######## block 1 ########
Fig. 1: block 1, M1 wires
Cells faint in the background.
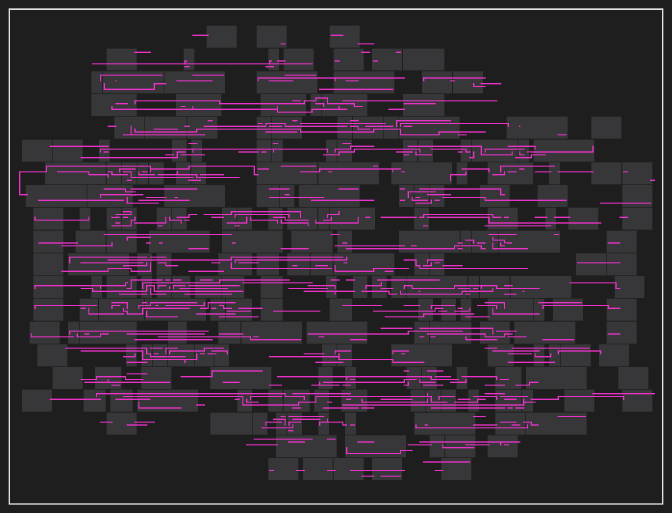

===== src/rtl/extend_pkg.sv =====
// Handshake buffer-state encoding, shared by valid/ready stream stages.
package extend_pkg;

  typedef enum logic [1:0] {
    EMPTY = 2'd0,
    BUSY  = 2'd1,
    FULL  = 2'd2
  } buf_state_t;

endpackage


===== src/rtl/extend_skid.sv =====
// Two-entry skid buffer: registered res_valid/res_data, arg_ready from state only.
//   state | meaning
//   EMPTY | output register invalid
//   BUSY  | output register holds one word
//   FULL  | output and skid registers both hold a word
module skid
  import extend_pkg::*;
#(
  parameter int W = 24
) (
  input  logic         clk,
  input  logic         rst,
  input  logic         arg_valid,
  input  logic [W-1:0] arg_data,
  output logic         arg_ready,
  output logic         res_valid,
  output logic [W-1:0] res_data,
  input  logic         res_ready
);

  buf_state_t   state_q, state_d;
  logic [W-1:0] out_q, skid_q;
  logic         xfer_in, xfer_out;
  logic         load_arg, load_skid, skid_to_out;

  assign arg_ready = (state_q != FULL) && !rst;
  assign res_valid = (state_q != EMPTY);
  assign res_data  = out_q;
  assign xfer_in   = arg_valid && arg_ready;
  assign xfer_out  = res_valid && res_ready;

  always_comb begin
    state_d     = state_q;
    load_arg    = 1'b0;
    load_skid   = 1'b0;
    skid_to_out = 1'b0;
    case (state_q)
      EMPTY: begin
        if (xfer_in) begin
          state_d  = BUSY;
          load_arg = 1'b1;
        end
      end
      BUSY: begin
        if (xfer_in && !xfer_out) begin
          state_d   = FULL;
          load_skid = 1'b1;
        end else if (xfer_in && xfer_out) begin
          load_arg = 1'b1;
        end else if (xfer_out) begin
          state_d = EMPTY;
        end
      end
      FULL: begin
        if (xfer_out) begin
          state_d     = BUSY;
          skid_to_out = 1'b1;
        end
      end
      default: state_d = EMPTY;
    endcase
  end

  always_ff @(posedge clk) begin
    if (rst) begin
      state_q <= EMPTY;
      out_q   <= '0;
      skid_q  <= '0;
    end else begin
      state_q <= state_d;
      if (load_arg)
        out_q <= arg_data;
      else if (skid_to_out)
        out_q <= skid_q;
      if (load_skid)
        skid_q <= arg_data;
    end
  end

endmodule


===== src/rtl/extend.sv =====
// Sign-extends ARGW-bit words to RESW bits, shifts left by SHIFT, and streams
// them through a skid buffer.
module extend
  import extend_pkg::*;
#(
  parameter int ARGW  = 16,
  parameter int RESW  = 24,
  parameter int SHIFT = 0
) (
  input  logic            clk,
  input  logic            rst,
  input  logic            arg_valid,
  input  logic [ARGW-1:0] arg_data,
  output logic            arg_ready,
  output logic            res_valid,
  output logic [RESW-1:0] res_data,
  input  logic            res_ready
);

  if (ARGW + SHIFT > RESW) begin : g_param_err
    $error("extend: ARGW + SHIFT exceeds RESW");
  end

  logic [RESW-1:0] ext;
  logic [RESW-1:0] widened;

  assign ext     = RESW'($signed(arg_data));
  assign widened = ext << SHIFT;

  skid #(.W(RESW)) u_skid (
    .clk       (clk),
    .rst       (rst),
    .arg_valid (arg_valid),
    .arg_data  (widened),
    .arg_ready (arg_ready),
    .res_valid (res_valid),
    .res_data  (res_data),
    .res_ready (res_ready)
  );

endmodule

===== config.mk =====
export PLATFORM = sky130hd
export DESIGN_NAME = extend
export DESIGN_NICKNAME = d
export VERILOG_FILES = /design/src/rtl/extend_pkg.sv /design/src/rtl/extend_skid.sv /design/src/rtl/extend.sv
export SDC_FILE = /design/constraint.sdc
export NUM_CORES = 1
export LEC_CHECK = 0
export CORE_ASPECT_RATIO = 0.75
export CORE_UTILIZATION = 40
export DETAILED_ROUTE_END_ITERATION = 7
export PLACE_DENSITY = 0.72
export SETUP_SLACK_MARGIN = 0.2
export SYNTH_ARGS = -nofsm -noshare
export SYNTH_HDL_FRONTEND = slang
export SYNTH_SLANG_ARGS = --single-unit

===== constraint.sdc =====
create_clock -name clk -period 2.7 [get_ports clk]
set_input_delay 0.54 -clock clk [delete_from_list [all_inputs] [get_ports clk]]
set_output_delay 0.54 -clock clk [all_outputs]
set_load 0.01 [all_outputs]

######## block 2 ########
<file path="config.mk">
export PLATFORM = sky130hd
export DESIGN_NAME = vector_packer
export DESIGN_NICKNAME = d
export VERILOG_FILES = /design/src/rtl/vector_packer_pkg.sv /design/src/rtl/vector_hold_reg.sv /design/src/rtl/vector_packer.sv
export SDC_FILE = /design/constraint.sdc
export NUM_CORES = 1
export LEC_CHECK = 0
export CAP_MARGIN = 30
export CORE_MARGIN = 1
export CORE_UTILIZATION = 36
export CTS_CLUSTER_DIAMETER = 60
export DETAILED_ROUTE_END_ITERATION = 6
export GPL_TIMING_DRIVEN = 0
export PLACE_DENSITY = 0.56
export SLEW_MARGIN = 25
export SYNTH_ARGS = -nofsm -noshare
export SYNTH_HDL_FRONTEND = slang
export SYNTH_SLANG_ARGS = --single-unit
</file>
<file path="constraint.sdc">
create_clock -name clkIn -period 3.1 [get_ports clkIn]
set_input_delay 0.775 -clock clkIn [delete_from_list [all_inputs] [get_ports clkIn]]
set_output_delay 0.775 -clock clkIn [all_outputs]
set_load 0.005 [all_outputs]
</file>
<file path="src/rtl/vector_packer_pkg.sv">
// ============================================================================
// Module      : vector_packer_pkg
// Description : Shared definitions for the vector datapath blocks.
// Revision    : 1.0 - initial release
// ============================================================================
`default_nettype none

package vector_packer_pkg;

    localparam int VP_VECTOR_SIZE = 8;
    localparam int VP_DATA_WIDTH  = 32;

    localparam logic [VP_VECTOR_SIZE*VP_DATA_WIDTH-1:0] VP_ZERO_VEC = '0;

    // A single-lane vector still needs a one-bit index register.
    function automatic int lane_idx_width(input int lanes);
        return (lanes > 1) ? $clog2(lanes) : 1;
    endfunction

    function automatic int lane_lsb(input int lane, input int width);
        return lane * width;
    endfunction

endpackage

`default_nettype wire

</file>
<file path="src/rtl/vector_hold_reg.sv">
// ============================================================================
// Module      : vector_hold_reg
// Description : Output vector register with load/consume handshake.
// Revision    : 1.0 - initial release
// ============================================================================
`default_nettype none

module vector_hold_reg #(
    parameter int VECTOR_SIZE = 8,
    parameter int DATA_WIDTH  = 32
) (
    input  logic                              clk,
    input  logic                              rst_n,
    input  logic                              i_load,
    input  logic [VECTOR_SIZE*DATA_WIDTH-1:0] i_data,
    input  logic [VECTOR_SIZE-1:0]            i_mask,
    input  logic                              i_last,
    input  logic                              i_ready,
    output logic [VECTOR_SIZE*DATA_WIDTH-1:0] o_data,
    output logic [VECTOR_SIZE-1:0]            o_valid,
    output logic                              o_last,
    output logic                              o_free
);

    logic [VECTOR_SIZE*DATA_WIDTH-1:0] r_data;
    logic [VECTOR_SIZE-1:0]            r_valid;
    logic                              r_last;

    assign o_free  = (r_valid == '0) || i_ready;
    assign o_data  = r_data;
    assign o_valid = r_valid;
    assign o_last  = r_last;

    always_ff @(posedge clk or negedge rst_n) begin
        if (!rst_n) begin
            r_data  <= '0;
            r_valid <= '0;
            r_last  <= 1'b0;
        end else if (i_load) begin
            r_data  <= i_data;
            r_valid <= i_mask;
            r_last  <= i_last;
        end else if ((r_valid != '0) && i_ready) begin
            r_data  <= '0;
            r_valid <= '0;
            r_last  <= 1'b0;
        end
    end

endmodule

`default_nettype wire

</file>
<file path="src/rtl/vector_packer.sv">
// ============================================================================
// Module      : vector_packer
// Description : Packs a scalar word stream into masked multi-lane vectors.
// Revision    : 1.0 - initial release
// ============================================================================
`default_nettype none

module vector_packer
    import vector_packer_pkg::*;
#(
    parameter int VECTOR_SIZE = 8,
    parameter int DATA_WIDTH  = 32
) (
    input  logic                              clkIn,
    input  logic                              rstIn,
    input  logic [DATA_WIDTH-1:0]             dataIn,
    input  logic                              validIn,
    input  logic                              lastIn,
    output logic                              readyOut,
    output logic [VECTOR_SIZE*DATA_WIDTH-1:0] dataOut,
    output logic [VECTOR_SIZE-1:0]            validOut,
    output logic                              lastOut,
    input  logic                              readyIn
);

    localparam int LANE_W = lane_idx_width(VECTOR_SIZE);
    localparam logic [LANE_W-1:0] C_LAST_LANE = LANE_W'(VECTOR_SIZE - 1);

    logic [VECTOR_SIZE*DATA_WIDTH-1:0] r_asm;
    logic [VECTOR_SIZE-1:0]            r_mask;
    logic                              r_last;
    logic [LANE_W-1:0]                 r_lane;
    logic                              r_pending;

    logic [VECTOR_SIZE*DATA_WIDTH-1:0] w_next_asm;
    logic [VECTOR_SIZE-1:0]            w_next_mask;
    logic                              w_accept;
    logic                              w_complete;
    logic                              w_free;
    logic                              w_load;
    logic [VECTOR_SIZE*DATA_WIDTH-1:0] w_load_data;
    logic [VECTOR_SIZE-1:0]            w_load_mask;
    logic                              w_load_last;

    assign readyOut   = !r_pending;
    assign w_accept   = validIn && !r_pending;
    assign w_complete = w_accept && ((r_lane == C_LAST_LANE) || lastIn);

    always_comb begin
        w_next_asm  = r_asm;
        w_next_mask = r_mask;
        for (int i = 0; i < VECTOR_SIZE; i++) begin
            if (r_lane == LANE_W'(i)) begin
                w_next_asm[lane_lsb(i, DATA_WIDTH) +: DATA_WIDTH] = dataIn;
                w_next_mask[i] = 1'b1;
            end
        end
    end

    // A pending vector and a fresh completion are mutually exclusive,
    // because readyOut is low for as long as a vector is pending.
    assign w_load      = (r_pending || w_complete) && w_free;
    assign w_load_data = r_pending ? r_asm  : w_next_asm;
    assign w_load_mask = r_pending ? r_mask : w_next_mask;
    assign w_load_last = r_pending ? r_last : lastIn;

    always_ff @(posedge clkIn or negedge rstIn) begin
        if (!rstIn) begin
            r_asm     <= '0;
            r_mask    <= '0;
            r_last    <= 1'b0;
            r_lane    <= '0;
            r_pending <= 1'b0;
        end else if (r_pending) begin
            if (w_free) begin
                r_asm     <= '0;
                r_mask    <= '0;
                r_last    <= 1'b0;
                r_pending <= 1'b0;
            end
        end else if (w_complete) begin
            r_lane <= '0;
            if (w_free) begin
                r_asm  <= '0;
                r_mask <= '0;
                r_last <= 1'b0;
            end else begin
                r_asm     <= w_next_asm;
                r_mask    <= w_next_mask;
                r_last    <= lastIn;
                r_pending <= 1'b1;
            end
        end else if (w_accept) begin
            r_asm  <= w_next_asm;
            r_mask <= w_next_mask;
            r_lane <= r_lane + 1'b1;
        end
    end

    vector_hold_reg #(
        .VECTOR_SIZE (VECTOR_SIZE),
        .DATA_WIDTH  (DATA_WIDTH)
    ) u_hold (
        .clk     (clkIn),
        .rst_n   (rstIn),
        .i_load  (w_load),
        .i_data  (w_load_data),
        .i_mask  (w_load_mask),
        .i_last  (w_load_last),
        .i_ready (readyIn),
        .o_data  (dataOut),
        .o_valid (validOut),
        .o_last  (lastOut),
        .o_free  (w_free)
    );

endmodule

`default_nettype wire

</file>
######## block 3 ########
## src/rtl/trsq8_prom_pkg.sv

```systemverilog
// Shared constants and encodings for the program-ROM fetch arbiter.
package trsq8_prom_pkg;

    localparam int ADDR_W = 13;
    localparam int DATA_W = 15;

    typedef enum logic [1:0] {
        RUN    = 2'd0,
        DRAIN  = 2'd1,
        HALTED = 2'd2
    } halt_state_t;

    typedef enum logic [1:0] {
        OWN_NONE = 2'd0,
        OWN_CPU  = 2'd1,
        OWN_DBG  = 2'd2
    } owner_t;

endpackage

```

## src/rtl/prom_arb_fairness.sv

```systemverilog
// Starvation counter: counts contested CPU wins and forces a debug grant
// once STARVE_LIMIT is reached (STARVE_LIMIT = 0 disables forcing).
module prom_arb_fairness #(
    parameter int STARVE_LIMIT = 4
) (
    input  logic i_clk,
    input  logic i_rst,
    input  logic i_contested,
    input  logic i_cpu_win,
    input  logic i_dbg_win,
    output logic o_force_dbg
);
    import trsq8_prom_pkg::*;

    localparam int CW = (STARVE_LIMIT < 1) ? 1 : $clog2(STARVE_LIMIT + 1);
    localparam logic [CW-1:0] LIMIT = CW'(STARVE_LIMIT);

    logic [CW-1:0] r_cnt;

    always_ff @(posedge i_clk) begin
        if (i_rst) begin
            r_cnt <= '0;
        end else if (i_dbg_win) begin
            r_cnt <= '0;
        end else if (i_contested && i_cpu_win && (r_cnt != LIMIT)) begin
            r_cnt <= r_cnt + CW'(1);
        end
    end

    assign o_force_dbg = (STARVE_LIMIT != 0) && (r_cnt == LIMIT);

endmodule

```

## src/rtl/prom_fetch_arbiter.sv

```systemverilog
// Arbitrates the single combinational program ROM between CPU fetch and debug
// reads, with a halt handshake. Define PROM_ARB_STATS_EN for grant counters.
module prom_fetch_arbiter #(
    parameter int ADDR_W       = trsq8_prom_pkg::ADDR_W,
    parameter int DATA_W       = trsq8_prom_pkg::DATA_W,
    parameter int STARVE_LIMIT = 4
) (
    input  logic              CLK_ip,
    input  logic              RST_ip,
    input  logic              CPU_REQ_ip,
    input  logic [ADDR_W-1:0] CPU_ADDR_ip,
    output logic              CPU_GNT_op,
    output logic              CPU_VALID_op,
    output logic [DATA_W-1:0] CPU_DATA_op,
    input  logic              DBG_REQ_ip,
    input  logic [ADDR_W-1:0] DBG_ADDR_ip,
    output logic              DBG_GNT_op,
    output logic              DBG_VALID_op,
    output logic [DATA_W-1:0] DBG_DATA_op,
    input  logic              HALT_ip,
    output logic              HALTED_op,
    output logic [ADDR_W-1:0] PROM_ADDR_op,
    input  logic [DATA_W-1:0] PROM_DATA_ip
`ifdef PROM_ARB_STATS_EN
   ,output logic [15:0]       CPU_CNT_op,
    output logic [15:0]       DBG_CNT_op
`endif
);
    import trsq8_prom_pkg::*;

    halt_state_t       r_state, w_state_nxt;
    owner_t            w_owner;
    logic              w_cpu_elig, w_contested, w_force_dbg;
    logic              w_cpu_gnt, w_dbg_gnt;
    logic [ADDR_W-1:0] r_last_addr;
    logic              r_cpu_valid, r_dbg_valid;
    logic [DATA_W-1:0] r_cpu_data, r_dbg_data;

    always_ff @(posedge CLK_ip) begin
        if (RST_ip) r_state <= RUN;
        else        r_state <= w_state_nxt;
    end

    // Raising HALT in RUN blocks the CPU immediately; DRAIN covers the
    // return of a read granted just before the halt took effect.
    always_comb begin
        w_state_nxt = r_state;
        w_cpu_elig  = 1'b0;
        case (r_state)
            RUN: begin
                w_cpu_elig = !HALT_ip;
                if (HALT_ip) w_state_nxt = DRAIN;
            end
            DRAIN:   w_state_nxt = HALT_ip ? HALTED : RUN;
            HALTED:  if (!HALT_ip) w_state_nxt = RUN;
            default: w_state_nxt = RUN;
        endcase
    end

    always_comb begin
        w_owner     = OWN_NONE;
        w_contested = CPU_REQ_ip && DBG_REQ_ip && w_cpu_elig;
        if (!RST_ip) begin
            if (CPU_REQ_ip && w_cpu_elig && !(DBG_REQ_ip && w_force_dbg))
                w_owner = OWN_CPU;
            else if (DBG_REQ_ip)
                w_owner = OWN_DBG;
        end
        w_cpu_gnt = (w_owner == OWN_CPU);
        w_dbg_gnt = (w_owner == OWN_DBG);
    end

    always_comb begin
        case (w_owner)
            OWN_CPU: PROM_ADDR_op = CPU_ADDR_ip;
            OWN_DBG: PROM_ADDR_op = DBG_ADDR_ip;
            default: PROM_ADDR_op = r_last_addr;
        endcase
    end

    prom_arb_fairness #(.STARVE_LIMIT(STARVE_LIMIT)) u_fair (
        .i_clk       (CLK_ip),
        .i_rst       (RST_ip),
        .i_contested (w_contested),
        .i_cpu_win   (w_cpu_gnt),
        .i_dbg_win   (w_dbg_gnt),
        .o_force_dbg (w_force_dbg)
    );

    always_ff @(posedge CLK_ip) begin
        if (RST_ip) begin
            r_last_addr <= '0;
            r_cpu_valid <= 1'b0;
            r_dbg_valid <= 1'b0;
            r_cpu_data  <= '0;
            r_dbg_data  <= '0;
        end else begin
            r_last_addr <= PROM_ADDR_op;
            r_cpu_valid <= w_cpu_gnt;
            r_dbg_valid <= w_dbg_gnt;
            if (w_cpu_gnt) r_cpu_data <= PROM_DATA_ip;
            if (w_dbg_gnt) r_dbg_data <= PROM_DATA_ip;
        end
    end

    assign CPU_GNT_op   = w_cpu_gnt;
    assign DBG_GNT_op   = w_dbg_gnt;
    // A valid owed from before a reset is suppressed during the reset cycle.
    assign CPU_VALID_op = r_cpu_valid && !RST_ip;
    assign DBG_VALID_op = r_dbg_valid && !RST_ip;
    assign CPU_DATA_op  = r_cpu_data;
    assign DBG_DATA_op  = r_dbg_data;
    assign HALTED_op    = (r_state == HALTED);

`ifdef PROM_ARB_STATS_EN
    logic [15:0] r_cpu_cnt, r_dbg_cnt;

    always_ff @(posedge CLK_ip) begin
        if (RST_ip) begin
            r_cpu_cnt <= '0;
            r_dbg_cnt <= '0;
        end else begin
            if (w_cpu_gnt && (r_cpu_cnt != 16'hFFFF)) r_cpu_cnt <= r_cpu_cnt + 16'd1;
            if (w_dbg_gnt && (r_dbg_cnt != 16'hFFFF)) r_dbg_cnt <= r_dbg_cnt + 16'd1;
        end
    end

    assign CPU_CNT_op = r_cpu_cnt;
    assign DBG_CNT_op = r_dbg_cnt;
`endif

endmodule

```

## config.mk

```make
export PLATFORM = sky130hd
export DESIGN_NAME = prom_fetch_arbiter
export DESIGN_NICKNAME = d
export VERILOG_FILES = /design/src/rtl/trsq8_prom_pkg.sv /design/src/rtl/prom_arb_fairness.sv /design/src/rtl/prom_fetch_arbiter.sv
export SDC_FILE = /design/constraint.sdc
export NUM_CORES = 1
export LEC_CHECK = 0
export CORE_ASPECT_RATIO = 0.5
export CORE_MARGIN = 2
export CORE_UTILIZATION = 40
export CTS_CLUSTER_DIAMETER = 150
export DETAILED_ROUTE_END_ITERATION = 8
export PLACE_DENSITY = 0.77
export SLEW_MARGIN = 40
export SYNTH_ARGS = -nofsm -noshare
export SYNTH_HDL_FRONTEND = slang
export SYNTH_SLANG_ARGS = --single-unit
```

## constraint.sdc

```tcl
create_clock -name CLK_ip -period 4.55 [get_ports CLK_ip]
set_clock_uncertainty 0.15 [all_clocks]
set_input_delay 1.1375 -clock CLK_ip [delete_from_list [all_inputs] [get_ports CLK_ip]]
set_output_delay 1.1375 -clock CLK_ip [all_outputs]
set_load 0.02 [all_outputs]
```

Fig. 2: block 1, routed metal per tile
The bar under the picture is 20 um long. The die is cut into 16 by 12 equal tiles; dark purple is low, yellow is high, scaled to the fullest tile. Values are wire area over tile area, all layers added.
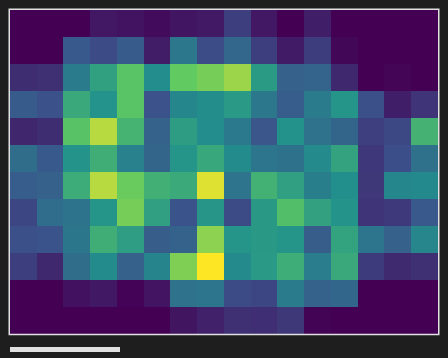
emptiest ninth of the die	north-east
mean over tiles	0.13
nearly empty tiles	18%
tiles over half the peak	26%
fullest tile	0.42

About Fig. 1:
wire length on this layer	1,940 um
main direction	horizontal
nets with wire on the layer	196
longest straight run	27.1 um
routed wire length: 3819 um
GR Util met1: 23.81%
vias: 1,454

==> reports/qor.csv, block 1 <==
metric,value,unit
cts_buffer_depth,2,
flop_cell,dfxtp_1,
period_used_share,83.37,%
ys_area,1730,um^2
dp_hpwl,2444,um
p_clk,0.403,mW
nets,246,
drc_errors,0,
powerComb,0.213,mW
regArea,680.7,um^2
power.total,1.156,mW
top_area_share,39.33,%
top_cells_by_area,"dfxtp_1 (39%), a311oi_2 (8.7%), nor3_2 (8.1%), nand2_1 (7.2%), buf_4 (5.6%)",
cp_num_buf_inv,2,
status,"finished, final reports clean",
holdPathEnd,u_skid.res_data[5],
rsz0062_at_grt,no,
m1WireLength,1943,um
maxPowerGroup,sequential cells,
comb_area,857.1,um^2
top_cell,dfxtp_1,
Fig. 3: block 2, M1 wires
Cells faint in the background.
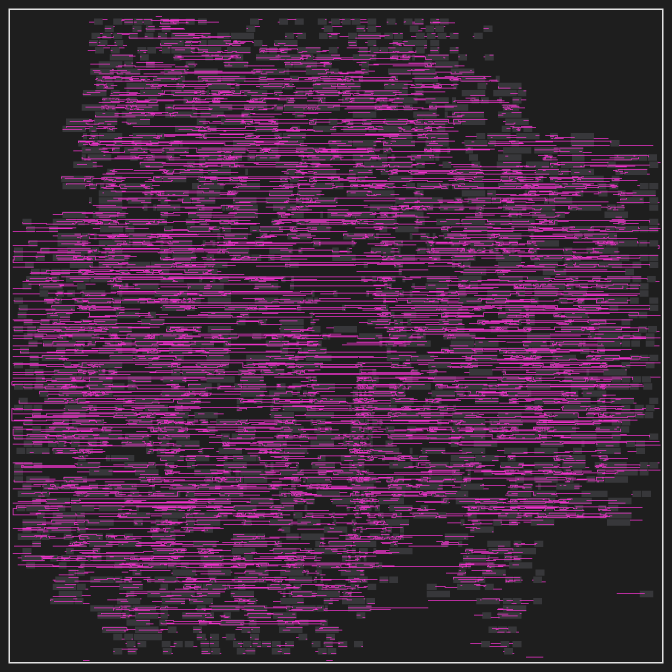
nets with wire on the layer	1,817
main direction	horizontal
routed wire length: 75,360 um
GR Util met1: 35.12%

==> reports/qor.csv, block 2 <==
metric,value,unit
status,"finished, final reports clean",
rows,89,
gp_congestion,0.8969,
grt_usage,24.56,%
post_cts.repair.setup_buffers,0,
coreArea,59350,um^2
synth.area.mux_share,11.78,%
drive_gt1_share,8.487,%
htreeDepth,2,
m1WireLength,34470,um
comb_area,7626,um^2
cts_tree,built,
r2r-end,u_hold.o_data[120],
nNonClkBuffers,482,
cts_hold_buf,0,
p_per_area,860.9,nW/um^2
ant_nets,0,
r2r_setup_slack,0.19,ns
wl_met3,4432,um
num_antenna_cells,1,
numCtsBuffers,59,
powerComb,7.82,mW
critPathTopFamily,buffers and inverters,
fin_util,47.10,%
simple_gate_area_share,1.075,%
drc_errors,0,
grt_pass1_vias,16351,
crit_required,3.64,ns
worstSetupEndpointType,flip-flop,
ys_sh_adder,0.3450,%
finalHoldViolCount,0,
cts-root-buf,clkbuf_16,
warnings,30,
endpoint,r_asm[163],
seq_cell_power,8.99,mW
route.vias.total,15755,
synth_flops,534,
enable_flop_cells,0,
fillers,5187,
r2r_start,r_lane[0],
flops,534,
Fig. 4: block 3, clock routing
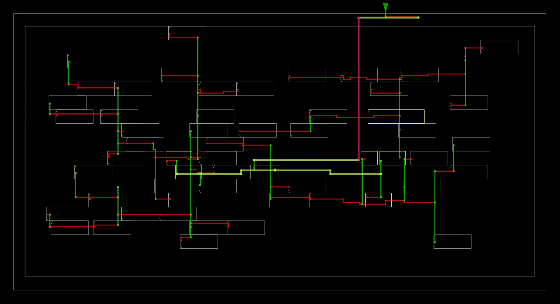
Clk power: 0.302 mW
flop count: 50
Late-Pin Clk Latency: 0.29 ns

==> reports/qor.csv, block 3 <==
metric,value,unit
cts.sink_count,50,
status,"finished, final reports clean",
fp-utilization,41.19,%
flop_cell,dfxtp_1,
port_buffers,93,
hp-start,DBG_DATA_op[4],
r2r_start,r_state[1],
ant_nets,0,
non_clock_buffer_area_share,30.86,%
finalHoldViolCount,0,
whs,0.3482,ns
enable_flop_cells,0,
ys_types,25,
pre_cts_ws,-0.5215,ns
syn_inst,213,
nNonClkBuffers,106,
ys_warn_count,0,
viasPerCell,4.723,
clk_share,3.407,%
met2WireLength,2636,um
worstSetupEndpointType,output pin,
nets,363,
top_area_share,49.72,%
grt.busiest_layer,met2,
drc_errors,0,
fillers,414,
avgSynthCellArea,9.452,um^2
rsz0062_at_grt,no,
use_met2,33.77,%
seq_power_share,49.4,%
detail_route.wl_per_cell,13.19,um
coreArea,4887,um^2
die-area,5651,um^2
place_inst,376,
hold_depth,2,
ys_async_sr_fraction,0,%
ys_sh_adder,2.486,%
path_cells,"clkdlybuf4s50_1, or4b_4, o21ai_2, ha_2, buf_12, o21ai_0, buf_2",
grt-ovfl-total,0,

######## block 4 ########
Fig. 5: block 4, met3 routing
The bar under the picture is 20 um long.
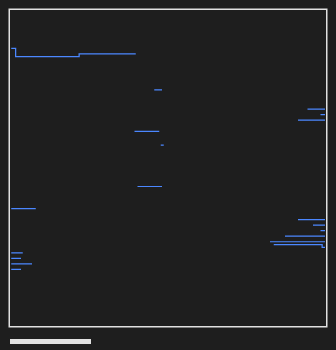

**config.mk**
```make
export PLATFORM = sky130hd
export DESIGN_NAME = chop_board
export DESIGN_NICKNAME = d
export VERILOG_FILES = /design/src/rtl/overcooked_pkg.sv /design/src/rtl/key_edge_detect.sv /design/src/rtl/chop_board.sv
export SDC_FILE = /design/constraint.sdc
export NUM_CORES = 1
export LEC_CHECK = 0
export ABC_CLOCK_PERIOD_IN_PS = 4150
export CAP_MARGIN = 20
export CELL_PAD_IN_SITES_DETAIL_PLACEMENT = 2
export CELL_PAD_IN_SITES_GLOBAL_PLACEMENT = 2
export CORE_UTILIZATION = 23
export DETAILED_ROUTE_END_ITERATION = 12
export HOLD_SLACK_MARGIN = 0.1
export PLACE_DENSITY_LB_ADDON = 0.1
export SLEW_MARGIN = 10
export SYNTH_ARGS = -nofsm -noshare
export SYNTH_HDL_FRONTEND = slang
export SYNTH_SLANG_ARGS = --single-unit
```
**constraint.sdc**
```tcl
create_clock -name frame_clk -period 4.15 [get_ports frame_clk]
set_clock_uncertainty 0.2 [all_clocks]
set_input_delay 1.0375 -clock frame_clk [delete_from_list [all_inputs] [get_ports frame_clk]]
set_output_delay 1.0375 -clock frame_clk [all_outputs]
set_load 0.02 [all_outputs]
```
**src/rtl/overcooked_pkg.sv**
```systemverilog
// rtl/overcooked_pkg.sv - shared kitchen definitions for the board and pot stages
package overcooked_pkg;

   typedef enum logic [1:0] {
      RAW      = 2'd0,
      ON_BOARD = 2'd1,
      CHOPPED  = 2'd2,
      USED     = 2'd3
   } ing_state_t;

   typedef enum logic [1:0] {
      IDLE     = 2'd0,
      LOADED   = 2'd1,
      CHOPPING = 2'd2,
      DONE     = 2'd3
   } board_state_t;

   localparam logic [7:0] KEY_E = 8'h08;
   localparam logic [7:0] KEY_F = 8'h09;

   localparam logic [2:0] SPR_NONE     = 3'd0;
   localparam logic [2:0] SPR_PLATE    = 3'd2;
   localparam logic [2:0] SPR_ING_BASE = 3'd3;

   localparam logic [3:0] TILE_FLOOR   = 4'd0;
   localparam logic [3:0] TILE_COUNTER = 4'd1;
   localparam logic [3:0] TILE_BOARD   = 4'd2;
   localparam logic [3:0] TILE_POT     = 4'd3;

   // Slot number of a sprite within the ingredient table; negative or >= num means not an ingredient.
   function automatic int ing_slot(input logic [2:0] spr);
      return int'(spr) - int'(SPR_ING_BASE);
   endfunction

   function automatic logic slot_valid(input int slot, input int num);
      return (slot >= 0) && (slot < num);
   endfunction

endpackage

```
**src/rtl/key_edge_detect.sv**
```systemverilog
// rtl/key_edge_detect.sv - rising-edge pulse when keycode first becomes KEY
module key_edge_detect
   import overcooked_pkg::*;
#(
   parameter logic [7:0] KEY = KEY_E
) (
   input  logic       frame_clk,
   input  logic       Reset,
   input  logic [7:0] keycode,
   output logic       keyEdge
);

   logic [7:0] prevKeycode;

   always_ff @(posedge frame_clk or posedge Reset) begin
      if (Reset)
         prevKeycode <= 8'h00;
      else
         prevKeycode <= keycode;
   end

   assign keyEdge = (keycode == KEY) && (prevKeycode != KEY);

endmodule

```
**src/rtl/chop_board.sv**
```systemverilog
// rtl/chop_board.sv - cutting-board tile: place, chop for 2^CHOP_LOG2 frames, pick up
module chop_board
   import overcooked_pkg::*;
#(
   parameter int         NUM_ING    = 1,
   parameter int         CHOP_LOG2  = 7,
   parameter logic [3:0] BOARD_TILE = 4'd2
) (
   input  logic       frame_clk,
   input  logic       Reset,
   input  logic [7:0] keycode,
   input  logic       wallFlag,
   input  logic [3:0] tileType,
   input  logic [2:0] heldSpriteIndex,
   input  logic       consume,
   input  logic [2:0] consumeIdx,
   output logic [1:0] objectState [NUM_ING],
   output logic [1:0] boardState,
   output logic [2:0] boardItem,
   output logic [2:0] chopProgress,
   output logic       pickupPulse
);

   board_state_t         state;
   logic [CHOP_LOG2-1:0] chopCnt;
   logic [CHOP_LOG2-1:0] cnt_inc;
   logic                 e_edge;
   logic                 f_held;
   logic                 at_board;
   logic                 empty_hand;
   logic                 held_raw;
   logic [NUM_ING-1:0]   consume_ok;
   int                   held_slot;
   int                   board_slot;
   int                   cons_slot;

   key_edge_detect #(.KEY(KEY_E)) u_e_edge (
      .frame_clk (frame_clk),
      .Reset     (Reset),
      .keycode   (keycode),
      .keyEdge   (e_edge)
   );

   assign f_held     = (keycode == KEY_F);
   assign at_board   = wallFlag && (tileType == BOARD_TILE);
   assign empty_hand = (heldSpriteIndex == SPR_NONE);
   assign cnt_inc    = chopCnt + 1'b1;
   assign held_slot  = ing_slot(heldSpriteIndex);
   assign board_slot = ing_slot(boardItem);
   assign cons_slot  = ing_slot(consumeIdx);
   assign boardState = state;

   always_comb begin
      held_raw = 1'b0;
      for (int i = 0; i < NUM_ING; i++) begin
         if (held_slot == i && objectState[i] == RAW)
            held_raw = 1'b1;
      end
   end

   // The item sitting on a busy board is never consumable, even once chopped.
   always_comb begin
      consume_ok = '0;
      for (int i = 0; i < NUM_ING; i++) begin
         consume_ok[i] = consume && (cons_slot == i) && (objectState[i] == CHOPPED)
                         && !((state != IDLE) && (board_slot == i));
      end
   end

   always_ff @(posedge frame_clk or posedge Reset) begin
      if (Reset) begin
         state        <= IDLE;
         boardItem    <= SPR_NONE;
         chopCnt      <= '0;
         chopProgress <= 3'd0;
         pickupPulse  <= 1'b0;
         for (int i = 0; i < NUM_ING; i++)
            objectState[i] <= RAW;
      end else begin
         pickupPulse <= 1'b0;
         for (int i = 0; i < NUM_ING; i++) begin
            if (consume_ok[i])
               objectState[i] <= USED;
         end

         case (state)
            IDLE: begin
               if (e_edge && at_board && slot_valid(held_slot, NUM_ING) && held_raw) begin
                  state        <= LOADED;
                  boardItem    <= heldSpriteIndex;
                  chopCnt      <= '0;
                  chopProgress <= 3'd0;
                  for (int i = 0; i < NUM_ING; i++) begin
                     if (held_slot == i)
                        objectState[i] <= ON_BOARD;
                  end
               end
            end

            LOADED, CHOPPING: begin
               if (e_edge && at_board && empty_hand) begin
                  state        <= IDLE;
                  boardItem    <= SPR_NONE;
                  chopCnt      <= '0;
                  chopProgress <= 3'd0;
                  for (int i = 0; i < NUM_ING; i++) begin
                     if (board_slot == i)
                        objectState[i] <= RAW;
                  end
               end else if (f_held && at_board) begin
                  if (chopCnt == {CHOP_LOG2{1'b1}}) begin
                     state        <= DONE;
                     chopCnt      <= '0;
                     chopProgress <= 3'd7;
                     for (int i = 0; i < NUM_ING; i++) begin
                        if (board_slot == i)
                           objectState[i] <= CHOPPED;
                     end
                  end else begin
                     state        <= CHOPPING;
                     chopCnt      <= cnt_inc;
                     chopProgress <= cnt_inc[CHOP_LOG2-1 -: 3];
                  end
               end
            end

            DONE: begin
               if (e_edge && at_board && empty_hand) begin
                  state        <= IDLE;
                  boardItem    <= SPR_NONE;
                  chopProgress <= 3'd0;
                  pickupPulse  <= 1'b1;
               end
            end

            default: state <= IDLE;
         endcase
      end
   end

endmodule

```
######## block 5 ########
### src/rtl/i2c_tx_fifo.sv
// ---------------------------------------------------------------------------
// i2c_tx_fifo
//
// This is the transmit FIFO between the APB register block and the I2C master
// byte engine. The register block and the core drive level enables. Each
// enable is edge-detected, so every assertion of a level gives exactly one
// push or one pop.
//
// Configuration macro: I2C_TX_FIFO_FWFT_EN
//   defined   : first-word-fall-through. data_o shows mem[rd_ptr] while the
//               FIFO is non-empty and shows 0 while it is empty.
//   undefined : standard mode. data_o is a register loaded with the popped
//               entry when a pop is accepted, and it holds its value otherwise.
//
// Ports
//   pclk_i          clock, rising edge
//   preset_i        synchronous active-high reset (also clears sticky flags)
//   clear_i         synchronous flush: pointers, count and data_o go to 0
//   data_i          byte to push
//   write_enable_i  level push request; a rising edge pushes
//   read_enable_i   level pop request; a rising edge pops
//   data_o          byte presented to the core
//   empty_o/full_o  decoded from the occupancy register
//   count_o         occupancy, 0 .. 2**ADDR_WIDTH
//   overflow_o      sticky: a push was dropped because the FIFO was full
//   underflow_o     sticky: a pop was ignored because the FIFO was empty
// ---------------------------------------------------------------------------
module i2c_tx_fifo #(
  parameter int DATA_WIDTH = 8,
  parameter int ADDR_WIDTH = 3
) (
  input  logic                  pclk_i,
  input  logic                  preset_i,
  input  logic                  clear_i,
  input  logic [DATA_WIDTH-1:0] data_i,
  input  logic                  write_enable_i,
  input  logic                  read_enable_i,
  output logic [DATA_WIDTH-1:0] data_o,
  output logic                  empty_o,
  output logic                  full_o,
  output logic [ADDR_WIDTH:0]   count_o,
  output logic                  overflow_o,
  output logic                  underflow_o
);

  localparam int DEPTH = 1 << ADDR_WIDTH;

  logic [DATA_WIDTH-1:0] mem [DEPTH];

  logic                  wr_q, wr_d;
  logic                  rd_q, rd_d;
  logic [ADDR_WIDTH-1:0] wr_ptr_q, wr_ptr_d;
  logic [ADDR_WIDTH-1:0] rd_ptr_q, rd_ptr_d;
  logic [ADDR_WIDTH:0]   count_q, count_d;
  logic                  overflow_q, overflow_d;
  logic                  underflow_q, underflow_d;
`ifndef I2C_TX_FIFO_FWFT_EN
  logic [DATA_WIDTH-1:0] data_q, data_d;
`endif

  logic wr_pulse, rd_pulse;
  logic push_acc, pop_acc;
  logic mem_we;
  logic empty, full;

  assign empty = (count_q == '0);
  assign full  = count_q[ADDR_WIDTH];

  // NOTE: every variable assigned here gets a default at the top of the
  // block. Without that default, a path that skips an assignment would infer
  // a latch.
  always_comb begin
    wr_pulse    = write_enable_i & ~wr_q;
    rd_pulse    = read_enable_i & ~rd_q;
    pop_acc     = rd_pulse & ~empty;
    // When the FIFO is full, a push is still accepted if a pop frees a slot
    // in the same cycle.
    push_acc    = wr_pulse & (~full | pop_acc);

    // The edge detectors keep tracking the enables during clear_i. A level
    // that is still high therefore does not push again after the flush.
    wr_d        = write_enable_i;
    rd_d        = read_enable_i;
    wr_ptr_d    = wr_ptr_q;
    rd_ptr_d    = rd_ptr_q;
    count_d     = count_q;
    overflow_d  = overflow_q;
    underflow_d = underflow_q;
    mem_we      = 1'b0;
`ifndef I2C_TX_FIFO_FWFT_EN
    data_d      = data_q;
`endif

    if (clear_i) begin
      // The flush overrides any pulse in this cycle. The sticky flags are
      // left unchanged.
      wr_ptr_d = '0;
      rd_ptr_d = '0;
      count_d  = '0;
`ifndef I2C_TX_FIFO_FWFT_EN
      data_d   = '0;
`endif
    end else begin
      if (push_acc) begin
        mem_we   = 1'b1;
        wr_ptr_d = wr_ptr_q + ADDR_WIDTH'(1);
      end
      if (pop_acc) begin
        rd_ptr_d = rd_ptr_q + ADDR_WIDTH'(1);
`ifndef I2C_TX_FIFO_FWFT_EN
        // This reads the entry before any same-cycle write lands. That
        // ordering matters when the FIFO is full and wr_ptr equals rd_ptr.
        data_d   = mem[rd_ptr_q];
`endif
      end
      unique case ({push_acc, pop_acc})
        2'b10:   count_d = count_q + (ADDR_WIDTH+1)'(1);
        2'b01:   count_d = count_q - (ADDR_WIDTH+1)'(1);
        default: count_d = count_q;
      endcase
      if (wr_pulse && !push_acc) overflow_d  = 1'b1;
      if (rd_pulse && empty)     underflow_d = 1'b1;
    end
  end

  // NOTE: sequential state uses non-blocking assignments only. All flops
  // then sample their _d values from the same edge, and the result does not
  // depend on the order of the statements.
  always_ff @(posedge pclk_i) begin
    if (preset_i) begin
      wr_q        <= 1'b0;
      rd_q        <= 1'b0;
      wr_ptr_q    <= '0;
      rd_ptr_q    <= '0;
      count_q     <= '0;
      overflow_q  <= 1'b0;
      underflow_q <= 1'b0;
`ifndef I2C_TX_FIFO_FWFT_EN
      data_q      <= '0;
`endif
    end else begin
      wr_q        <= wr_d;
      rd_q        <= rd_d;
      wr_ptr_q    <= wr_ptr_d;
      rd_ptr_q    <= rd_ptr_d;
      count_q     <= count_d;
      overflow_q  <= overflow_d;
      underflow_q <= underflow_d;
`ifndef I2C_TX_FIFO_FWFT_EN
      data_q      <= data_d;
`endif
    end
  end

  // NOTE: the storage array has no reset. The pointers and the count decide
  // which entries are live, so stale contents can never be read. Leaving the
  // reset off also lets the array map onto plain registers without reset.
  always_ff @(posedge pclk_i) begin
    if (mem_we) mem[wr_ptr_q] <= data_i;
  end

`ifdef I2C_TX_FIFO_FWFT_EN
  assign data_o = empty ? '0 : mem[rd_ptr_q];
`else
  assign data_o = data_q;
`endif

  assign empty_o     = empty;
  assign full_o      = full;
  assign count_o     = count_q;
  assign overflow_o  = overflow_q;
  assign underflow_o = underflow_q;

endmodule

### config.mk
export PLATFORM = sky130hd
export DESIGN_NAME = i2c_tx_fifo
export DESIGN_NICKNAME = d
export VERILOG_FILES = /design/src/rtl/i2c_tx_fifo.sv
export SDC_FILE = /design/constraint.sdc
export NUM_CORES = 1
export LEC_CHECK = 0
export CAP_MARGIN = 20
export CORE_UTILIZATION = 55
export DETAILED_ROUTE_END_ITERATION = 8
export HOLD_SLACK_MARGIN = 0.1
export PLACE_DENSITY = 0.76
export SKIP_CTS_REPAIR_TIMING = 1
export SLEW_MARGIN = 30
export SYNTH_ARGS = -nofsm -noshare
export SYNTH_HDL_FRONTEND = slang
export SYNTH_SLANG_ARGS = --single-unit
### constraint.sdc
create_clock -name pclk_i -period 5.78 [get_ports pclk_i]
set_input_delay 1.156 -clock pclk_i [delete_from_list [all_inputs] [get_ports pclk_i]]
set_output_delay 1.156 -clock pclk_i [all_outputs]
set_load 0.1 [all_outputs]
######## block 6 ########
--- config.mk ---
export PLATFORM = sky130hd
export DESIGN_NAME = fft_sched_ctrl_flat
export DESIGN_NICKNAME = d
export VERILOG_FILES = /design/src/rtl/fft_sched_ctrl_if.sv /design/src/rtl/fft_sched_ctrl.sv /design/src/flat_wrapper.sv
export SDC_FILE = /design/constraint.sdc
export NUM_CORES = 1
export LEC_CHECK = 0
export ABC_AREA = 1
export CAP_MARGIN = 40
export CORE_MARGIN = 4
export CORE_UTILIZATION = 42
export DETAILED_ROUTE_END_ITERATION = 10
export HOLD_SLACK_MARGIN = 0.08
export MAX_ROUTING_LAYER = met4
export PLACE_DENSITY = 0.74
export SYNTH_ARGS = -nofsm -noshare
export SYNTH_HDL_FRONTEND = slang
export SYNTH_SLANG_ARGS = --single-unit
export TNS_END_PERCENT = 10
--- constraint.sdc ---
create_clock -name clk -period 2.3 [get_ports clk]
set_input_delay 0.69 -clock clk [delete_from_list [all_inputs] [get_ports clk]]
set_output_delay 0.69 -clock clk [all_outputs]
set_load 0.1 [all_outputs]
--- src/rtl/fft_sched_ctrl_if.sv ---
// Control bundle between the FFT sequencer and the datapath it drives.
interface fft_sched_ctrl_if #(
  parameter int unsigned LOG2N = 4
);
  localparam int unsigned TW_BITS = (LOG2N - 1) * (LOG2N - 1);

  logic                 en;
  logic                 start;
  logic                 busy;
  logic [LOG2N-1:0]     stage_en;
  logic [TW_BITS-1:0]   tw_idx;
  logic                 out_valid;
  logic [LOG2N-1:0]     out_idx;
  logic                 finish;

  modport master (
    output en, start,
    input  busy, stage_en, tw_idx, out_valid, out_idx, finish
  );

  modport slave (
    input  en, start,
    output busy, stage_en, tw_idx, out_valid, out_idx, finish
  );
endinterface

--- src/rtl/fft_sched_ctrl.sv ---
// Frame sequencer for a radix-2 DIF SDF FFT: a stallable global cycle counter
// decoded into stage windows, twiddle exponents and output bin indices.
module fft_sched_ctrl #(
  parameter int unsigned LOG2N    = 4,
  parameter int unsigned CNT_BITS = LOG2N + 1
) (
  input  logic               clk,
  input  logic               rst,
  fft_sched_ctrl_if.slave    bus
);
  localparam int unsigned N       = 1 << LOG2N;
  localparam int unsigned TW_W    = LOG2N - 1;
  localparam int unsigned TW_BITS = TW_W * TW_W;
  localparam logic [CNT_BITS-1:0] G_LAST    = CNT_BITS'(2 * N - 2);
  localparam logic [CNT_BITS-1:0] OUT_FIRST = CNT_BITS'(N - 1);

  typedef enum logic {IDLE, RUN} state_e;

  state_e              state_q, state_d;
  logic [CNT_BITS-1:0] g_q, g_d;

  logic                run_c;
  logic [LOG2N-1:0]    win_c;
  logic                out_win_c;
  logic [LOG2N-1:0]    stage_en_c;
  logic [TW_BITS-1:0]  tw_idx_c;
  logic                out_valid_c;
  logic [LOG2N-1:0]    out_idx_c;
  logic [LOG2N-1:0]    rel_c;
  logic                finish_c;

  // First-sample offset of stage s (1-based): sum of N>>k for k < s.
  function automatic int unsigned stage_ofs(int unsigned s);
    int unsigned acc;
    acc = 0;
    for (int unsigned k = 1; k < s; k++) acc += N >> k;
    return acc;
  endfunction

  function automatic logic in_win(int unsigned s, logic [CNT_BITS-1:0] g);
    logic [CNT_BITS-1:0] lo;
    lo = CNT_BITS'(stage_ofs(s));
    return (g >= lo) && (g <= lo + CNT_BITS'(N - 1));
  endfunction

  // Twiddle exponent of multiplier j; truncation to TW_W bits is the mod N/2.
  function automatic logic [TW_W-1:0] tw_of(int unsigned j, logic [CNT_BITS-1:0] g);
    logic [CNT_BITS-1:0] c, b, d;
    c = g - CNT_BITS'(stage_ofs(j + 1));
    d = CNT_BITS'(N >> j);
    b = c & ((d << 1) - CNT_BITS'(1));
    if (b < d) return '0;
    return TW_W'((b - d) << (j - 1));
  endfunction

  always_ff @(posedge clk or negedge rst) begin
    if (!rst) begin
      state_q <= IDLE;
      g_q     <= '0;
    end else begin
      state_q <= state_d;
      g_q     <= g_d;
    end
  end

  always_comb begin
    state_d = state_q;
    g_d     = g_q;
    case (state_q)
      IDLE: begin
        if (bus.start && bus.en) begin
          state_d = RUN;
          g_d     = '0;
        end
      end
      RUN: begin
        if (bus.en) begin
          if (g_q == G_LAST) begin
            state_d = IDLE;
            g_d     = '0;
          end else begin
            g_d = g_q + CNT_BITS'(1);
          end
        end
      end
      default: begin
        state_d = IDLE;
        g_d     = '0;
      end
    endcase
  end

  // Output decode; index outputs use the un-stalled windows so they hold under en=0.
  always_comb begin
    run_c       = (state_q == RUN);
    win_c       = '0;
    tw_idx_c    = '0;
    out_idx_c   = '0;
    rel_c       = LOG2N'(g_q - OUT_FIRST);
    for (int unsigned s = 0; s < LOG2N; s++) begin
      win_c[s] = run_c && in_win(s + 1, g_q);
    end
    for (int unsigned j = 1; j < LOG2N; j++) begin
      if (win_c[j]) tw_idx_c[(j - 1) * TW_W +: TW_W] = tw_of(j, g_q);
    end
    out_win_c = run_c && (g_q >= OUT_FIRST) && (g_q <= G_LAST);
    if (out_win_c) begin
      for (int unsigned i = 0; i < LOG2N; i++) out_idx_c[i] = rel_c[LOG2N - 1 - i];
    end
    stage_en_c  = win_c & {LOG2N{bus.en}};
    out_valid_c = out_win_c && bus.en;
    finish_c    = out_valid_c && (g_q == G_LAST);
  end

  assign bus.busy      = run_c;
  assign bus.stage_en  = stage_en_c;
  assign bus.tw_idx    = tw_idx_c;
  assign bus.out_valid = out_valid_c;
  assign bus.out_idx   = out_idx_c;
  assign bus.finish    = finish_c;

endmodule

--- src/flat_wrapper.sv ---
// flat-port wrapper written by rule: the top's interface ports become plain ports
module fft_sched_ctrl_flat 
#(
  parameter int unsigned LOG2N    = 4,
  parameter int unsigned CNT_BITS = LOG2N + 1
)
  (clk, rst, bus_en, bus_start, bus_busy, bus_stage_en, bus_tw_idx, bus_out_valid, bus_out_idx, bus_finish);
  fft_sched_ctrl_if #(.LOG2N(LOG2N)) bus_i ();
  input  logic clk;
  input  logic rst;
  input wire logic [$bits(bus_i.en)-1:0] bus_en;
  input wire logic [$bits(bus_i.start)-1:0] bus_start;
  output wire logic [$bits(bus_i.busy)-1:0] bus_busy;
  output wire logic [$bits(bus_i.stage_en)-1:0] bus_stage_en;
  output wire logic [$bits(bus_i.tw_idx)-1:0] bus_tw_idx;
  output wire logic [$bits(bus_i.out_valid)-1:0] bus_out_valid;
  output wire logic [$bits(bus_i.out_idx)-1:0] bus_out_idx;
  output wire logic [$bits(bus_i.finish)-1:0] bus_finish;
  assign bus_i.en = bus_en;
  assign bus_i.start = bus_start;
  assign bus_busy = bus_i.busy;
  assign bus_stage_en = bus_i.stage_en;
  assign bus_tw_idx = bus_i.tw_idx;
  assign bus_out_valid = bus_i.out_valid;
  assign bus_out_idx = bus_i.out_idx;
  assign bus_finish = bus_i.finish;
  fft_sched_ctrl #(.LOG2N(LOG2N), .CNT_BITS(CNT_BITS)) u_core (.clk(clk), .rst(rst), .bus(bus_i));
endmodule
######## block 7 ########
## src/rtl/rpn_expr_arbiter.sv

```systemverilog
// Shares one RPN calculator between two token requesters, one whole expression per grant, round-robin.
// Latency: grant 1 cycle after request in IDLE; a token reaches c_* 1 cycle after its rN_ack; result held on oN_* until acked.
// Backpressure: rN_ack follows the one-entry skid (empty or draining via c_ack); the non-owner is never acked and its token stays pending.
module rpn_expr_arbiter #(
  parameter int DATA_W     = 32,
  parameter int MAX_TOKENS = 64,
  parameter int TIMEOUT    = 1023
) (
  input  logic              clk,
  input  logic              rst,
  input  logic              r0_stb,
  input  logic [DATA_W-1:0] r0_dat,
  input  logic              r0_op,
  output logic              r0_ack,
  input  logic              r1_stb,
  input  logic [DATA_W-1:0] r1_dat,
  input  logic              r1_op,
  output logic              r1_ack,
  output logic              c_stb,
  output logic [DATA_W-1:0] c_dat,
  output logic              c_op,
  input  logic              c_ack,
  input  logic              c_res_stb,
  input  logic [DATA_W-1:0] c_res_dat,
  output logic              c_res_ack,
  output logic              o0_stb,
  output logic [DATA_W-1:0] o0_dat,
  output logic              o0_err,
  input  logic              o0_ack,
  output logic              o1_stb,
  output logic [DATA_W-1:0] o1_dat,
  output logic              o1_err,
  input  logic              o1_ack,
  output logic              busy,
  output logic              owner
);

  localparam int CW = $clog2(MAX_TOKENS + 1);
  localparam int TW = $clog2(TIMEOUT + 1);
  localparam logic [DATA_W-1:0] OP_EQ = DATA_W'(4);

  typedef enum logic [2:0] {IDLE, FWD, DRAIN, WAIT_RES, RET} state_t;

  state_t            state_q;
  logic              owner_q;
  logic              last_q;      // requester served last; loses the next tie
  logic [CW-1:0]     cnt_q;
  logic [TW-1:0]     timer_q;
  logic              skid_vld_q;
  logic [DATA_W-1:0] skid_dat_q;
  logic              skid_op_q;
  logic              err_q;
  logic [DATA_W-1:0] res_q;

  logic              own_stb;
  logic [DATA_W-1:0] own_dat;
  logic              own_op;
  logic              own_res_ack;
  logic              fwd_rdy;
  logic              take;
  logic              bad_op;
  logic              is_eq;
  logic              grant;
  logic [CW-1:0]     cnt_d;

  // Select the owning requester's token and result handshake.
  always_comb begin
    own_stb     = owner_q ? r1_stb : r0_stb;
    own_dat     = owner_q ? r1_dat : r0_dat;
    own_op      = owner_q ? r1_op  : r0_op;
    own_res_ack = owner_q ? o1_ack : o0_ack;
  end

  // Token acceptance and classification while forwarding.
  always_comb begin
    fwd_rdy = (state_q == FWD) && (!skid_vld_q || c_ack);
    take    = fwd_rdy && own_stb;
    bad_op  = own_op && ((own_dat == '0) || (own_dat > OP_EQ));
    is_eq   = own_op && (own_dat == OP_EQ);
    cnt_d   = cnt_q + CW'(1);
  end

  // Round-robin choice: a lone requester wins, a tie goes to the one not served last.
  always_comb begin
    if (r0_stb && !r1_stb) begin
      grant = 1'b0;
    end else if (!r0_stb && r1_stb) begin
      grant = 1'b1;
    end else begin
      grant = ~last_q;
    end
  end

  assign r0_ack    = fwd_rdy && !owner_q;
  assign r1_ack    = fwd_rdy && owner_q;
  assign c_stb     = skid_vld_q;
  assign c_dat     = skid_dat_q;
  assign c_op      = skid_op_q;
  assign c_res_ack = (state_q == WAIT_RES);
  assign o0_stb    = (state_q == RET) && !owner_q;
  assign o1_stb    = (state_q == RET) && owner_q;
  assign o0_dat    = res_q;
  assign o1_dat    = res_q;
  assign o0_err    = o0_stb && err_q;
  assign o1_err    = o1_stb && err_q;
  assign busy      = (state_q != IDLE);
  assign owner     = owner_q;

  // Expression FSM: grant, forward through the skid, drain, await result, return it.
  always_ff @(posedge clk or negedge rst) begin
    if (!rst) begin
      state_q    <= IDLE;
      owner_q    <= 1'b0;
      last_q     <= 1'b1;
      cnt_q      <= '0;
      timer_q    <= '0;
      skid_vld_q <= 1'b0;
      skid_dat_q <= '0;
      skid_op_q  <= 1'b0;
      err_q      <= 1'b0;
      res_q      <= '0;
    end else begin
      case (state_q)
        IDLE: begin
          if (r0_stb || r1_stb) begin
            owner_q <= grant;
            state_q <= FWD;
          end
        end
        FWD: begin
          if (c_ack) skid_vld_q <= 1'b0;
          if (take) begin
            skid_vld_q <= 1'b1;
            cnt_q      <= cnt_d;
            if (bad_op || ((cnt_d == CW'(MAX_TOKENS)) && !is_eq)) begin
              // Close the expression early so the calculator still sees a terminator.
              skid_dat_q <= OP_EQ;
              skid_op_q  <= 1'b1;
              err_q      <= 1'b1;
              state_q    <= DRAIN;
            end else begin
              skid_dat_q <= own_dat;
              skid_op_q  <= own_op;
              if (is_eq) state_q <= DRAIN;
            end
          end
        end
        DRAIN: begin
          if (!skid_vld_q || c_ack) begin
            skid_vld_q <= 1'b0;
            timer_q    <= '0;
            state_q    <= WAIT_RES;
          end
        end
        WAIT_RES: begin
          if (c_res_stb) begin
            res_q   <= c_res_dat;
            state_q <= RET;
          end else if (timer_q == TW'(TIMEOUT - 1)) begin
            res_q   <= '0;
            err_q   <= 1'b1;
            state_q <= RET;
          end else begin
            timer_q <= timer_q + TW'(1);
          end
        end
        RET: begin
          if (own_res_ack) begin
            last_q  <= owner_q;
            err_q   <= 1'b0;
            cnt_q   <= '0;
            state_q <= IDLE;
          end
        end
        default: state_q <= IDLE;
      endcase
    end
  end

endmodule

```

## config.mk

```make
export PLATFORM = sky130hd
export DESIGN_NAME = rpn_expr_arbiter
export DESIGN_NICKNAME = d
export VERILOG_FILES = /design/src/rtl/rpn_expr_arbiter.sv
export SDC_FILE = /design/constraint.sdc
export NUM_CORES = 1
export LEC_CHECK = 0
export ABC_AREA = 1
export CAP_MARGIN = 30
export CORE_ASPECT_RATIO = 0.6
export CORE_UTILIZATION = 32
export CTS_CLUSTER_SIZE = 28
export DETAILED_ROUTE_END_ITERATION = 10
export MAX_ROUTING_LAYER = met4
export PLACE_DENSITY_LB_ADDON = 0.15
export SYNTH_ARGS = -nofsm -noshare
export SYNTH_HDL_FRONTEND = slang
export SYNTH_SLANG_ARGS = --single-unit
```

## constraint.sdc

```tcl
create_clock -name clk -period 1.6 [get_ports clk]
set_input_delay 0.4 -clock clk [delete_from_list [all_inputs] [get_ports clk]]
set_output_delay 0.4 -clock clk [all_outputs]
set_load 0.05 [all_outputs]
```


==> gallery <==
Routed metal per tile.
image #1
The bar under the picture is 20 um long. The die is cut into 16 by 16 equal tiles; dark purple is low, yellow is high, scaled to the fullest tile. Values are wire area over tile area, all layers added.
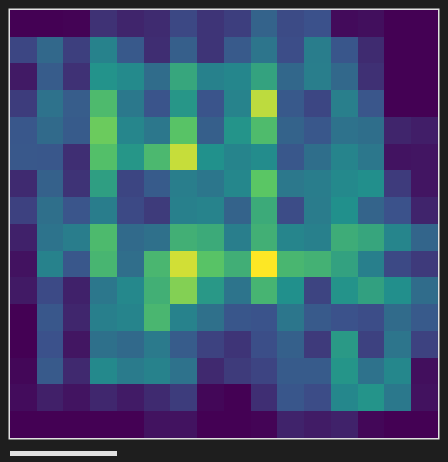
image #2
The bar under the picture is 20 um long. The die is cut into 16 by 16 equal tiles; dark purple is low, yellow is high, scaled to the fullest tile. Values are wire area over tile area, all layers added.
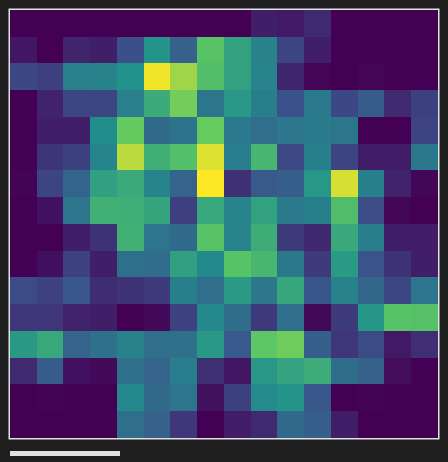
image #3
The bar under the picture is 10 um long. The die is cut into 9 by 9 equal tiles; dark purple is low, yellow is high, scaled to the fullest tile. Values are wire area over tile area, all layers added.
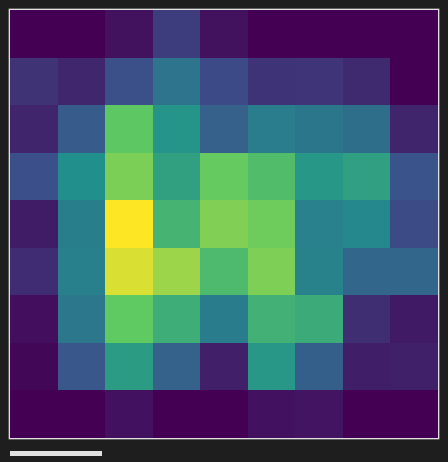
image #2: block 4
image #3: block 6
image #1: block 5

Key to image #2:
fullest tile	0.32
tiles over half the peak	20%
emptiest ninth of the die	north-east
densest ninth of the die	center

Fig. 6: block 4, M2 wires
The bar under the picture is 20 um long.
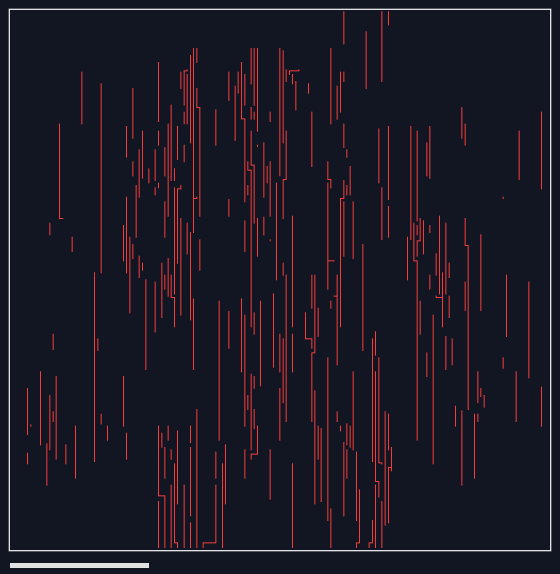
main direction	vertical
share of all routed wire	49%
longest straight run	27.2 um
nets with wire on the layer	165
wire length on this layer	1,780 um
GRT met2 Usage: 22.21%
vias: 1,110
routed wire length: 3599 um

Notes on Fig. 5 above:
main direction	horizontal
share of all routed wire	3.3%
nets with wire on the layer	16
longest straight run	15.6 um

==> reports/qor.csv, block 4 <==
metric,value,unit
status,"finished, final reports clean",
worstSkewPairLatency,0.28,ns
holdPathEnd,chopProgress[2],
grt_usage,13.22,%
critPathTopFamily,AND-OR/OR-AND gates,
p_sw,0.3718,mW
power.total,0.9309,mW
r2r-end,chopCnt[2],
rows,27,
drv_slew,0,
syn_inst,120,
htreeDepth,1,
cp.depth,6,
maxPowerGroup,combinational logic,
seq_power_share,33.7,%
worstSetupStartpointType,input port,
fin_crit,3.459,ns
max_stage_delay,0.48,ns
highest_layer,met4,
top_area_share,49.24,%
synth.area.mux_share,1.610,%
crit_required,4.11,ns
fp-utilization,23.99,%
rsz0062_at_grt,no,
top_cells_by_area,"dfrtp_1 (49%), ha_1 (3.8%), a22o_1 (3.3%), nand4_1 (2.4%), a32o_1 (2.3%)",
seq_cell_power,0.314,mW
coreArea,5507,um^2
topCombFamilyByArea,AND-OR/OR-AND gates,
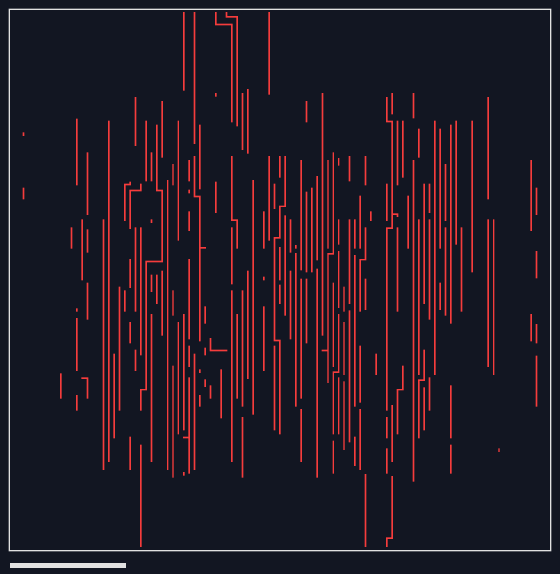
Fig. 7. M2 wires (block 6).
The bar under the picture is 10 um long.
wire length on this layer	1,120 um
share of all routed wire	52%
nets with wire on the layer	120
main direction	vertical
routed wire length: 2132 um
vias: 774
GRT met2 Usage: 40.66%

==> reports/qor.csv, block 6 <==
metric,value,unit
nets,139,
met3_usage,4.688,%
cts_buffer_depth,2,
syn-cell-area,621.8,um^2
post_cts.repair.setup_buffers,0,
maxPowerGroup,combinational logic,
worstSetupEndpointType,output pin,
ys_types,21,
cts_resized,8,
grt_first_pass_wirelength,3291,um
dp_hpwl,1696,um
violations,negative setup slack,
cp_num_buf_inv,3,
p_int,0.4119,mW
cts.sink_count,6,
setup_viol,5,
comb_cells,70,
finalClockSkew,0.001977,ns
status,finished with violations,
ioPinCount,24,
regArea,153.9,um^2
flop_cell,dfrtp_1,
topCombFamilyByArea,simple AND/OR/NAND/NOR gates,
ys_area,621.8,um^2
fin_util,91.01,%
setup_ws,-0.1058,ns
die-area,2160,um^2
fin_crit,2.406,ns
grt_usage,23.36,%
critPathTopFamily,simple AND/OR/NAND/NOR gates,
rr_worst_depth,6,
seq_cell_power,0.151,mW
p_clk,0.112,mW
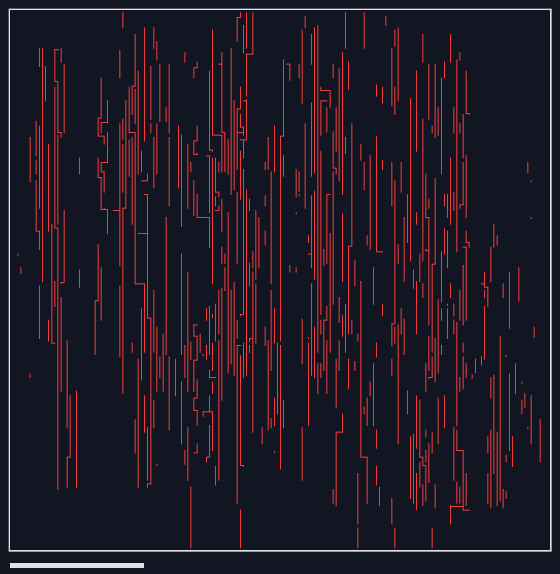
Fig. 8. M2 wires (block 5).
The bar under the picture is 20 um long.
nets with wire on the layer	224
longest straight run	48.6 um

==> reports/qor.csv, block 5 <==
metric,value,unit
endpoint,empty_o,
vdd_drop_max,0.2008,mV
status,"finished, final reports clean",
viasPerCell,5.642,
detail_route.wl_per_cell,18.89,um
path_cells,"or4_4, clkinv_2, clkdlybuf4s50_1",
aoi_share,5.080,%
cp.depth,3,
numCtsBuffers,9,
cts_buffer_depth,2,
enable_flop_cells,64,
nNonClkInverters,5,
clk_share,5.196,%
fillers,418,
hold_depth,2,
worstSetupStartpointType,flip-flop,
ys_sh_xor,1.817,%
route.vias.total,1828,
p_sw,0.2812,mW
num_antenna_cells,0,
drtPass1Iterations,4,
use_met2,34.62,%
post_dp_cell_area,3721,um^2
Fig. 9: block 7, M2 wires
The bar under the picture is 50 um long.
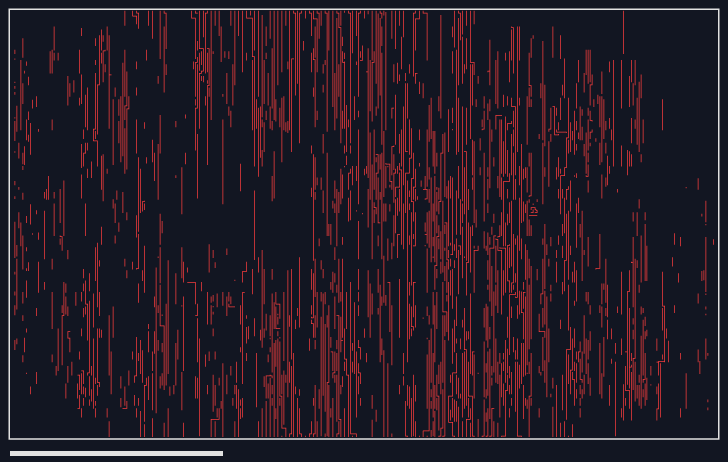
wire length on this layer	8,460 um
share of all routed wire	46%
main direction	vertical
longest straight run	42.5 um
nets with wire on the layer	893

==> reports/qor.csv, block 7 <==
metric,value,unit
avgSynthCellArea,7.256,um^2
setup_viol,62,
comb_area,2749,um^2
ioPinCount,213,
combPwrFrac,71.5,%
violations,"design-rule violations, negative setup slack",
ys_sh_adder,0.7276,%
flop_cell,dfrtp_1,
status,finished with violations,
largest_class,non-clock buffers,
drive_gt1_share,38.39,%
drc_errors,5,
ys_warn_count,0,
setup_ws,-0.5262,ns
clockPowerShare,9.2,%
lay_top_cells,"nand2_1 (233), buf_12 (116), clkdlybuf4s50_1 (104), buf_4 (98), dfrtp_1 (85)",

######## block 8 ########
Fig. 10: block 8, clock routing
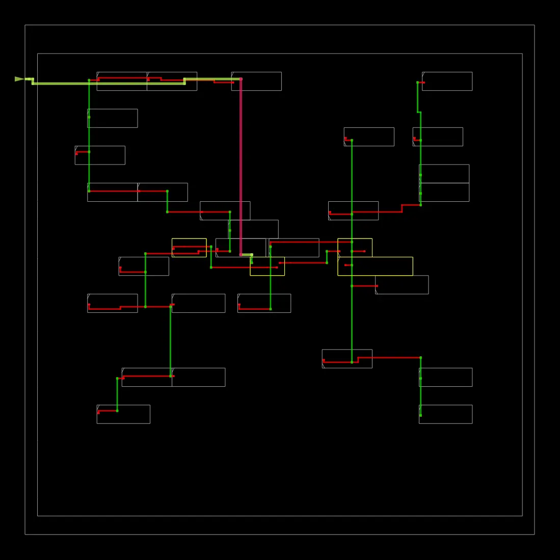

==> config.mk <==
export PLATFORM = sky130hd
export DESIGN_NAME = busca_instrucao
export DESIGN_NICKNAME = d
export VERILOG_FILES = /design/src/rtl/busca_instrucao.sv
export SDC_FILE = /design/constraint.sdc
export NUM_CORES = 1
export LEC_CHECK = 0
export ABC_AREA = 1
export CELL_PAD_IN_SITES_DETAIL_PLACEMENT = 0
export CELL_PAD_IN_SITES_GLOBAL_PLACEMENT = 1
export CORE_MARGIN = 1.5
export CORE_UTILIZATION = 29
export CTS_CLUSTER_DIAMETER = 80
export DETAILED_ROUTE_END_ITERATION = 8
export MAX_ROUTING_LAYER = met4
export PLACE_DENSITY = 0.86
export SLEW_MARGIN = 20
export SYNTH_ARGS = -nofsm -noshare
export SYNTH_HDL_FRONTEND = slang
export SYNTH_SLANG_ARGS = --single-unit
==> constraint.sdc <==
create_clock -name CLK -period 1.7 [get_ports CLK]
set_input_delay 0.255 -clock CLK [delete_from_list [all_inputs] [get_ports CLK]]
set_output_delay 0.255 -clock CLK [all_outputs]
set_load 0.1 [all_outputs]
==> src/rtl/busca_instrucao.sv <==
// Instruction-fetch stage: owns the PC, handshakes with instruction memory,
// latches the fetched word and presents its opcode (CODOP) downstream.
// Ports: CLK, RST_N (sync, active low), FONTECP/DESVIO_END/SALTO_END select
// the next PC; MEM_REQ/MEM_END/MEM_PRONTO/MEM_DADO form the memory handshake;
// PC, INSTR, CODOP, INSTR_VALIDA go to the control unit.
// Optional macro PARADA_EN: opcode 4'b1111 parks the FSM in PARADO until reset.
module busca_instrucao #(
   parameter int LARG_PC   = 8,
   parameter int LARG_INST = 16
) (
   input  logic                 CLK,
   input  logic                 RST_N,
   input  logic [1:0]           FONTECP,
   input  logic [LARG_PC-1:0]   DESVIO_END,
   input  logic [LARG_PC-1:0]   SALTO_END,
   input  logic                 MEM_PRONTO,
   input  logic [LARG_INST-1:0] MEM_DADO,
   output logic                 MEM_REQ,
   output logic [LARG_PC-1:0]   MEM_END,
   output logic [LARG_PC-1:0]   PC,
   output logic [LARG_INST-1:0] INSTR,
   output logic [3:0]           CODOP,
   output logic                 INSTR_VALIDA
);

`ifdef PARADA_EN
   typedef enum logic [2:0] {
      OCIOSO,
      BUSCA,
      DECOD,
      ATUALIZA,
      PARADO
   } estado_t;
`else
   typedef enum logic [1:0] {
      OCIOSO,
      BUSCA,
      DECOD,
      ATUALIZA
   } estado_t;
`endif

   estado_t              estado_q, estado_d;
   logic [LARG_PC-1:0]   pc_q, pc_d;
   logic [LARG_INST-1:0] instr_q, instr_d;
   logic                 req_q, req_d;
   logic                 valida_q, valida_d;

   always_ff @(posedge CLK) begin
      if (!RST_N) begin
         estado_q <= OCIOSO;
         pc_q     <= '0;
         instr_q  <= '0;
         req_q    <= 1'b0;
         valida_q <= 1'b0;
      end else begin
         estado_q <= estado_d;
         pc_q     <= pc_d;
         instr_q  <= instr_d;
         req_q    <= req_d;
         valida_q <= valida_d;
      end
   end

   always_comb begin
      estado_d = estado_q;
      pc_d     = pc_q;
      instr_d  = instr_q;
      req_d    = req_q;
      valida_d = 1'b0;
      unique case (estado_q)
         OCIOSO: begin
            req_d    = 1'b1;
            estado_d = BUSCA;
         end
         BUSCA: begin
            req_d = 1'b1;
            if (MEM_PRONTO) begin
               instr_d  = MEM_DADO;
               req_d    = 1'b0;
               valida_d = 1'b1;
               estado_d = DECOD;
            end
         end
         DECOD: begin
            estado_d = ATUALIZA;
`ifdef PARADA_EN
            if (instr_q[LARG_INST-1 -: 4] == 4'b1111) begin
               estado_d = PARADO;
            end
`endif
         end
         ATUALIZA: begin
            // FONTECP was registered by control during DECOD.
            unique case (FONTECP)
               2'b01:   pc_d = DESVIO_END;
               2'b10:   pc_d = SALTO_END;
               default: pc_d = pc_q + LARG_PC'(1);
            endcase
            req_d    = 1'b1;
            estado_d = BUSCA;
         end
`ifdef PARADA_EN
         PARADO: begin
            req_d = 1'b0;
         end
`endif
         default: begin
            estado_d = OCIOSO;
         end
      endcase
   end

   assign MEM_REQ      = req_q;
   assign MEM_END      = pc_q;
   assign PC           = pc_q;
   assign INSTR        = instr_q;
   assign CODOP        = instr_q[LARG_INST-1 -: 4];
   assign INSTR_VALIDA = valida_q;

endmodule

######## block 9 ########
--- config.mk ---
export PLATFORM = sky130hd
export DESIGN_NAME = alu_share_arbiter
export DESIGN_NICKNAME = d
export VERILOG_FILES = /design/src/rtl/alu_share_arbiter.sv
export SDC_FILE = /design/constraint.sdc
export NUM_CORES = 1
export LEC_CHECK = 0
export CORE_AREA = 2 2 96 144
export CTS_BUF_LIST = sky130_fd_sc_hd__clkbuf_8 sky130_fd_sc_hd__clkbuf_16
export CTS_CLUSTER_DIAMETER = 200
export DETAILED_ROUTE_END_ITERATION = 8
export DIE_AREA = 0 0 98 146
export GPL_TIMING_DRIVEN = 0
export PLACE_DENSITY = 0.76
export SLEW_MARGIN = 20
export SYNTH_ARGS = -nofsm -noshare
export SYNTH_HDL_FRONTEND = slang
export SYNTH_SLANG_ARGS = --single-unit
export TNS_END_PERCENT = 5
--- constraint.sdc ---
create_clock -name clk -period 1.5 [get_ports clk]
set_input_delay 0.375 -clock clk [delete_from_list [all_inputs] [get_ports clk]]
set_output_delay 0.375 -clock clk [all_outputs]
set_load 0.01 [all_outputs]
--- src/rtl/alu_share_arbiter.sv ---
// Two-requester front end for one shared combinational ALU. Round-robin grant,
// registered operands toward the ALU, and a held response until the consumer accepts.
module alu_share_arbiter #(
  parameter int N = 32
) (
  input  logic           clk,
  input  logic           rst,
  input  logic [1:0]     req_valid,
  output logic [1:0]     req_ready,
  input  logic [2*N-1:0] req_srcA,
  input  logic [2*N-1:0] req_srcB,
  input  logic [5:0]     req_op,
  output logic [N-1:0]   alu_srcA,
  output logic [N-1:0]   alu_srcB,
  output logic [2:0]     alu_opCode,
  input  logic [N-1:0]   alu_result,
  input  logic           alu_zero,
  output logic           rsp_valid,
  input  logic           rsp_ready,
  output logic           rsp_id,
  output logic [N-1:0]   rsp_result,
  output logic           rsp_zero
);

  typedef enum logic [1:0] {
    IDLE = 2'b00,
    EXEC = 2'b01,
    RESP = 2'b10
  } state_t;

  state_t         state_q, state_d;
  logic           prio_q;
  logic           id_q;
  logic [N-1:0]   srca_q, srcb_q;
  logic [2:0]     op_q;
  logic [N-1:0]   result_q;
  logic           zero_q;
  logic           gnt_s;
  logic           accept_s;

  // A lone requester wins outright; the pointer only breaks ties.
  assign gnt_s    = (req_valid == 2'b11) ? prio_q : req_valid[1];
  assign accept_s = (state_q == IDLE) && (req_valid != 2'b00);

  // State register
  always_ff @(posedge clk) begin
    if (rst) begin
      state_q <= IDLE;
    end else begin
      state_q <= state_d;
    end
  end

  // Next-state logic
  always_comb begin
    state_d = state_q;
    case (state_q)
      IDLE: begin
        if (req_valid != 2'b00) begin
          state_d = EXEC;
        end else begin
          state_d = IDLE;
        end
      end
      EXEC: state_d = RESP;
      RESP: begin
        if (rsp_ready) begin
          state_d = IDLE;
        end else begin
          state_d = RESP;
        end
      end
      default: state_d = IDLE;
    endcase
  end

  // Handshake outputs; req_ready is masked by rst so no grant shows during reset
  always_comb begin
    req_ready = 2'b00;
    rsp_valid = 1'b0;
    case (state_q)
      IDLE: begin
        if (!rst && (req_valid != 2'b00)) begin
          req_ready = gnt_s ? 2'b10 : 2'b01;
        end else begin
          req_ready = 2'b00;
        end
      end
      EXEC: rsp_valid = 1'b0;
      RESP: rsp_valid = 1'b1;
      default: begin
        req_ready = 2'b00;
        rsp_valid = 1'b0;
      end
    endcase
  end

  // Operand capture on accept, result capture at the end of EXEC
  always_ff @(posedge clk) begin
    if (rst) begin
      prio_q   <= 1'b0;
      id_q     <= 1'b0;
      srca_q   <= '0;
      srcb_q   <= '0;
      op_q     <= 3'b000;
      result_q <= '0;
      zero_q   <= 1'b0;
    end else begin
      if (accept_s) begin
        id_q   <= gnt_s;
        prio_q <= ~gnt_s;
        srca_q <= gnt_s ? req_srcA[2*N-1:N] : req_srcA[N-1:0];
        srcb_q <= gnt_s ? req_srcB[2*N-1:N] : req_srcB[N-1:0];
        op_q   <= gnt_s ? req_op[5:3] : req_op[2:0];
      end
      if (state_q == EXEC) begin
        result_q <= alu_result;
        zero_q   <= alu_zero;
      end
    end
  end

  assign alu_srcA   = srca_q;
  assign alu_srcB   = srcb_q;
  assign alu_opCode = op_q;
  assign rsp_id     = id_q;
  assign rsp_result = result_q;
  assign rsp_zero   = zero_q;

endmodule

######## block 10 ########
$ cat config.mk
export PLATFORM = sky130hd
export DESIGN_NAME = button_conditioner_flat
export DESIGN_NICKNAME = d
export VERILOG_FILES = /design/src/rtl/button_conditioner_if.sv /design/src/rtl/button_conditioner.sv /design/src/flat_wrapper.sv
export SDC_FILE = /design/constraint.sdc
export NUM_CORES = 1
export LEC_CHECK = 0
export CAP_MARGIN = 20
export CORE_AREA = 5 5 42 44
export CTS_BUF_LIST = sky130_fd_sc_hd__clkbuf_8
export DETAILED_ROUTE_END_ITERATION = 10
export DIE_AREA = 0 0 47 49
export SKIP_CTS_REPAIR_TIMING = 1
export SLEW_MARGIN = 20
export SYNTH_ARGS = -nofsm -noshare
export SYNTH_HDL_FRONTEND = slang
export SYNTH_SLANG_ARGS = --single-unit
$ cat constraint.sdc
create_clock -name clk -period 1.2 [get_ports clk]
set_input_delay 0.12 -clock clk [delete_from_list [all_inputs] [get_ports clk]]
set_output_delay 0.12 -clock clk [all_outputs]
set_load 0.01 [all_outputs]
$ cat src/rtl/button_conditioner_if.sv
// Push-button conditioner bus: raw button level in, press pulse and debounced level out.
interface button_conditioner_if;
    logic btn_in;
    logic run;
    logic btn_level;

    modport master (output btn_in, input run, input btn_level);
    modport slave  (input btn_in, output run, output btn_level);
endinterface

$ cat src/rtl/button_conditioner.sv
// Synchronizes and debounces a push button, emitting a one-cycle run pulse per accepted press.
// Define BUTTON_CONDITIONER_AUTO_REPEAT_EN to add auto-repeat run pulses while the button is held.
module button_conditioner #(
    parameter int unsigned DEBOUNCE_CYCLES = 4,
    parameter int unsigned REPEAT_DELAY    = 8,
    parameter int unsigned REPEAT_PERIOD   = 4
) (
    input  logic clk,
    input  logic reset,
    button_conditioner_if.slave bus
);
    localparam int unsigned CNT_W = (DEBOUNCE_CYCLES > 2) ? $clog2(DEBOUNCE_CYCLES) : 1;
    localparam logic [CNT_W-1:0] CNT_MAX = CNT_W'(DEBOUNCE_CYCLES - 1);

    if (DEBOUNCE_CYCLES < 2 || DEBOUNCE_CYCLES > 65535 ||
        REPEAT_DELAY < 2 || REPEAT_DELAY > 65535 ||
        REPEAT_PERIOD < 2 || REPEAT_PERIOD > 65535) begin : g_param_check
        $error("button_conditioner: parameter out of range 2..65535");
    end

    typedef enum logic [1:0] {IDLE, PRESS_CHK, HELD, RELEASE_CHK} state_t;

    state_t           state, next_state;
    logic [CNT_W-1:0] cnt, cnt_d;
    logic             sync1, sync2;
    logic             run_q, level_q;
    logic             run_press, run_rpt, run_d, level_d;

    // Two-flop synchronizer; only sync2 feeds the FSM
    always_ff @(posedge clk or posedge reset) begin
        if (reset) begin
            sync1 <= 1'b0;
            sync2 <= 1'b0;
        end else begin
            sync1 <= bus.btn_in;
            sync2 <= sync1;
        end
    end

    always_ff @(posedge clk or posedge reset) begin
        if (reset) begin
            state   <= IDLE;
            cnt     <= '0;
            run_q   <= 1'b0;
            level_q <= 1'b0;
        end else begin
            state   <= next_state;
            cnt     <= cnt_d;
            run_q   <= run_d;
            level_q <= level_d;
        end
    end

    // Outputs are computed from next_state so they rise on the HELD-entry edge
    always_comb begin
        next_state = IDLE;
        cnt_d      = '0;
        run_press  = 1'b0;
        case (state)
            IDLE: begin
                if (sync2) next_state = PRESS_CHK;
            end
            PRESS_CHK: begin
                if (!sync2) begin
                    next_state = IDLE;
                end else if (cnt == CNT_MAX) begin
                    next_state = HELD;
                    run_press  = 1'b1;
                end else begin
                    next_state = PRESS_CHK;
                    cnt_d      = cnt + CNT_W'(1);
                end
            end
            HELD: begin
                next_state = sync2 ? HELD : RELEASE_CHK;
            end
            RELEASE_CHK: begin
                if (sync2) begin
                    next_state = HELD;
                end else if (cnt == CNT_MAX) begin
                    next_state = IDLE;
                end else begin
                    next_state = RELEASE_CHK;
                    cnt_d      = cnt + CNT_W'(1);
                end
            end
            default: next_state = IDLE;
        endcase
        level_d = (next_state == HELD) || (next_state == RELEASE_CHK);
    end

`ifdef BUTTON_CONDITIONER_AUTO_REPEAT_EN
    localparam int unsigned RPT_W = 16;

    logic [RPT_W-1:0] rpt_q, rpt_d, rpt_inc, rpt_limit;
    logic             rep_q, rep_d;

    always_ff @(posedge clk or posedge reset) begin
        if (reset) begin
            rpt_q <= '0;
            rep_q <= 1'b0;
        end else begin
            rpt_q <= rpt_d;
            rep_q <= rep_d;
        end
    end

    // rpt_q counts HELD cycles since the last pulse; rep_q selects delay vs period
    always_comb begin
        rpt_d     = rpt_q;
        rep_d     = rep_q;
        run_rpt   = 1'b0;
        rpt_inc   = rpt_q + RPT_W'(1);
        rpt_limit = rep_q ? RPT_W'(REPEAT_PERIOD) : RPT_W'(REPEAT_DELAY);
        if (next_state == HELD) begin
            if (state == PRESS_CHK) begin
                rpt_d = '0;
                rep_d = 1'b0;
            end else if (rpt_inc == rpt_limit) begin
                run_rpt = 1'b1;
                rpt_d   = '0;
                rep_d   = 1'b1;
            end else begin
                rpt_d = rpt_inc;
            end
        end else if (next_state == IDLE) begin
            rpt_d = '0;
            rep_d = 1'b0;
        end
    end
`else
    assign run_rpt = 1'b0;
`endif

    assign run_d         = run_press | run_rpt;
    assign bus.run       = run_q;
    assign bus.btn_level = level_q;
endmodule

$ cat src/flat_wrapper.sv
// flat-port wrapper written by rule: the top's interface ports become plain ports
module button_conditioner_flat 
#(
    parameter int unsigned DEBOUNCE_CYCLES = 4,
    parameter int unsigned REPEAT_DELAY    = 8,
    parameter int unsigned REPEAT_PERIOD   = 4
)
  (clk, reset, bus_btn_in, bus_run, bus_btn_level);
  button_conditioner_if bus_i ();
  input  logic clk;
  input  logic reset;
  input wire logic [$bits(bus_i.btn_in)-1:0] bus_btn_in;
  output wire logic [$bits(bus_i.run)-1:0] bus_run;
  output wire logic [$bits(bus_i.btn_level)-1:0] bus_btn_level;
  assign bus_i.btn_in = bus_btn_in;
  assign bus_run = bus_i.run;
  assign bus_btn_level = bus_i.btn_level;
  button_conditioner #(.DEBOUNCE_CYCLES(DEBOUNCE_CYCLES), .REPEAT_DELAY(REPEAT_DELAY), .REPEAT_PERIOD(REPEAT_PERIOD)) u_core (.clk(clk), .reset(reset), .bus(bus_i));
endmodule

==> gallery <==
M2 wires.
panel A
The bar under the picture is 20 um long.
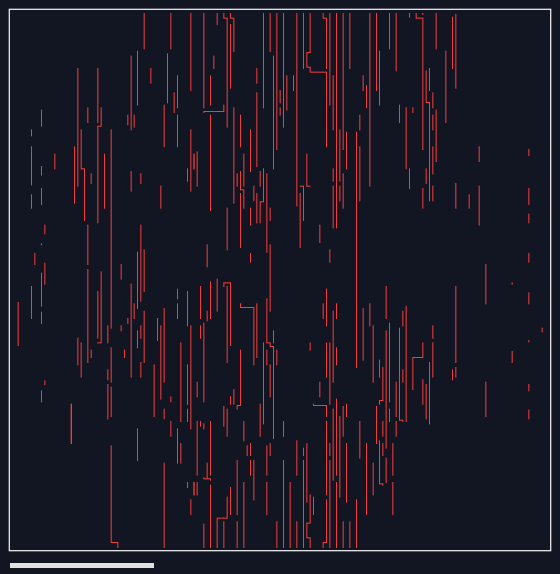
panel B
The bar under the picture is 10 um long.
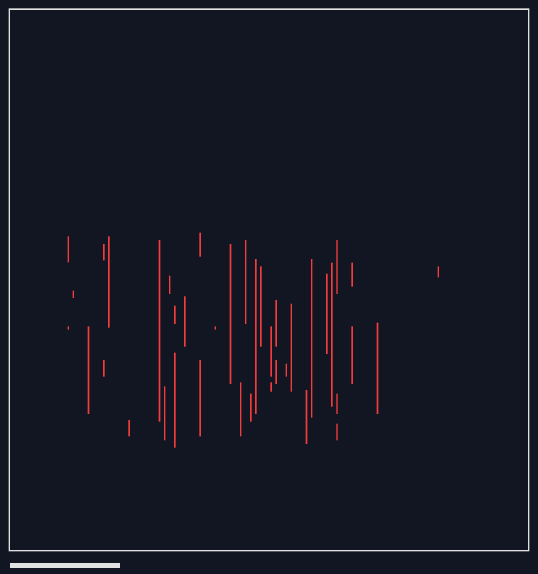
panel C
The bar under the picture is 20 um long.
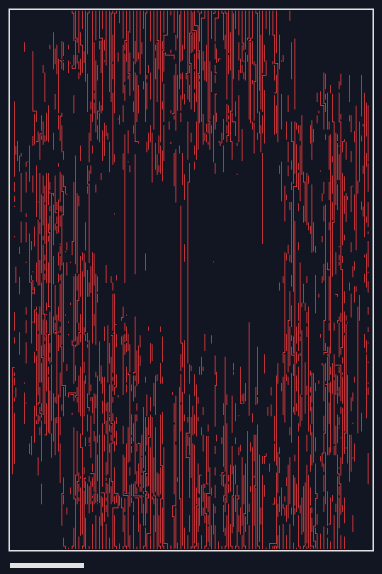
| from | picture |
|---|---|
| block 10 | panel B |
| block 8 | panel A |
| block 9 | panel C |
- smallest die: panel B
- largest die: panel C

Key to panel A:
longest straight run	32.6 um
main direction	vertical
share of all routed wire	48%
wire length on this layer	1,780 um

Fig. 11: block 8, met3 routing
The bar under the picture is 20 um long.
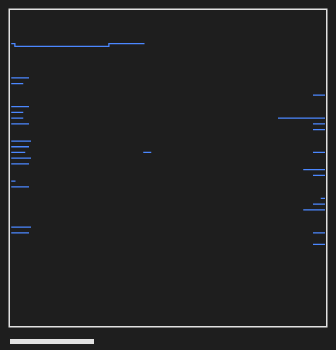
nets with wire on the layer	28
longest straight run	22.3 um
main direction	horizontal
vias: 1,437
routed wire length: 3733 um
global routing met3 resource utilization: 2.811%

## Picture notes: Fig. 10
clock buffers: 3
flop count: 28

==> reports/qor.csv, block 8 <==
metric,value,unit
status,"finished, final reports clean",
fp-utilization,30.94,%
viasPerCell,4.355,
path_cells,"clkdlybuf4s50_1, inv_1, ha_1, inv_2, nand3_1, nand2_1, inv_2, nand2_1, a21oi_1",
seq_share,21.33,%
finalClockSkew,0.001561,ns
whs,0.5136,ns
fin_crit,1.409,ns
comb_area,729.5,um^2
common_cells,"nand2_1 (52), dfxtp_1 (28), nand3_1 (23)",
p_clk,0.522,mW
met2WireLength,1784,um
rr_worst_depth,6,
ys_async_sr_fraction,0,%
top_area_cell,dfxtp_1,
aoi_share,11.51,%
r2r-end,INSTR[2],
finalSetupTns,0,ns
cts_hold_buf,0,
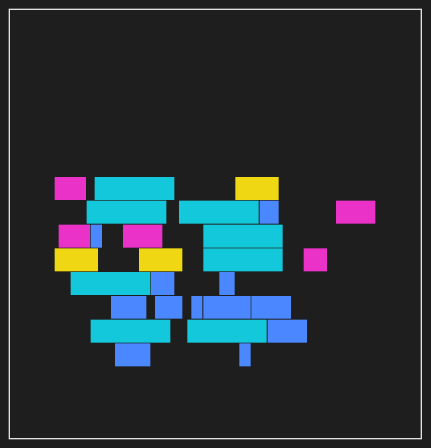
Fig. 12. Cell classes on the final placement (block 10).
class	color	cells	share of their area
all other logic	blue	12	26%
other buffers and delay cells	magenta	5	13%
cells driving clock nets	yellow	3	10%
flip-flops	cyan	8	51%

Fig. 13: block 10, routed metal per tile
The bar under the picture is 10 um long. The die is cut into 9 by 10 equal tiles; dark purple is low, yellow is high, scaled to the fullest tile. Values are wire area over tile area, all layers added.
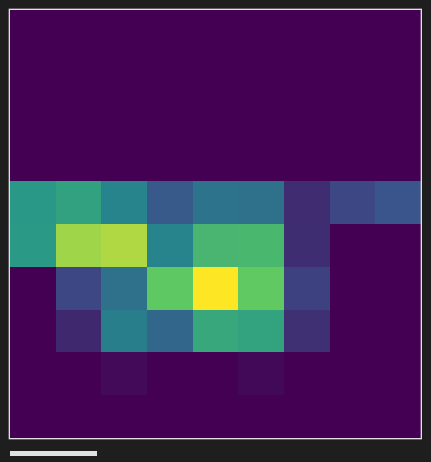
nearly empty tiles	67%
fullest tile	0.22
tiles over half the peak	13%
mean over tiles	0.031

==> reports/qor.csv, block 10 <==
metric,value,unit
grt.busiest_layer,met2,
syn-cell-area,299.0,um^2
post_dp_cell_area,366.6,um^2
port_buffers,4,
highest_layer,met3,
status,"finished, final reports clean",
fin_crit,1.142,ns
syn_inst,20,
avgSynthCellArea,14.95,um^2
cts-root-buf,clkbuf_8,
ant_nets,0,
syn_to_final_growth,38.91,%
cp_max_fo,3,
nNonClkInverters,1,
top_regs,"u_core.cnt (2), u_core.state (2)",
comb_area_share,23.49,%
flops,8,
grt_antenna_before_repair,0,
syn_nets,25,
seq_share,48.19,%
critPathKind,flip-flop to flip-flop,
Fig. 14: block 9, M1 wires
Cells faint in the background.
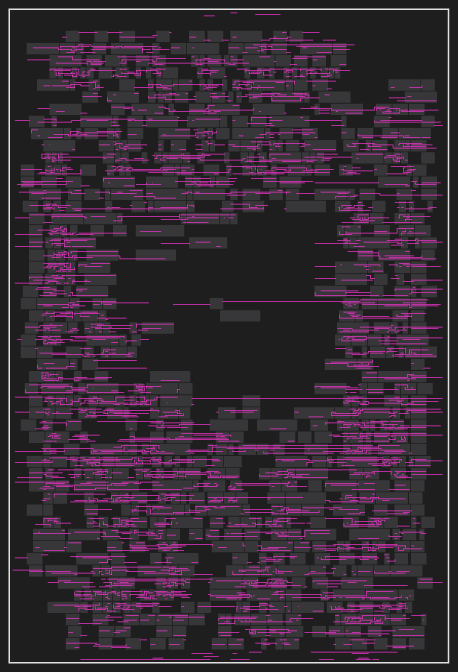
wire length on this layer	6,400 um
main direction	horizontal
longest straight run	56.1 um
vias: 5,080
routed wire length: 17,100 um
GR Util met1: 25.01%

==> reports/qor.csv, block 9 <==
metric,value,unit
status,finished with violations,
violations,negative setup slack,
cts-root-buf,clkbuf_16,
ys_async_sr_fraction,0,%
nNonClkBuffers,345,
top_area_cell,dfxtp_1,
topCombFamilyByArea,AND-OR/OR-AND gates,
htreeDepth,3,
syn_to_final_growth,80.67,%
syn_nets,677,
regArea,2091,um^2
p_sw,2.119,mW
yosys_cells,505,
final_common_cell,clkdlybuf4s50_1,
seq_share,27.30,%
setup_viol,50,
dp_hpwl,13150,um
setup_ws,-0.2998,ns
die-area,14310,um^2
maxCapViolCount,0,
nNonClkInverters,38,
finalSetupTns,-9.396,ns
use_met2,41.99,%
viasPerCell,5.226,
grt_pass1_vias,5203,
non_clock_buffer_area_share,40.75,%
cts_hold_buf,0,
place_inst,939,

######## block 11 ########
Fig. 15: block 11, M2 wires
The bar under the picture is 20 um long.
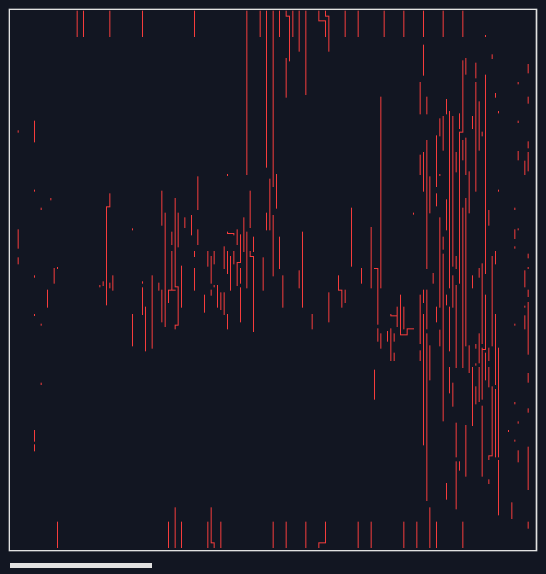

File: src/rtl/riscv_pkg.sv
// Shared RV32I definitions: base opcodes and the pipeline-control FSM state type.
package riscv_pkg;

    localparam logic [6:0] LOAD   = 7'b0000011;
    localparam logic [6:0] STORE  = 7'b0100011;
    localparam logic [6:0] BRANCH = 7'b1100011;
    localparam logic [6:0] JAL    = 7'b1101111;
    localparam logic [6:0] JALR   = 7'b1100111;
    localparam logic [6:0] LUI    = 7'b0110111;
    localparam logic [6:0] AUIPC  = 7'b0010111;
    localparam logic [6:0] IMM_OP = 7'b0010011;
    localparam logic [6:0] REG_OP = 7'b0110011;

    typedef enum logic [1:0] {
        RUN      = 2'd0,
        MEM_WAIT = 2'd1,
        REDIRECT = 2'd2
    } ctrl_state_t;

endpackage

File: src/rtl/load_use_detect.sv
// Combinational load-use detector: flags an ID instruction that reads the rd of a LOAD in EX.
module load_use_detect
    import riscv_pkg::*;
(
    input  logic [6:0] opcode_ID,
    input  logic [4:0] rs1_ID,
    input  logic [4:0] rs2_ID,
    input  logic [6:0] opcode_EX,
    input  logic [4:0] rd_EX,
    output logic       use1,
    output logic       use2,
    output logic       loaduse
);

    // Source-register usage by ID opcode and the resulting hazard
    always_comb begin
        use1    = !((opcode_ID == LUI) || (opcode_ID == AUIPC) || (opcode_ID == JAL));
        use2    = (opcode_ID == REG_OP) || (opcode_ID == BRANCH) || (opcode_ID == STORE);
        loaduse = (opcode_EX == LOAD) && (rd_EX != 5'd0) &&
                  ((use1 && (rs1_ID == rd_EX)) || (use2 && (rs2_ID == rd_EX)));
    end

endmodule

File: src/rtl/pipe_hazard_ctrl.sv
// Pipeline stage enable/flush sequencer for the 5-stage RV32I core.
// Optional performance counters are built when PIPE_PERF_CNT_EN is defined.
module pipe_hazard_ctrl
    import riscv_pkg::*;
#(
    parameter int MEM_TIMEOUT = 16
)
(
    input  logic        clk,
    input  logic        reset_n,
    input  logic [6:0]  opcode_ID,
    input  logic [4:0]  rs1_ID,
    input  logic [4:0]  rs2_ID,
    input  logic [6:0]  opcode_EX,
    input  logic [4:0]  rd_EX,
    input  logic        res_EX_lsb,
    input  logic        dmem_req_MEM,
    input  logic        dmem_ready,
    output logic        en_PC,
    output logic        en_IF_ID,
    output logic        en_ID_EX,
    output logic        en_EX_MEM,
    output logic        en_MEM_WB,
    output logic        flush_IF_ID,
    output logic        flush_ID_EX,
    output logic        flush_MEM_WB,
    output logic        redirect,
    output logic        mem_timeout,
    output logic [31:0] cnt_stall,
    output logic [31:0] cnt_flush
);

    localparam int WCW = $clog2(MEM_TIMEOUT + 1);
    localparam logic [WCW-1:0] WAIT_MAX = WCW'(MEM_TIMEOUT);

    ctrl_state_t    state_r;
    ctrl_state_t    next_state_s;
    logic           squash_r;
    logic           squash_next_s;
    logic [WCW-1:0] wait_cnt_r;
    logic [WCW-1:0] wait_inc_s;
    logic           mem_timeout_r;
    logic           memwait_s;
    logic           taken_s;
    logic           use1_s;
    logic           use2_s;
    logic           loaduse_s;

    load_use_detect u_lud (
        .opcode_ID (opcode_ID),
        .rs1_ID    (rs1_ID),
        .rs2_ID    (rs2_ID),
        .opcode_EX (opcode_EX),
        .rd_EX     (rd_EX),
        .use1      (use1_s),
        .use2      (use2_s),
        .loaduse   (loaduse_s)
    );

    // Hazard qualification and saturating wait-count increment
    always_comb begin
        memwait_s = dmem_req_MEM && !dmem_ready;
        taken_s   = ((opcode_EX == BRANCH) && res_EX_lsb) ||
                    (opcode_EX == JAL) || (opcode_EX == JALR);
        if (wait_cnt_r == WAIT_MAX) begin
            wait_inc_s = WAIT_MAX;
        end else begin
            wait_inc_s = wait_cnt_r + WCW'(1);
        end
    end

    // Stage enables, flushes, redirect and next-state selection (memwait > taken > loaduse)
    always_comb begin
        en_PC         = 1'b1;
        en_IF_ID      = 1'b1;
        en_ID_EX      = 1'b1;
        en_EX_MEM     = 1'b1;
        en_MEM_WB     = 1'b1;
        flush_IF_ID   = 1'b0;
        flush_ID_EX   = 1'b0;
        flush_MEM_WB  = 1'b0;
        redirect      = 1'b0;
        next_state_s  = RUN;
        squash_next_s = 1'b0;
        if (!reset_n) begin
            en_PC        = 1'b0;
            en_IF_ID     = 1'b0;
            en_ID_EX     = 1'b0;
            en_EX_MEM    = 1'b0;
            en_MEM_WB    = 1'b0;
            flush_IF_ID  = 1'b1;
            flush_ID_EX  = 1'b1;
            flush_MEM_WB = 1'b1;
        end else if (memwait_s) begin
            en_PC         = 1'b0;
            en_IF_ID      = 1'b0;
            en_ID_EX      = 1'b0;
            en_EX_MEM     = 1'b0;
            flush_MEM_WB  = 1'b1;
            next_state_s  = MEM_WAIT;
            // A squash interrupted by the wait is remembered for after release
            squash_next_s = squash_r || (state_r == REDIRECT);
        end else if (taken_s) begin
            redirect     = 1'b1;
            flush_IF_ID  = 1'b1;
            flush_ID_EX  = 1'b1;
            next_state_s = REDIRECT;
        end else begin
            if (state_r == REDIRECT) begin
                flush_IF_ID = 1'b1;
            end else if (loaduse_s) begin
                en_PC       = 1'b0;
                en_IF_ID    = 1'b0;
                flush_ID_EX = 1'b1;
            end else begin
                flush_IF_ID = 1'b0;
            end
            if ((state_r == MEM_WAIT) && squash_r) begin
                next_state_s = REDIRECT;
            end else begin
                next_state_s = RUN;
            end
        end
    end

    // FSM state, pending squash, wait counter and sticky timeout flag
    always_ff @(posedge clk) begin
        if (!reset_n) begin
            state_r       <= RUN;
            squash_r      <= 1'b0;
            wait_cnt_r    <= '0;
            mem_timeout_r <= 1'b0;
        end else begin
            state_r  <= next_state_s;
            squash_r <= squash_next_s;
            if (memwait_s) begin
                wait_cnt_r <= wait_inc_s;
                if (wait_inc_s == WAIT_MAX) begin
                    mem_timeout_r <= 1'b1;
                end else begin
                    mem_timeout_r <= mem_timeout_r;
                end
            end else begin
                wait_cnt_r    <= '0;
                mem_timeout_r <= mem_timeout_r;
            end
        end
    end

    assign mem_timeout = mem_timeout_r;

`ifdef PIPE_PERF_CNT_EN
    logic [31:0] cnt_stall_r;
    logic [31:0] cnt_flush_r;

    // Stall-cycle and redirect counters, wrapping modulo 2^32
    always_ff @(posedge clk) begin
        if (!reset_n) begin
            cnt_stall_r <= 32'd0;
            cnt_flush_r <= 32'd0;
        end else begin
            if (!en_PC) begin
                cnt_stall_r <= cnt_stall_r + 32'd1;
            end else begin
                cnt_stall_r <= cnt_stall_r;
            end
            if (redirect) begin
                cnt_flush_r <= cnt_flush_r + 32'd1;
            end else begin
                cnt_flush_r <= cnt_flush_r;
            end
        end
    end

    assign cnt_stall = cnt_stall_r;
    assign cnt_flush = cnt_flush_r;
`else
    assign cnt_stall = 32'd0;
    assign cnt_flush = 32'd0;
`endif

endmodule

File: config.mk
export PLATFORM = sky130hd
export DESIGN_NAME = pipe_hazard_ctrl
export DESIGN_NICKNAME = d
export VERILOG_FILES = /design/src/rtl/riscv_pkg.sv /design/src/rtl/load_use_detect.sv /design/src/rtl/pipe_hazard_ctrl.sv
export SDC_FILE = /design/constraint.sdc
export NUM_CORES = 1
export LEC_CHECK = 0
export CAP_MARGIN = 15
export CORE_AREA = 2 2 72 74
export DETAILED_ROUTE_END_ITERATION = 8
export DIE_AREA = 0 0 74 76
export PLACE_DENSITY = 0.66
export SYNTH_ARGS = -nofsm -noshare
export SYNTH_HDL_FRONTEND = slang
export SYNTH_SLANG_ARGS = --single-unit
File: constraint.sdc
create_clock -name clk -period 3.4 [get_ports clk]
set_input_delay 0.68 -clock clk [delete_from_list [all_inputs] [get_ports clk]]
set_output_delay 0.68 -clock clk [all_outputs]
set_load 0.05 [all_outputs]
######## block 12 ########
`src/rtl/conv_pkg.sv`:
```
// Shared definitions for the convolution / dense layer family.
//   sm_word_t    : sign-magnitude word at the default 35-bit width (bit 34 = sign)
//   conv_state_t : sequencer states
//   out_dim()    : output extent of a strided, padded convolution along one axis
//   addr_w()     : index width for a given depth (never narrower than 1 bit)
package conv_pkg;

    localparam int unsigned SmWidth = 35;

    typedef logic [SmWidth-1:0] sm_word_t;

    typedef enum logic [2:0] {
        StIdle,
        StBias,
        StMac,
        StDrain,
        StEmit,
        StDone
    } conv_state_t;

    function automatic int unsigned out_dim(input int unsigned in_dim, input int unsigned k,
                                            input int unsigned stride, input int unsigned pad);
        return (in_dim + 2 * pad - k) / stride + 1;
    endfunction

    function automatic int unsigned addr_w(input int unsigned depth);
        return (depth > 1) ? $clog2(depth) : 1;
    endfunction

endpackage

```
`src/rtl/sm_mac.sv`:
```
// Sign-magnitude multiply-accumulate with a registered accumulator.
//   clock, reset : rising-edge clock, synchronous active-high reset (clears acc)
//   load         : replace acc with load_val (negative zero folded to +0)
//   en           : acc <= acc + a*b (sign-magnitude, saturating)
//   a, b         : operands, bit N-1 = sign, Q fractional bits
//   acc          : accumulator, registered
module sm_mac #(
    parameter int unsigned N = 35,
    parameter int unsigned Q = 32
) (
    input  logic         clock,
    input  logic         reset,
    input  logic         load,
    input  logic [N-1:0] load_val,
    input  logic         en,
    input  logic [N-1:0] a,
    input  logic [N-1:0] b,
    output logic [N-1:0] acc
);

    localparam int unsigned M  = N - 1;
    localparam int unsigned PW = 2 * M;

    logic [PW-1:0] prod_full;
    logic [PW-1:0] prod_shift;
    logic [M-1:0]  p_mag;
    logic          p_sgn;
    logic [M-1:0]  acc_mag;
    logic [M:0]    sum_wide;
    logic [M-1:0]  res_mag;
    logic          res_sgn;
    logic [N-1:0]  acc_d;

    always_comb begin
        prod_full  = PW'(a[M-1:0]) * PW'(b[M-1:0]);
        prod_shift = prod_full >> Q;
        // A product too large for the magnitude field clamps rather than wraps.
        p_mag      = (|prod_shift[PW-1:M]) ? '1 : prod_shift[M-1:0];
        p_sgn      = (p_mag != '0) && (a[M] ^ b[M]);

        acc_mag    = acc[M-1:0];
        sum_wide   = {1'b0, acc_mag} + {1'b0, p_mag};

        if (acc[M] == p_sgn) begin
            res_mag = sum_wide[M] ? '1 : sum_wide[M-1:0];
            res_sgn = acc[M];
        end else if (acc_mag >= p_mag) begin
            res_mag = acc_mag - p_mag;
            res_sgn = acc[M];
        end else begin
            res_mag = p_mag - acc_mag;
            res_sgn = p_sgn;
        end
        if (res_mag == '0) begin
            res_sgn = 1'b0;
        end

        acc_d = acc;
        if (load) begin
            acc_d = {load_val[M] && (load_val[M-1:0] != '0), load_val[M-1:0]};
        end else if (en) begin
            acc_d = {res_sgn, res_mag};
        end
    end

    always_ff @(posedge clock) begin
        if (reset) begin
            acc <= '0;
        end else begin
            acc <= acc_d;
        end
    end

endmodule

```
`src/rtl/conv2d_seq.sv`:
```
// Sequential 2-D convolution: one output at a time, one tap per cycle, from
// synchronous-read memories (data valid one cycle after address).
//   clock, reset          : rising-edge clock, synchronous active-high reset
//   go / busy / flag      : start pulse, frame in progress, one-cycle done pulse
//   in_addr / in_data     : input feature read port (channel-major)
//   w_addr / w_data       : weight read port
//   bias_addr / bias_data : bias read port
//   out_valid / out_ready : result handshake
//   out_data, out_ch, out_row, out_col : result word and its coordinates
module conv2d_seq
    import conv_pkg::*;
#(
    parameter int unsigned N       = 35,
    parameter int unsigned Q       = 32,
    parameter int unsigned IC      = 4,
    parameter int unsigned OC      = 8,
    parameter int unsigned H       = 64,
    parameter int unsigned W       = 64,
    parameter int unsigned K       = 5,
    parameter int unsigned STRIDE  = 2,
    parameter int unsigned PAD     = 2,
    localparam int unsigned OH     = out_dim(H, K, STRIDE, PAD),
    localparam int unsigned OW     = out_dim(W, K, STRIDE, PAD),
    localparam int unsigned InAw   = addr_w(IC * H * W),
    localparam int unsigned WAw    = addr_w(OC * IC * K * K),
    localparam int unsigned ChW    = addr_w(OC),
    localparam int unsigned RowW   = addr_w(OH),
    localparam int unsigned ColW   = addr_w(OW)
) (
    input  logic            clock,
    input  logic            reset,
    input  logic            go,
    output logic            busy,
    output logic            flag,
    output logic [InAw-1:0] in_addr,
    input  logic [N-1:0]    in_data,
    output logic [WAw-1:0]  w_addr,
    input  logic [N-1:0]    w_data,
    output logic [ChW-1:0]  bias_addr,
    input  logic [N-1:0]    bias_data,
    output logic            out_valid,
    input  logic            out_ready,
    output logic [N-1:0]    out_data,
    output logic [ChW-1:0]  out_ch,
    output logic [RowW-1:0] out_row,
    output logic [ColW-1:0] out_col
);

    localparam int unsigned IcW = addr_w(IC);
    localparam int unsigned KW  = addr_w(K);

    localparam logic [KW-1:0]   KLast   = KW'(K - 1);
    localparam logic [IcW-1:0]  IcLast  = IcW'(IC - 1);
    localparam logic [ChW-1:0]  OcLast  = ChW'(OC - 1);
    localparam logic [RowW-1:0] OhLast  = RowW'(OH - 1);
    localparam logic [ColW-1:0] OwLast  = ColW'(OW - 1);

    conv_state_t     state_q, state_d;
    logic [ChW-1:0]  oc_q, oc_d;
    logic [RowW-1:0] oh_q, oh_d;
    logic [ColW-1:0] ow_q, ow_d;
    logic [IcW-1:0]  ic_q, ic_d;
    logic [KW-1:0]   kr_q, kr_d;
    logic [KW-1:0]   kc_q, kc_d;

    // Control delayed by the one-cycle memory read latency.
    logic            bias_load_q;
    logic            tap_en_q;

    int              r_pos;
    int              c_pos;
    logic            tap_in_range;
    logic [N-1:0]    acc;

    // Tap position and read addresses.
    always_comb begin
        r_pos        = int'(oh_q) * int'(STRIDE) + int'(kr_q) - int'(PAD);
        c_pos        = int'(ow_q) * int'(STRIDE) + int'(kc_q) - int'(PAD);
        tap_in_range = (r_pos >= 0) && (r_pos < int'(H)) && (c_pos >= 0) && (c_pos < int'(W));

        in_addr   = '0;
        w_addr    = '0;
        bias_addr = '0;
        if (state_q == StMac) begin
            w_addr = WAw'(((int'(oc_q) * int'(IC) + int'(ic_q)) * int'(K) + int'(kr_q)) * int'(K)
                          + int'(kc_q));
            if (tap_in_range) begin
                in_addr = InAw'((int'(ic_q) * int'(H) + r_pos) * int'(W) + c_pos);
            end
        end
        if (state_q == StBias) begin
            bias_addr = oc_q;
        end
    end

    // Next state, counters and handshake outputs.
    always_comb begin
        state_d   = state_q;
        oc_d      = oc_q;
        oh_d      = oh_q;
        ow_d      = ow_q;
        ic_d      = ic_q;
        kr_d      = kr_q;
        kc_d      = kc_q;
        busy      = 1'b0;
        flag      = 1'b0;
        out_valid = 1'b0;

        unique case (state_q)
            StIdle: begin
                if (go) begin
                    state_d = StBias;
                    oc_d    = '0;
                    oh_d    = '0;
                    ow_d    = '0;
                end
            end
            StBias: begin
                busy    = 1'b1;
                ic_d    = '0;
                kr_d    = '0;
                kc_d    = '0;
                state_d = StMac;
            end
            StMac: begin
                busy = 1'b1;
                if (kc_q != KLast) begin
                    kc_d = kc_q + 1'b1;
                end else begin
                    kc_d = '0;
                    if (kr_q != KLast) begin
                        kr_d = kr_q + 1'b1;
                    end else begin
                        kr_d = '0;
                        if (ic_q != IcLast) begin
                            ic_d = ic_q + 1'b1;
                        end else begin
                            ic_d    = '0;
                            state_d = StDrain;
                        end
                    end
                end
            end
            StDrain: begin
                busy    = 1'b1;
                state_d = StEmit;
            end
            StEmit: begin
                busy      = 1'b1;
                out_valid = 1'b1;
                if (out_ready) begin
                    state_d = StBias;
                    if (ow_q != OwLast) begin
                        ow_d = ow_q + 1'b1;
                    end else begin
                        ow_d = '0;
                        if (oh_q != OhLast) begin
                            oh_d = oh_q + 1'b1;
                        end else begin
                            oh_d = '0;
                            if (oc_q != OcLast) begin
                                oc_d = oc_q + 1'b1;
                            end else begin
                                state_d = StDone;
                            end
                        end
                    end
                end
            end
            StDone: begin
                flag    = 1'b1;
                state_d = StIdle;
            end
            default: state_d = StIdle;
        endcase
    end

    always_ff @(posedge clock) begin
        if (reset) begin
            state_q     <= StIdle;
            oc_q        <= '0;
            oh_q        <= '0;
            ow_q        <= '0;
            ic_q        <= '0;
            kr_q        <= '0;
            kc_q        <= '0;
            bias_load_q <= 1'b0;
            tap_en_q    <= 1'b0;
        end else begin
            state_q     <= state_d;
            oc_q        <= oc_d;
            oh_q        <= oh_d;
            ow_q        <= ow_d;
            ic_q        <= ic_d;
            kr_q        <= kr_d;
            kc_q        <= kc_d;
            bias_load_q <= (state_q == StBias);
            // Padding taps never enable the accumulator, so they add exactly zero.
            tap_en_q    <= (state_q == StMac) && tap_in_range;
        end
    end

    sm_mac #(
        .N (N),
        .Q (Q)
    ) u_sm_mac (
        .clock    (clock),
        .reset    (reset),
        .load     (bias_load_q),
        .load_val (bias_data),
        .en       (tap_en_q),
        .a        (in_data),
        .b        (w_data),
        .acc      (acc)
    );

    assign out_data = acc;
    assign out_ch   = oc_q;
    assign out_row  = oh_q;
    assign out_col  = ow_q;

endmodule

```
`config.mk`:
```
export PLATFORM = sky130hd
export DESIGN_NAME = conv2d_seq
export DESIGN_NICKNAME = d
export VERILOG_FILES = /design/src/rtl/conv_pkg.sv /design/src/rtl/sm_mac.sv /design/src/rtl/conv2d_seq.sv
export SDC_FILE = /design/constraint.sdc
export NUM_CORES = 2
export LEC_CHECK = 0
export ABC_AREA = 1
export CAP_MARGIN = 40
export CORE_ASPECT_RATIO = 1.5
export CORE_MARGIN = 1.5
export CORE_UTILIZATION = 50
export DETAILED_ROUTE_END_ITERATION = 7
export HOLD_SLACK_MARGIN = 0.05
export MAX_ROUTING_LAYER = met4
export PLACE_DENSITY_LB_ADDON = 0.12
export RECOVER_POWER = 50
export SYNTH_ARGS = -nofsm -noshare
export SYNTH_HDL_FRONTEND = slang
export SYNTH_SLANG_ARGS = --single-unit
```
`constraint.sdc`:
```
create_clock -name clock -period 31.1 [get_ports clock]
set_input_delay 4.665 -clock clock [delete_from_list [all_inputs] [get_ports clock]]
set_output_delay 4.665 -clock clock [all_outputs]
set_load 0.02 [all_outputs]
```
Fig. 16: block 12, clock routing
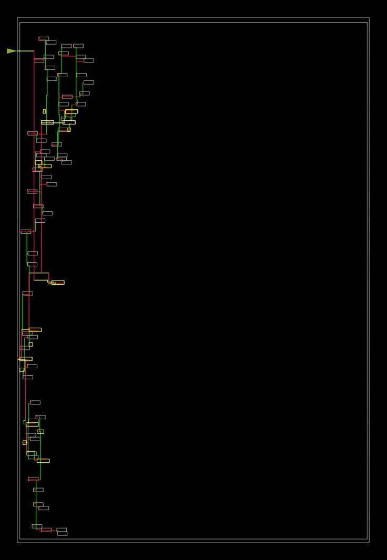
clock buffers: 11
Late-Pin Clk Latency: 0.37 ns

==> reports/qor.csv, block 12 <==
metric,value,unit
status,finished with violations,
violations,"max-capacitance violations, max-slew violations",
whs,0.4875,ns
use_met2,65.75,%
clkTransAtPathRegs,0.06,ns
critPathKind,input port to flip-flop,
m1WireLength,58310,um
comb_area_share,75.13,%
worstSetupEndpointType,flip-flop,
cts.sink_count,61,
nNonClkBuffers,265,
enable_flop_cells,0,
hold_path_class,flip-flop to flip-flop,
highest_layer,met4,
warnings,100,
hp-start,state_q[0],
max_stage_delay,0.59,ns
cts_buffer_depth,2,
largest_class,combinational gates,
period_used_share,55.89,%
cts_tree,built,
worstPathArrival,17.64,ns
grt_usage,34.25,%
htreeDepth,3,
grt_pass1_vias,48388,
wl_met3,5802,um
maxCapViolCount,1,
cp_num_buf_inv,10,
grt_antenna_before_repair,0,
flop_cell,dfxtp_1,
tightest_slew,2.572,ns
ys_sh_adder,51.88,%
drv_slew,52,
simple_gate_area_share,19.86,%
finalNonFillerCells,8393,
endpoint,u_sm_mac.acc[34],
regArea,1221,um^2
ioPinCount,187,
finalHoldViolCount,0,
flops,61,
Fig. 17: block 11, met3 routing
The bar under the picture is 20 um long.
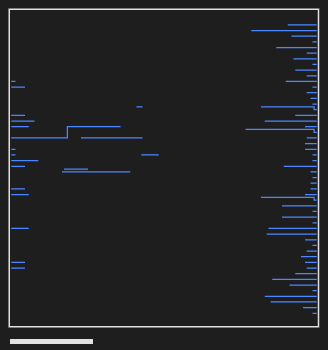
nets with wire on the layer	70
longest straight run	16.3 um
wire length on this layer	368 um
main direction	horizontal
global routing met3 resource utilization: 3.571%
routed wire length: 2494 um

Notes on Fig. 15 above:
share of all routed wire	48%
longest straight run	27.9 um
wire length on this layer	1,200 um

==> reports/qor.csv, block 11 <==
metric,value,unit
grt_antenna_before_repair,0,
port_buffers,43,
holdPathEnd,squash_r,
cp_num_buf_inv,3,
synth.area.mux_share,0,%
status,"finished, final reports clean",
flops,9,
fin_crit,3.237,ns
post_cts.repair.setup_buffers,0,
clkTransAtPathRegs,0.04,ns
final_common_cell,conb_1,
cts-root-buf,clkbuf_8,
setup_viol,0,
cts_buffer_depth,2,
m1WireLength,911,um
coreArea,4912,um^2
finalSetupTns,0,ns
critPathTopFamily,AND-OR/OR-AND gates,
ys_async_sr_fraction,0,%
fp-utilization,23.74,%
grt.busiest_layer,met2,
ys_warn_count,0,
grt_max_degree,8,
max_freq,308.9,MHz
use_met2,14.02,%
finalClockSkew,0.003111,ns
top_register,wait_cnt_r,
top_area_cell,buf_4,
ys_types,32,
dp_hpwl,2180,um

######## block 13 ########
Fig. 18: block 13, M1 wires
Cells faint in the background.
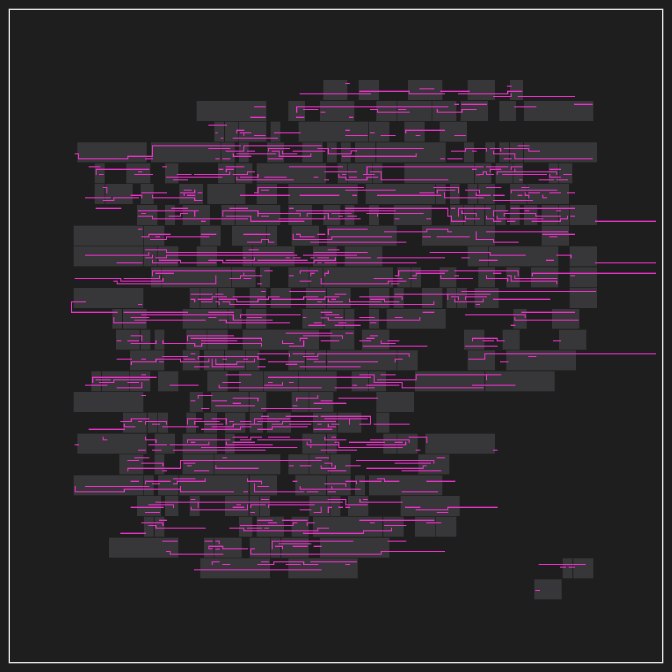
Fig. 19: block 13, M2 wires
The bar under the picture is 20 um long.
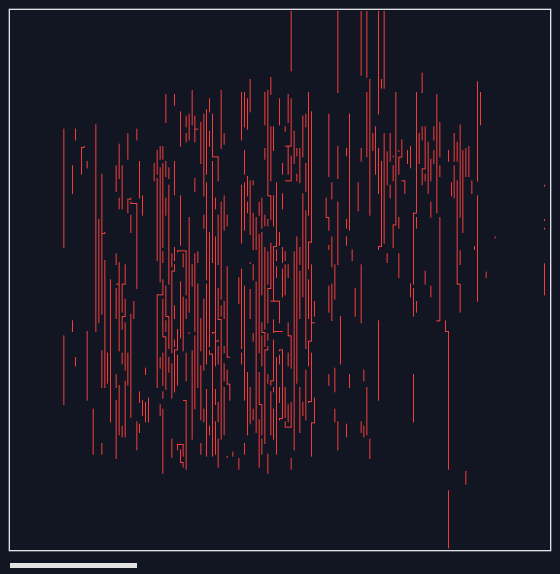
===== src/rtl/frogger_pkg.sv =====
// ---------------------------------------------------------------------------
// frogger_pkg
// Shared definitions for the frogger game blocks.
//   - Direction codes carried on move commands (UP, DOWN, LEFT, RIGHT).
//   - State encodings for the move arbiter FSM.
// ---------------------------------------------------------------------------
package frogger_pkg;

  localparam logic [1:0] DIR_UP    = 2'd0;
  localparam logic [1:0] DIR_DOWN  = 2'd1;
  localparam logic [1:0] DIR_LEFT  = 2'd2;
  localparam logic [1:0] DIR_RIGHT = 2'd3;

  typedef enum logic [1:0] {
    St_Idle     = 2'b00,
    St_Grant    = 2'b01,
    St_Cooldown = 2'b10
  } arb_state_t;

endpackage


===== src/rtl/rr_pick4.sv =====
// ---------------------------------------------------------------------------
// rr_pick4
// Combinational 4-way round-robin selector.
// Ports:
//   req     in  4  request vector, one bit per requester
//   last    in  2  index of the most recent grant
//   gnt_idx out 2  winning index, searched from last+1 upward (mod 4)
//   any     out 1  at least one request is present
// When no request is present gnt_idx is 0 and must be ignored.
// ---------------------------------------------------------------------------
module rr_pick4 (
  input  logic [3:0] req,
  input  logic [1:0] last,
  output logic [1:0] gnt_idx,
  output logic       any
);

  logic       w_found;
  logic [1:0] w_idx;

  // Walk the four candidates starting just after the last winner. The most
  // recent winner is checked last, which gives it the lowest priority.
  always_comb begin
    gnt_idx = 2'd0;
    w_found = 1'b0;
    w_idx   = 2'd0;
    any     = |req;
    for (int k = 1; k <= 4; k++) begin
      w_idx = last + 2'(k);
      if (!w_found && req[w_idx]) begin
        gnt_idx = w_idx;
        w_found = 1'b1;
      end
    end
  end

endmodule


===== src/rtl/frog_move_arbiter.sv =====
// ---------------------------------------------------------------------------
// frog_move_arbiter
// Collects one-cycle direction pulses as pending requests, picks one by
// round-robin and presents it to the frog position logic over valid/ack.
// After every accepted move a cooldown window blocks further moves.
// Ports:
//   C_CLOCK_50   in  1  system clock
//   C_Reset      in  1  asynchronous active-high reset
//   C_Enable     in  1  game running; low clears pending and ignores pulses
//   C_Dir_Pulse  in  4  press pulses, bit0=UP bit1=DOWN bit2=LEFT bit3=RIGHT
//   C_Move_Ack   in  1  position logic accepts the presented move
//   C_Move_Valid out 1  a move command is presented
//   C_Move_Dir   out 2  direction code of the presented move
//   C_Busy       out 1  high during GRANT or COOLDOWN
//   C_Pending    out 4  pending request register
// ---------------------------------------------------------------------------
module frog_move_arbiter
  import frogger_pkg::*;
#(
  parameter int COOLDOWN_CYCLES = 2_500_000,
  parameter int CNT_W           = 22
) (
  input  logic       C_CLOCK_50,
  input  logic       C_Reset,
  input  logic       C_Enable,
  input  logic [3:0] C_Dir_Pulse,
  input  logic       C_Move_Ack,
  output logic       C_Move_Valid,
  output logic [1:0] C_Move_Dir,
  output logic       C_Busy,
  output logic [3:0] C_Pending
);

  arb_state_t       r_state;
  logic [3:0]       r_pending;
  logic [1:0]       r_last;
  logic [1:0]       r_dir;
  logic [CNT_W-1:0] r_cnt;

  arb_state_t       w_nextState;
  logic [1:0]       w_nextLast;
  logic [1:0]       w_nextDir;
  logic [CNT_W-1:0] w_nextCnt;
  logic [3:0]       w_clear;
  logic [1:0]       w_gnt;
  logic             w_any;

  rr_pick4 u_pick (
    .req     (r_pending),
    .last    (r_last),
    .gnt_idx (w_gnt),
    .any     (w_any)
  );

  // State, winner and cooldown counter registers.
  always_ff @(posedge C_CLOCK_50 or posedge C_Reset) begin
    if (C_Reset) begin
      r_state <= St_Idle;
      r_last  <= DIR_RIGHT;
      r_dir   <= DIR_UP;
      r_cnt   <= '0;
    end else begin
      r_state <= w_nextState;
      r_last  <= w_nextLast;
      r_dir   <= w_nextDir;
      r_cnt   <= w_nextCnt;
    end
  end

  // Next-state logic. An in-flight grant always waits for its ack, even if
  // the game is disabled meanwhile, so a move is never half-delivered.
  always_comb begin
    w_nextState = r_state;
    w_nextLast  = r_last;
    w_nextDir   = r_dir;
    w_nextCnt   = r_cnt;
    w_clear     = 4'b0000;
    case (r_state)
      St_Idle: begin
        if (C_Enable && w_any) begin
          w_nextDir   = w_gnt;
          w_nextLast  = w_gnt;
          w_nextState = St_Grant;
        end
      end
      St_Grant: begin
        if (C_Move_Ack) begin
          w_clear[r_dir] = 1'b1;
          w_nextCnt      = CNT_W'(COOLDOWN_CYCLES - 1);
          w_nextState    = St_Cooldown;
        end
      end
      St_Cooldown: begin
        if (r_cnt == '0) begin
          w_nextState = St_Idle;
        end else begin
          w_nextCnt = r_cnt - CNT_W'(1);
        end
      end
      default: begin
        w_nextState = St_Idle;
      end
    endcase
  end

  // Pending requests: a new pulse wins over a simultaneous clear so a press
  // landing on the ack cycle is not lost.
  always_ff @(posedge C_CLOCK_50 or posedge C_Reset) begin
    if (C_Reset) begin
      r_pending <= 4'b0000;
    end else if (!C_Enable) begin
      r_pending <= 4'b0000;
    end else begin
      r_pending <= (r_pending & ~w_clear) | C_Dir_Pulse;
    end
  end

  assign C_Move_Valid = (r_state == St_Grant);
  assign C_Busy       = (r_state == St_Grant) || (r_state == St_Cooldown);
  assign C_Move_Dir   = r_dir;
  assign C_Pending    = r_pending;

endmodule

===== config.mk =====
export PLATFORM = sky130hd
export DESIGN_NAME = frog_move_arbiter
export DESIGN_NICKNAME = d
export VERILOG_FILES = /design/src/rtl/frogger_pkg.sv /design/src/rtl/rr_pick4.sv /design/src/rtl/frog_move_arbiter.sv
export SDC_FILE = /design/constraint.sdc
export NUM_CORES = 1
export LEC_CHECK = 0
export CORE_MARGIN = 8
export CORE_UTILIZATION = 40
export CTS_CLUSTER_DIAMETER = 200
export DETAILED_ROUTE_END_ITERATION = 10
export SETUP_SLACK_MARGIN = 0.3
export SYNTH_ARGS = -nofsm -noshare
export SYNTH_HDL_FRONTEND = slang
export SYNTH_HIERARCHICAL = 1
export SYNTH_SLANG_ARGS = --single-unit

===== constraint.sdc =====
create_clock -name C_CLOCK_50 -period 2.2 [get_ports C_CLOCK_50]
set_input_delay 0.44 -clock C_CLOCK_50 [delete_from_list [all_inputs] [get_ports C_CLOCK_50]]
set_output_delay 0.44 -clock C_CLOCK_50 [all_outputs]
set_load 0.005 [all_outputs]

==> reports/qor.csv <==
metric,value,unit
non_clock_buffer_area_share,15.17,%
pre_cts_ws,-0.2382,ns
cts_resized,14,
fin_util,54.68,%
maxSlewHeadroom,68.67,%
swShare,38.41,%
rows,25,
synth_flops,32,
top_area_cell,dfrtp_1,
holdPathEnd,r_last[0],
leakagePower,1.021,nW
ys_async_sr_fraction,100.0,%
hold_depth,2,
period_used_share,83.55,%
top_area_share,39.11,%
syn-cell-area,1919,um^2
post_cts.repair.setup_buffers,5,
post_dp_cell_area,2280,um^2
simple_gate_area_share,29.07,%
viasPerCell,5.716,
fp-utilization,41.18,%
crit_required,2.36,ns
ys_area,1919,um^2
critPathMostFrequentCell,buf_4,
worstSkewPairLatency,0.28,ns
r2r_setup_slack,0.36,ns
clockPowerShare,18.1,%
grt.busiest_layer,met2,
die_y,85.27,um
r2r_start,r_cnt[5],
drtPass1Iterations,5,
wl_met3,163,um
ys_sh_adder,2.608,%
setup_ws,0.3619,ns
status,"finished, final reports clean",
grt_max_degree,33,
p_sw,0.8833,mW
cts.sink_count,32,
drv_slew,0,
common_cells,"nand2_1 (31), dfrtp_1 (30), nor2_1 (16)",
Notes on Fig. 18 above:
share of all routed wire	47%
longest straight run	26.7 um

Notes on Fig. 19 above:
longest straight run	32.6 um
nets with wire on the layer	220
share of all routed wire	49%
main direction	vertical
vias: 1,772
routed wire length: 4934 um
GRT met2 Usage: 23.30%



==> notes/layouts.md <==
Pictures saved along the way, in no particular order.

Clock routing.
(a)
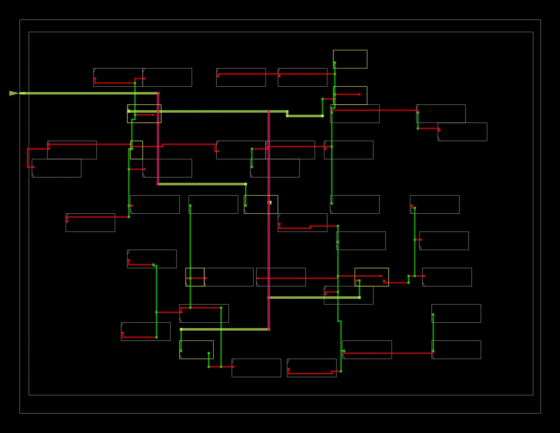
(b)
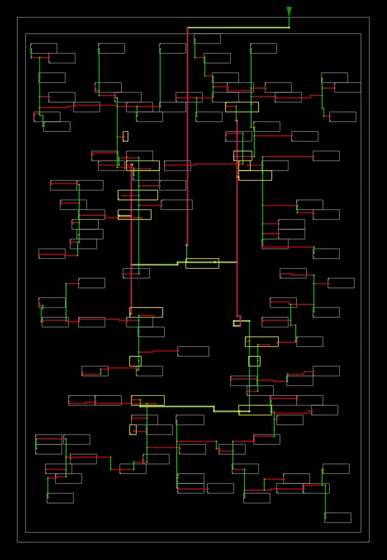
(c)
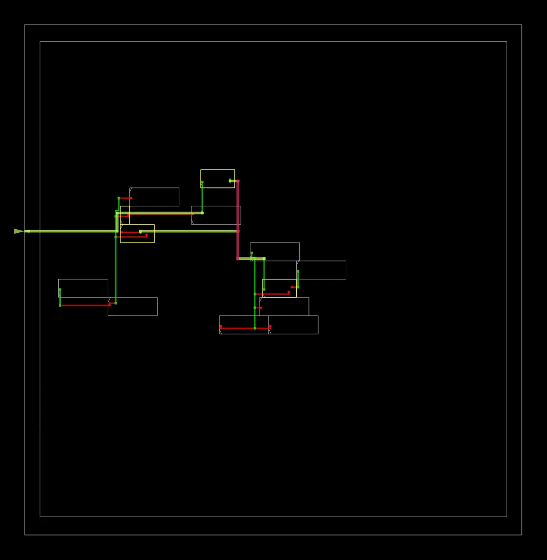
(d)
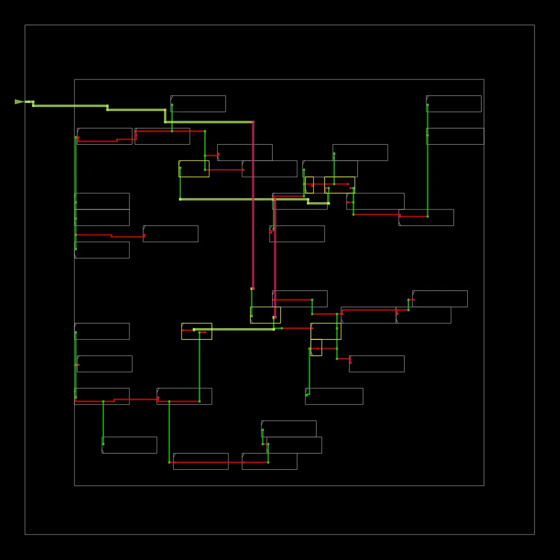
(e)
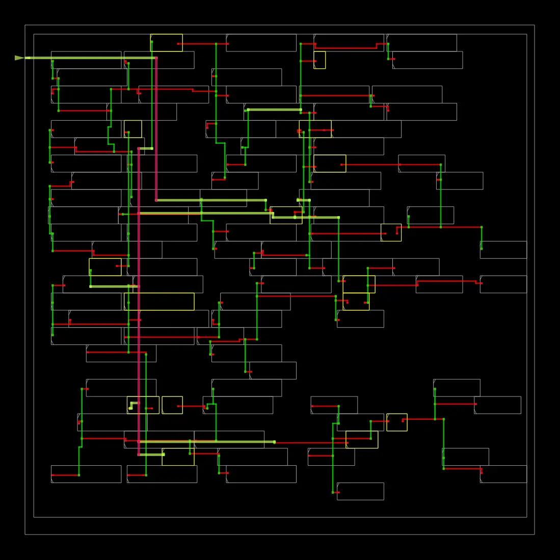
(f)
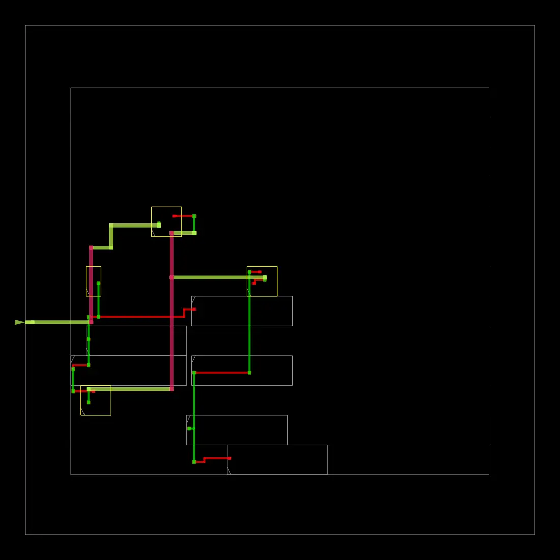
The one with the most sequential cells is (b).
(d): block 13
(e): block 5
(c): block 11
(a): block 1
(f): block 6
(b): block 9


==> screenshots <==
Routed metal per tile.
picture 1
The bar under the picture is 20 um long. The die is cut into 15 by 15 equal tiles; dark purple is low, yellow is high, scaled to the fullest tile. Values are wire area over tile area, all layers added.
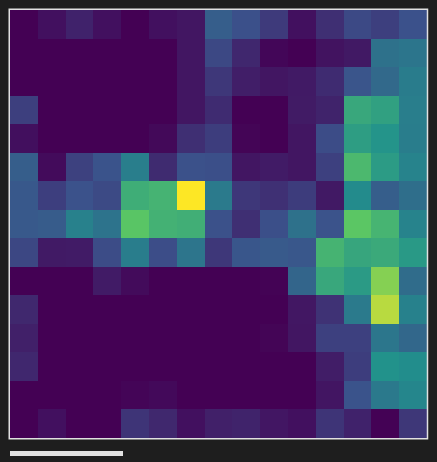
picture 2
The bar under the picture is 20 um long. The die is cut into 17 by 17 equal tiles; dark purple is low, yellow is high, scaled to the fullest tile. Values are wire area over tile area, all layers added.
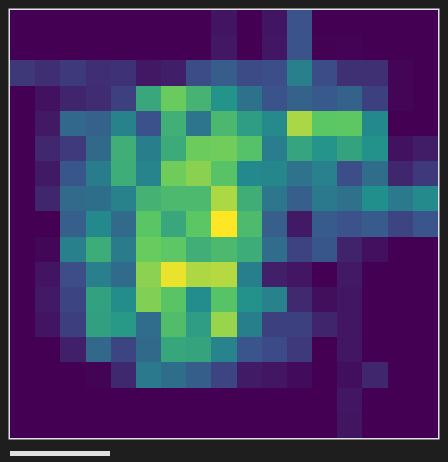
picture 3
The bar under the picture is 20 um long. The die is cut into 21 by 11 equal tiles; dark purple is low, yellow is high, scaled to the fullest tile. Values are wire area over tile area, all layers added.
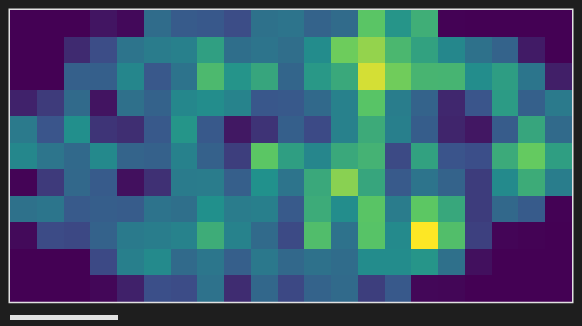
picture 4
The bar under the picture is 20 um long. The die is cut into 15 by 15 equal tiles; dark purple is low, yellow is high, scaled to the fullest tile. Values are wire area over tile area, all layers added.
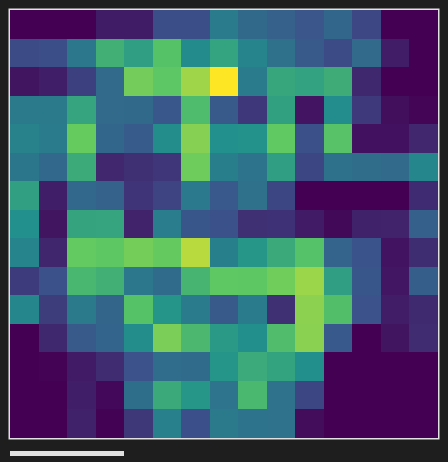
picture 3 -> block 3
picture 2 -> block 13
picture 1 -> block 11
picture 4 -> block 8
Of these, largest die: picture 2

Power and IR drop assume default switching activity.
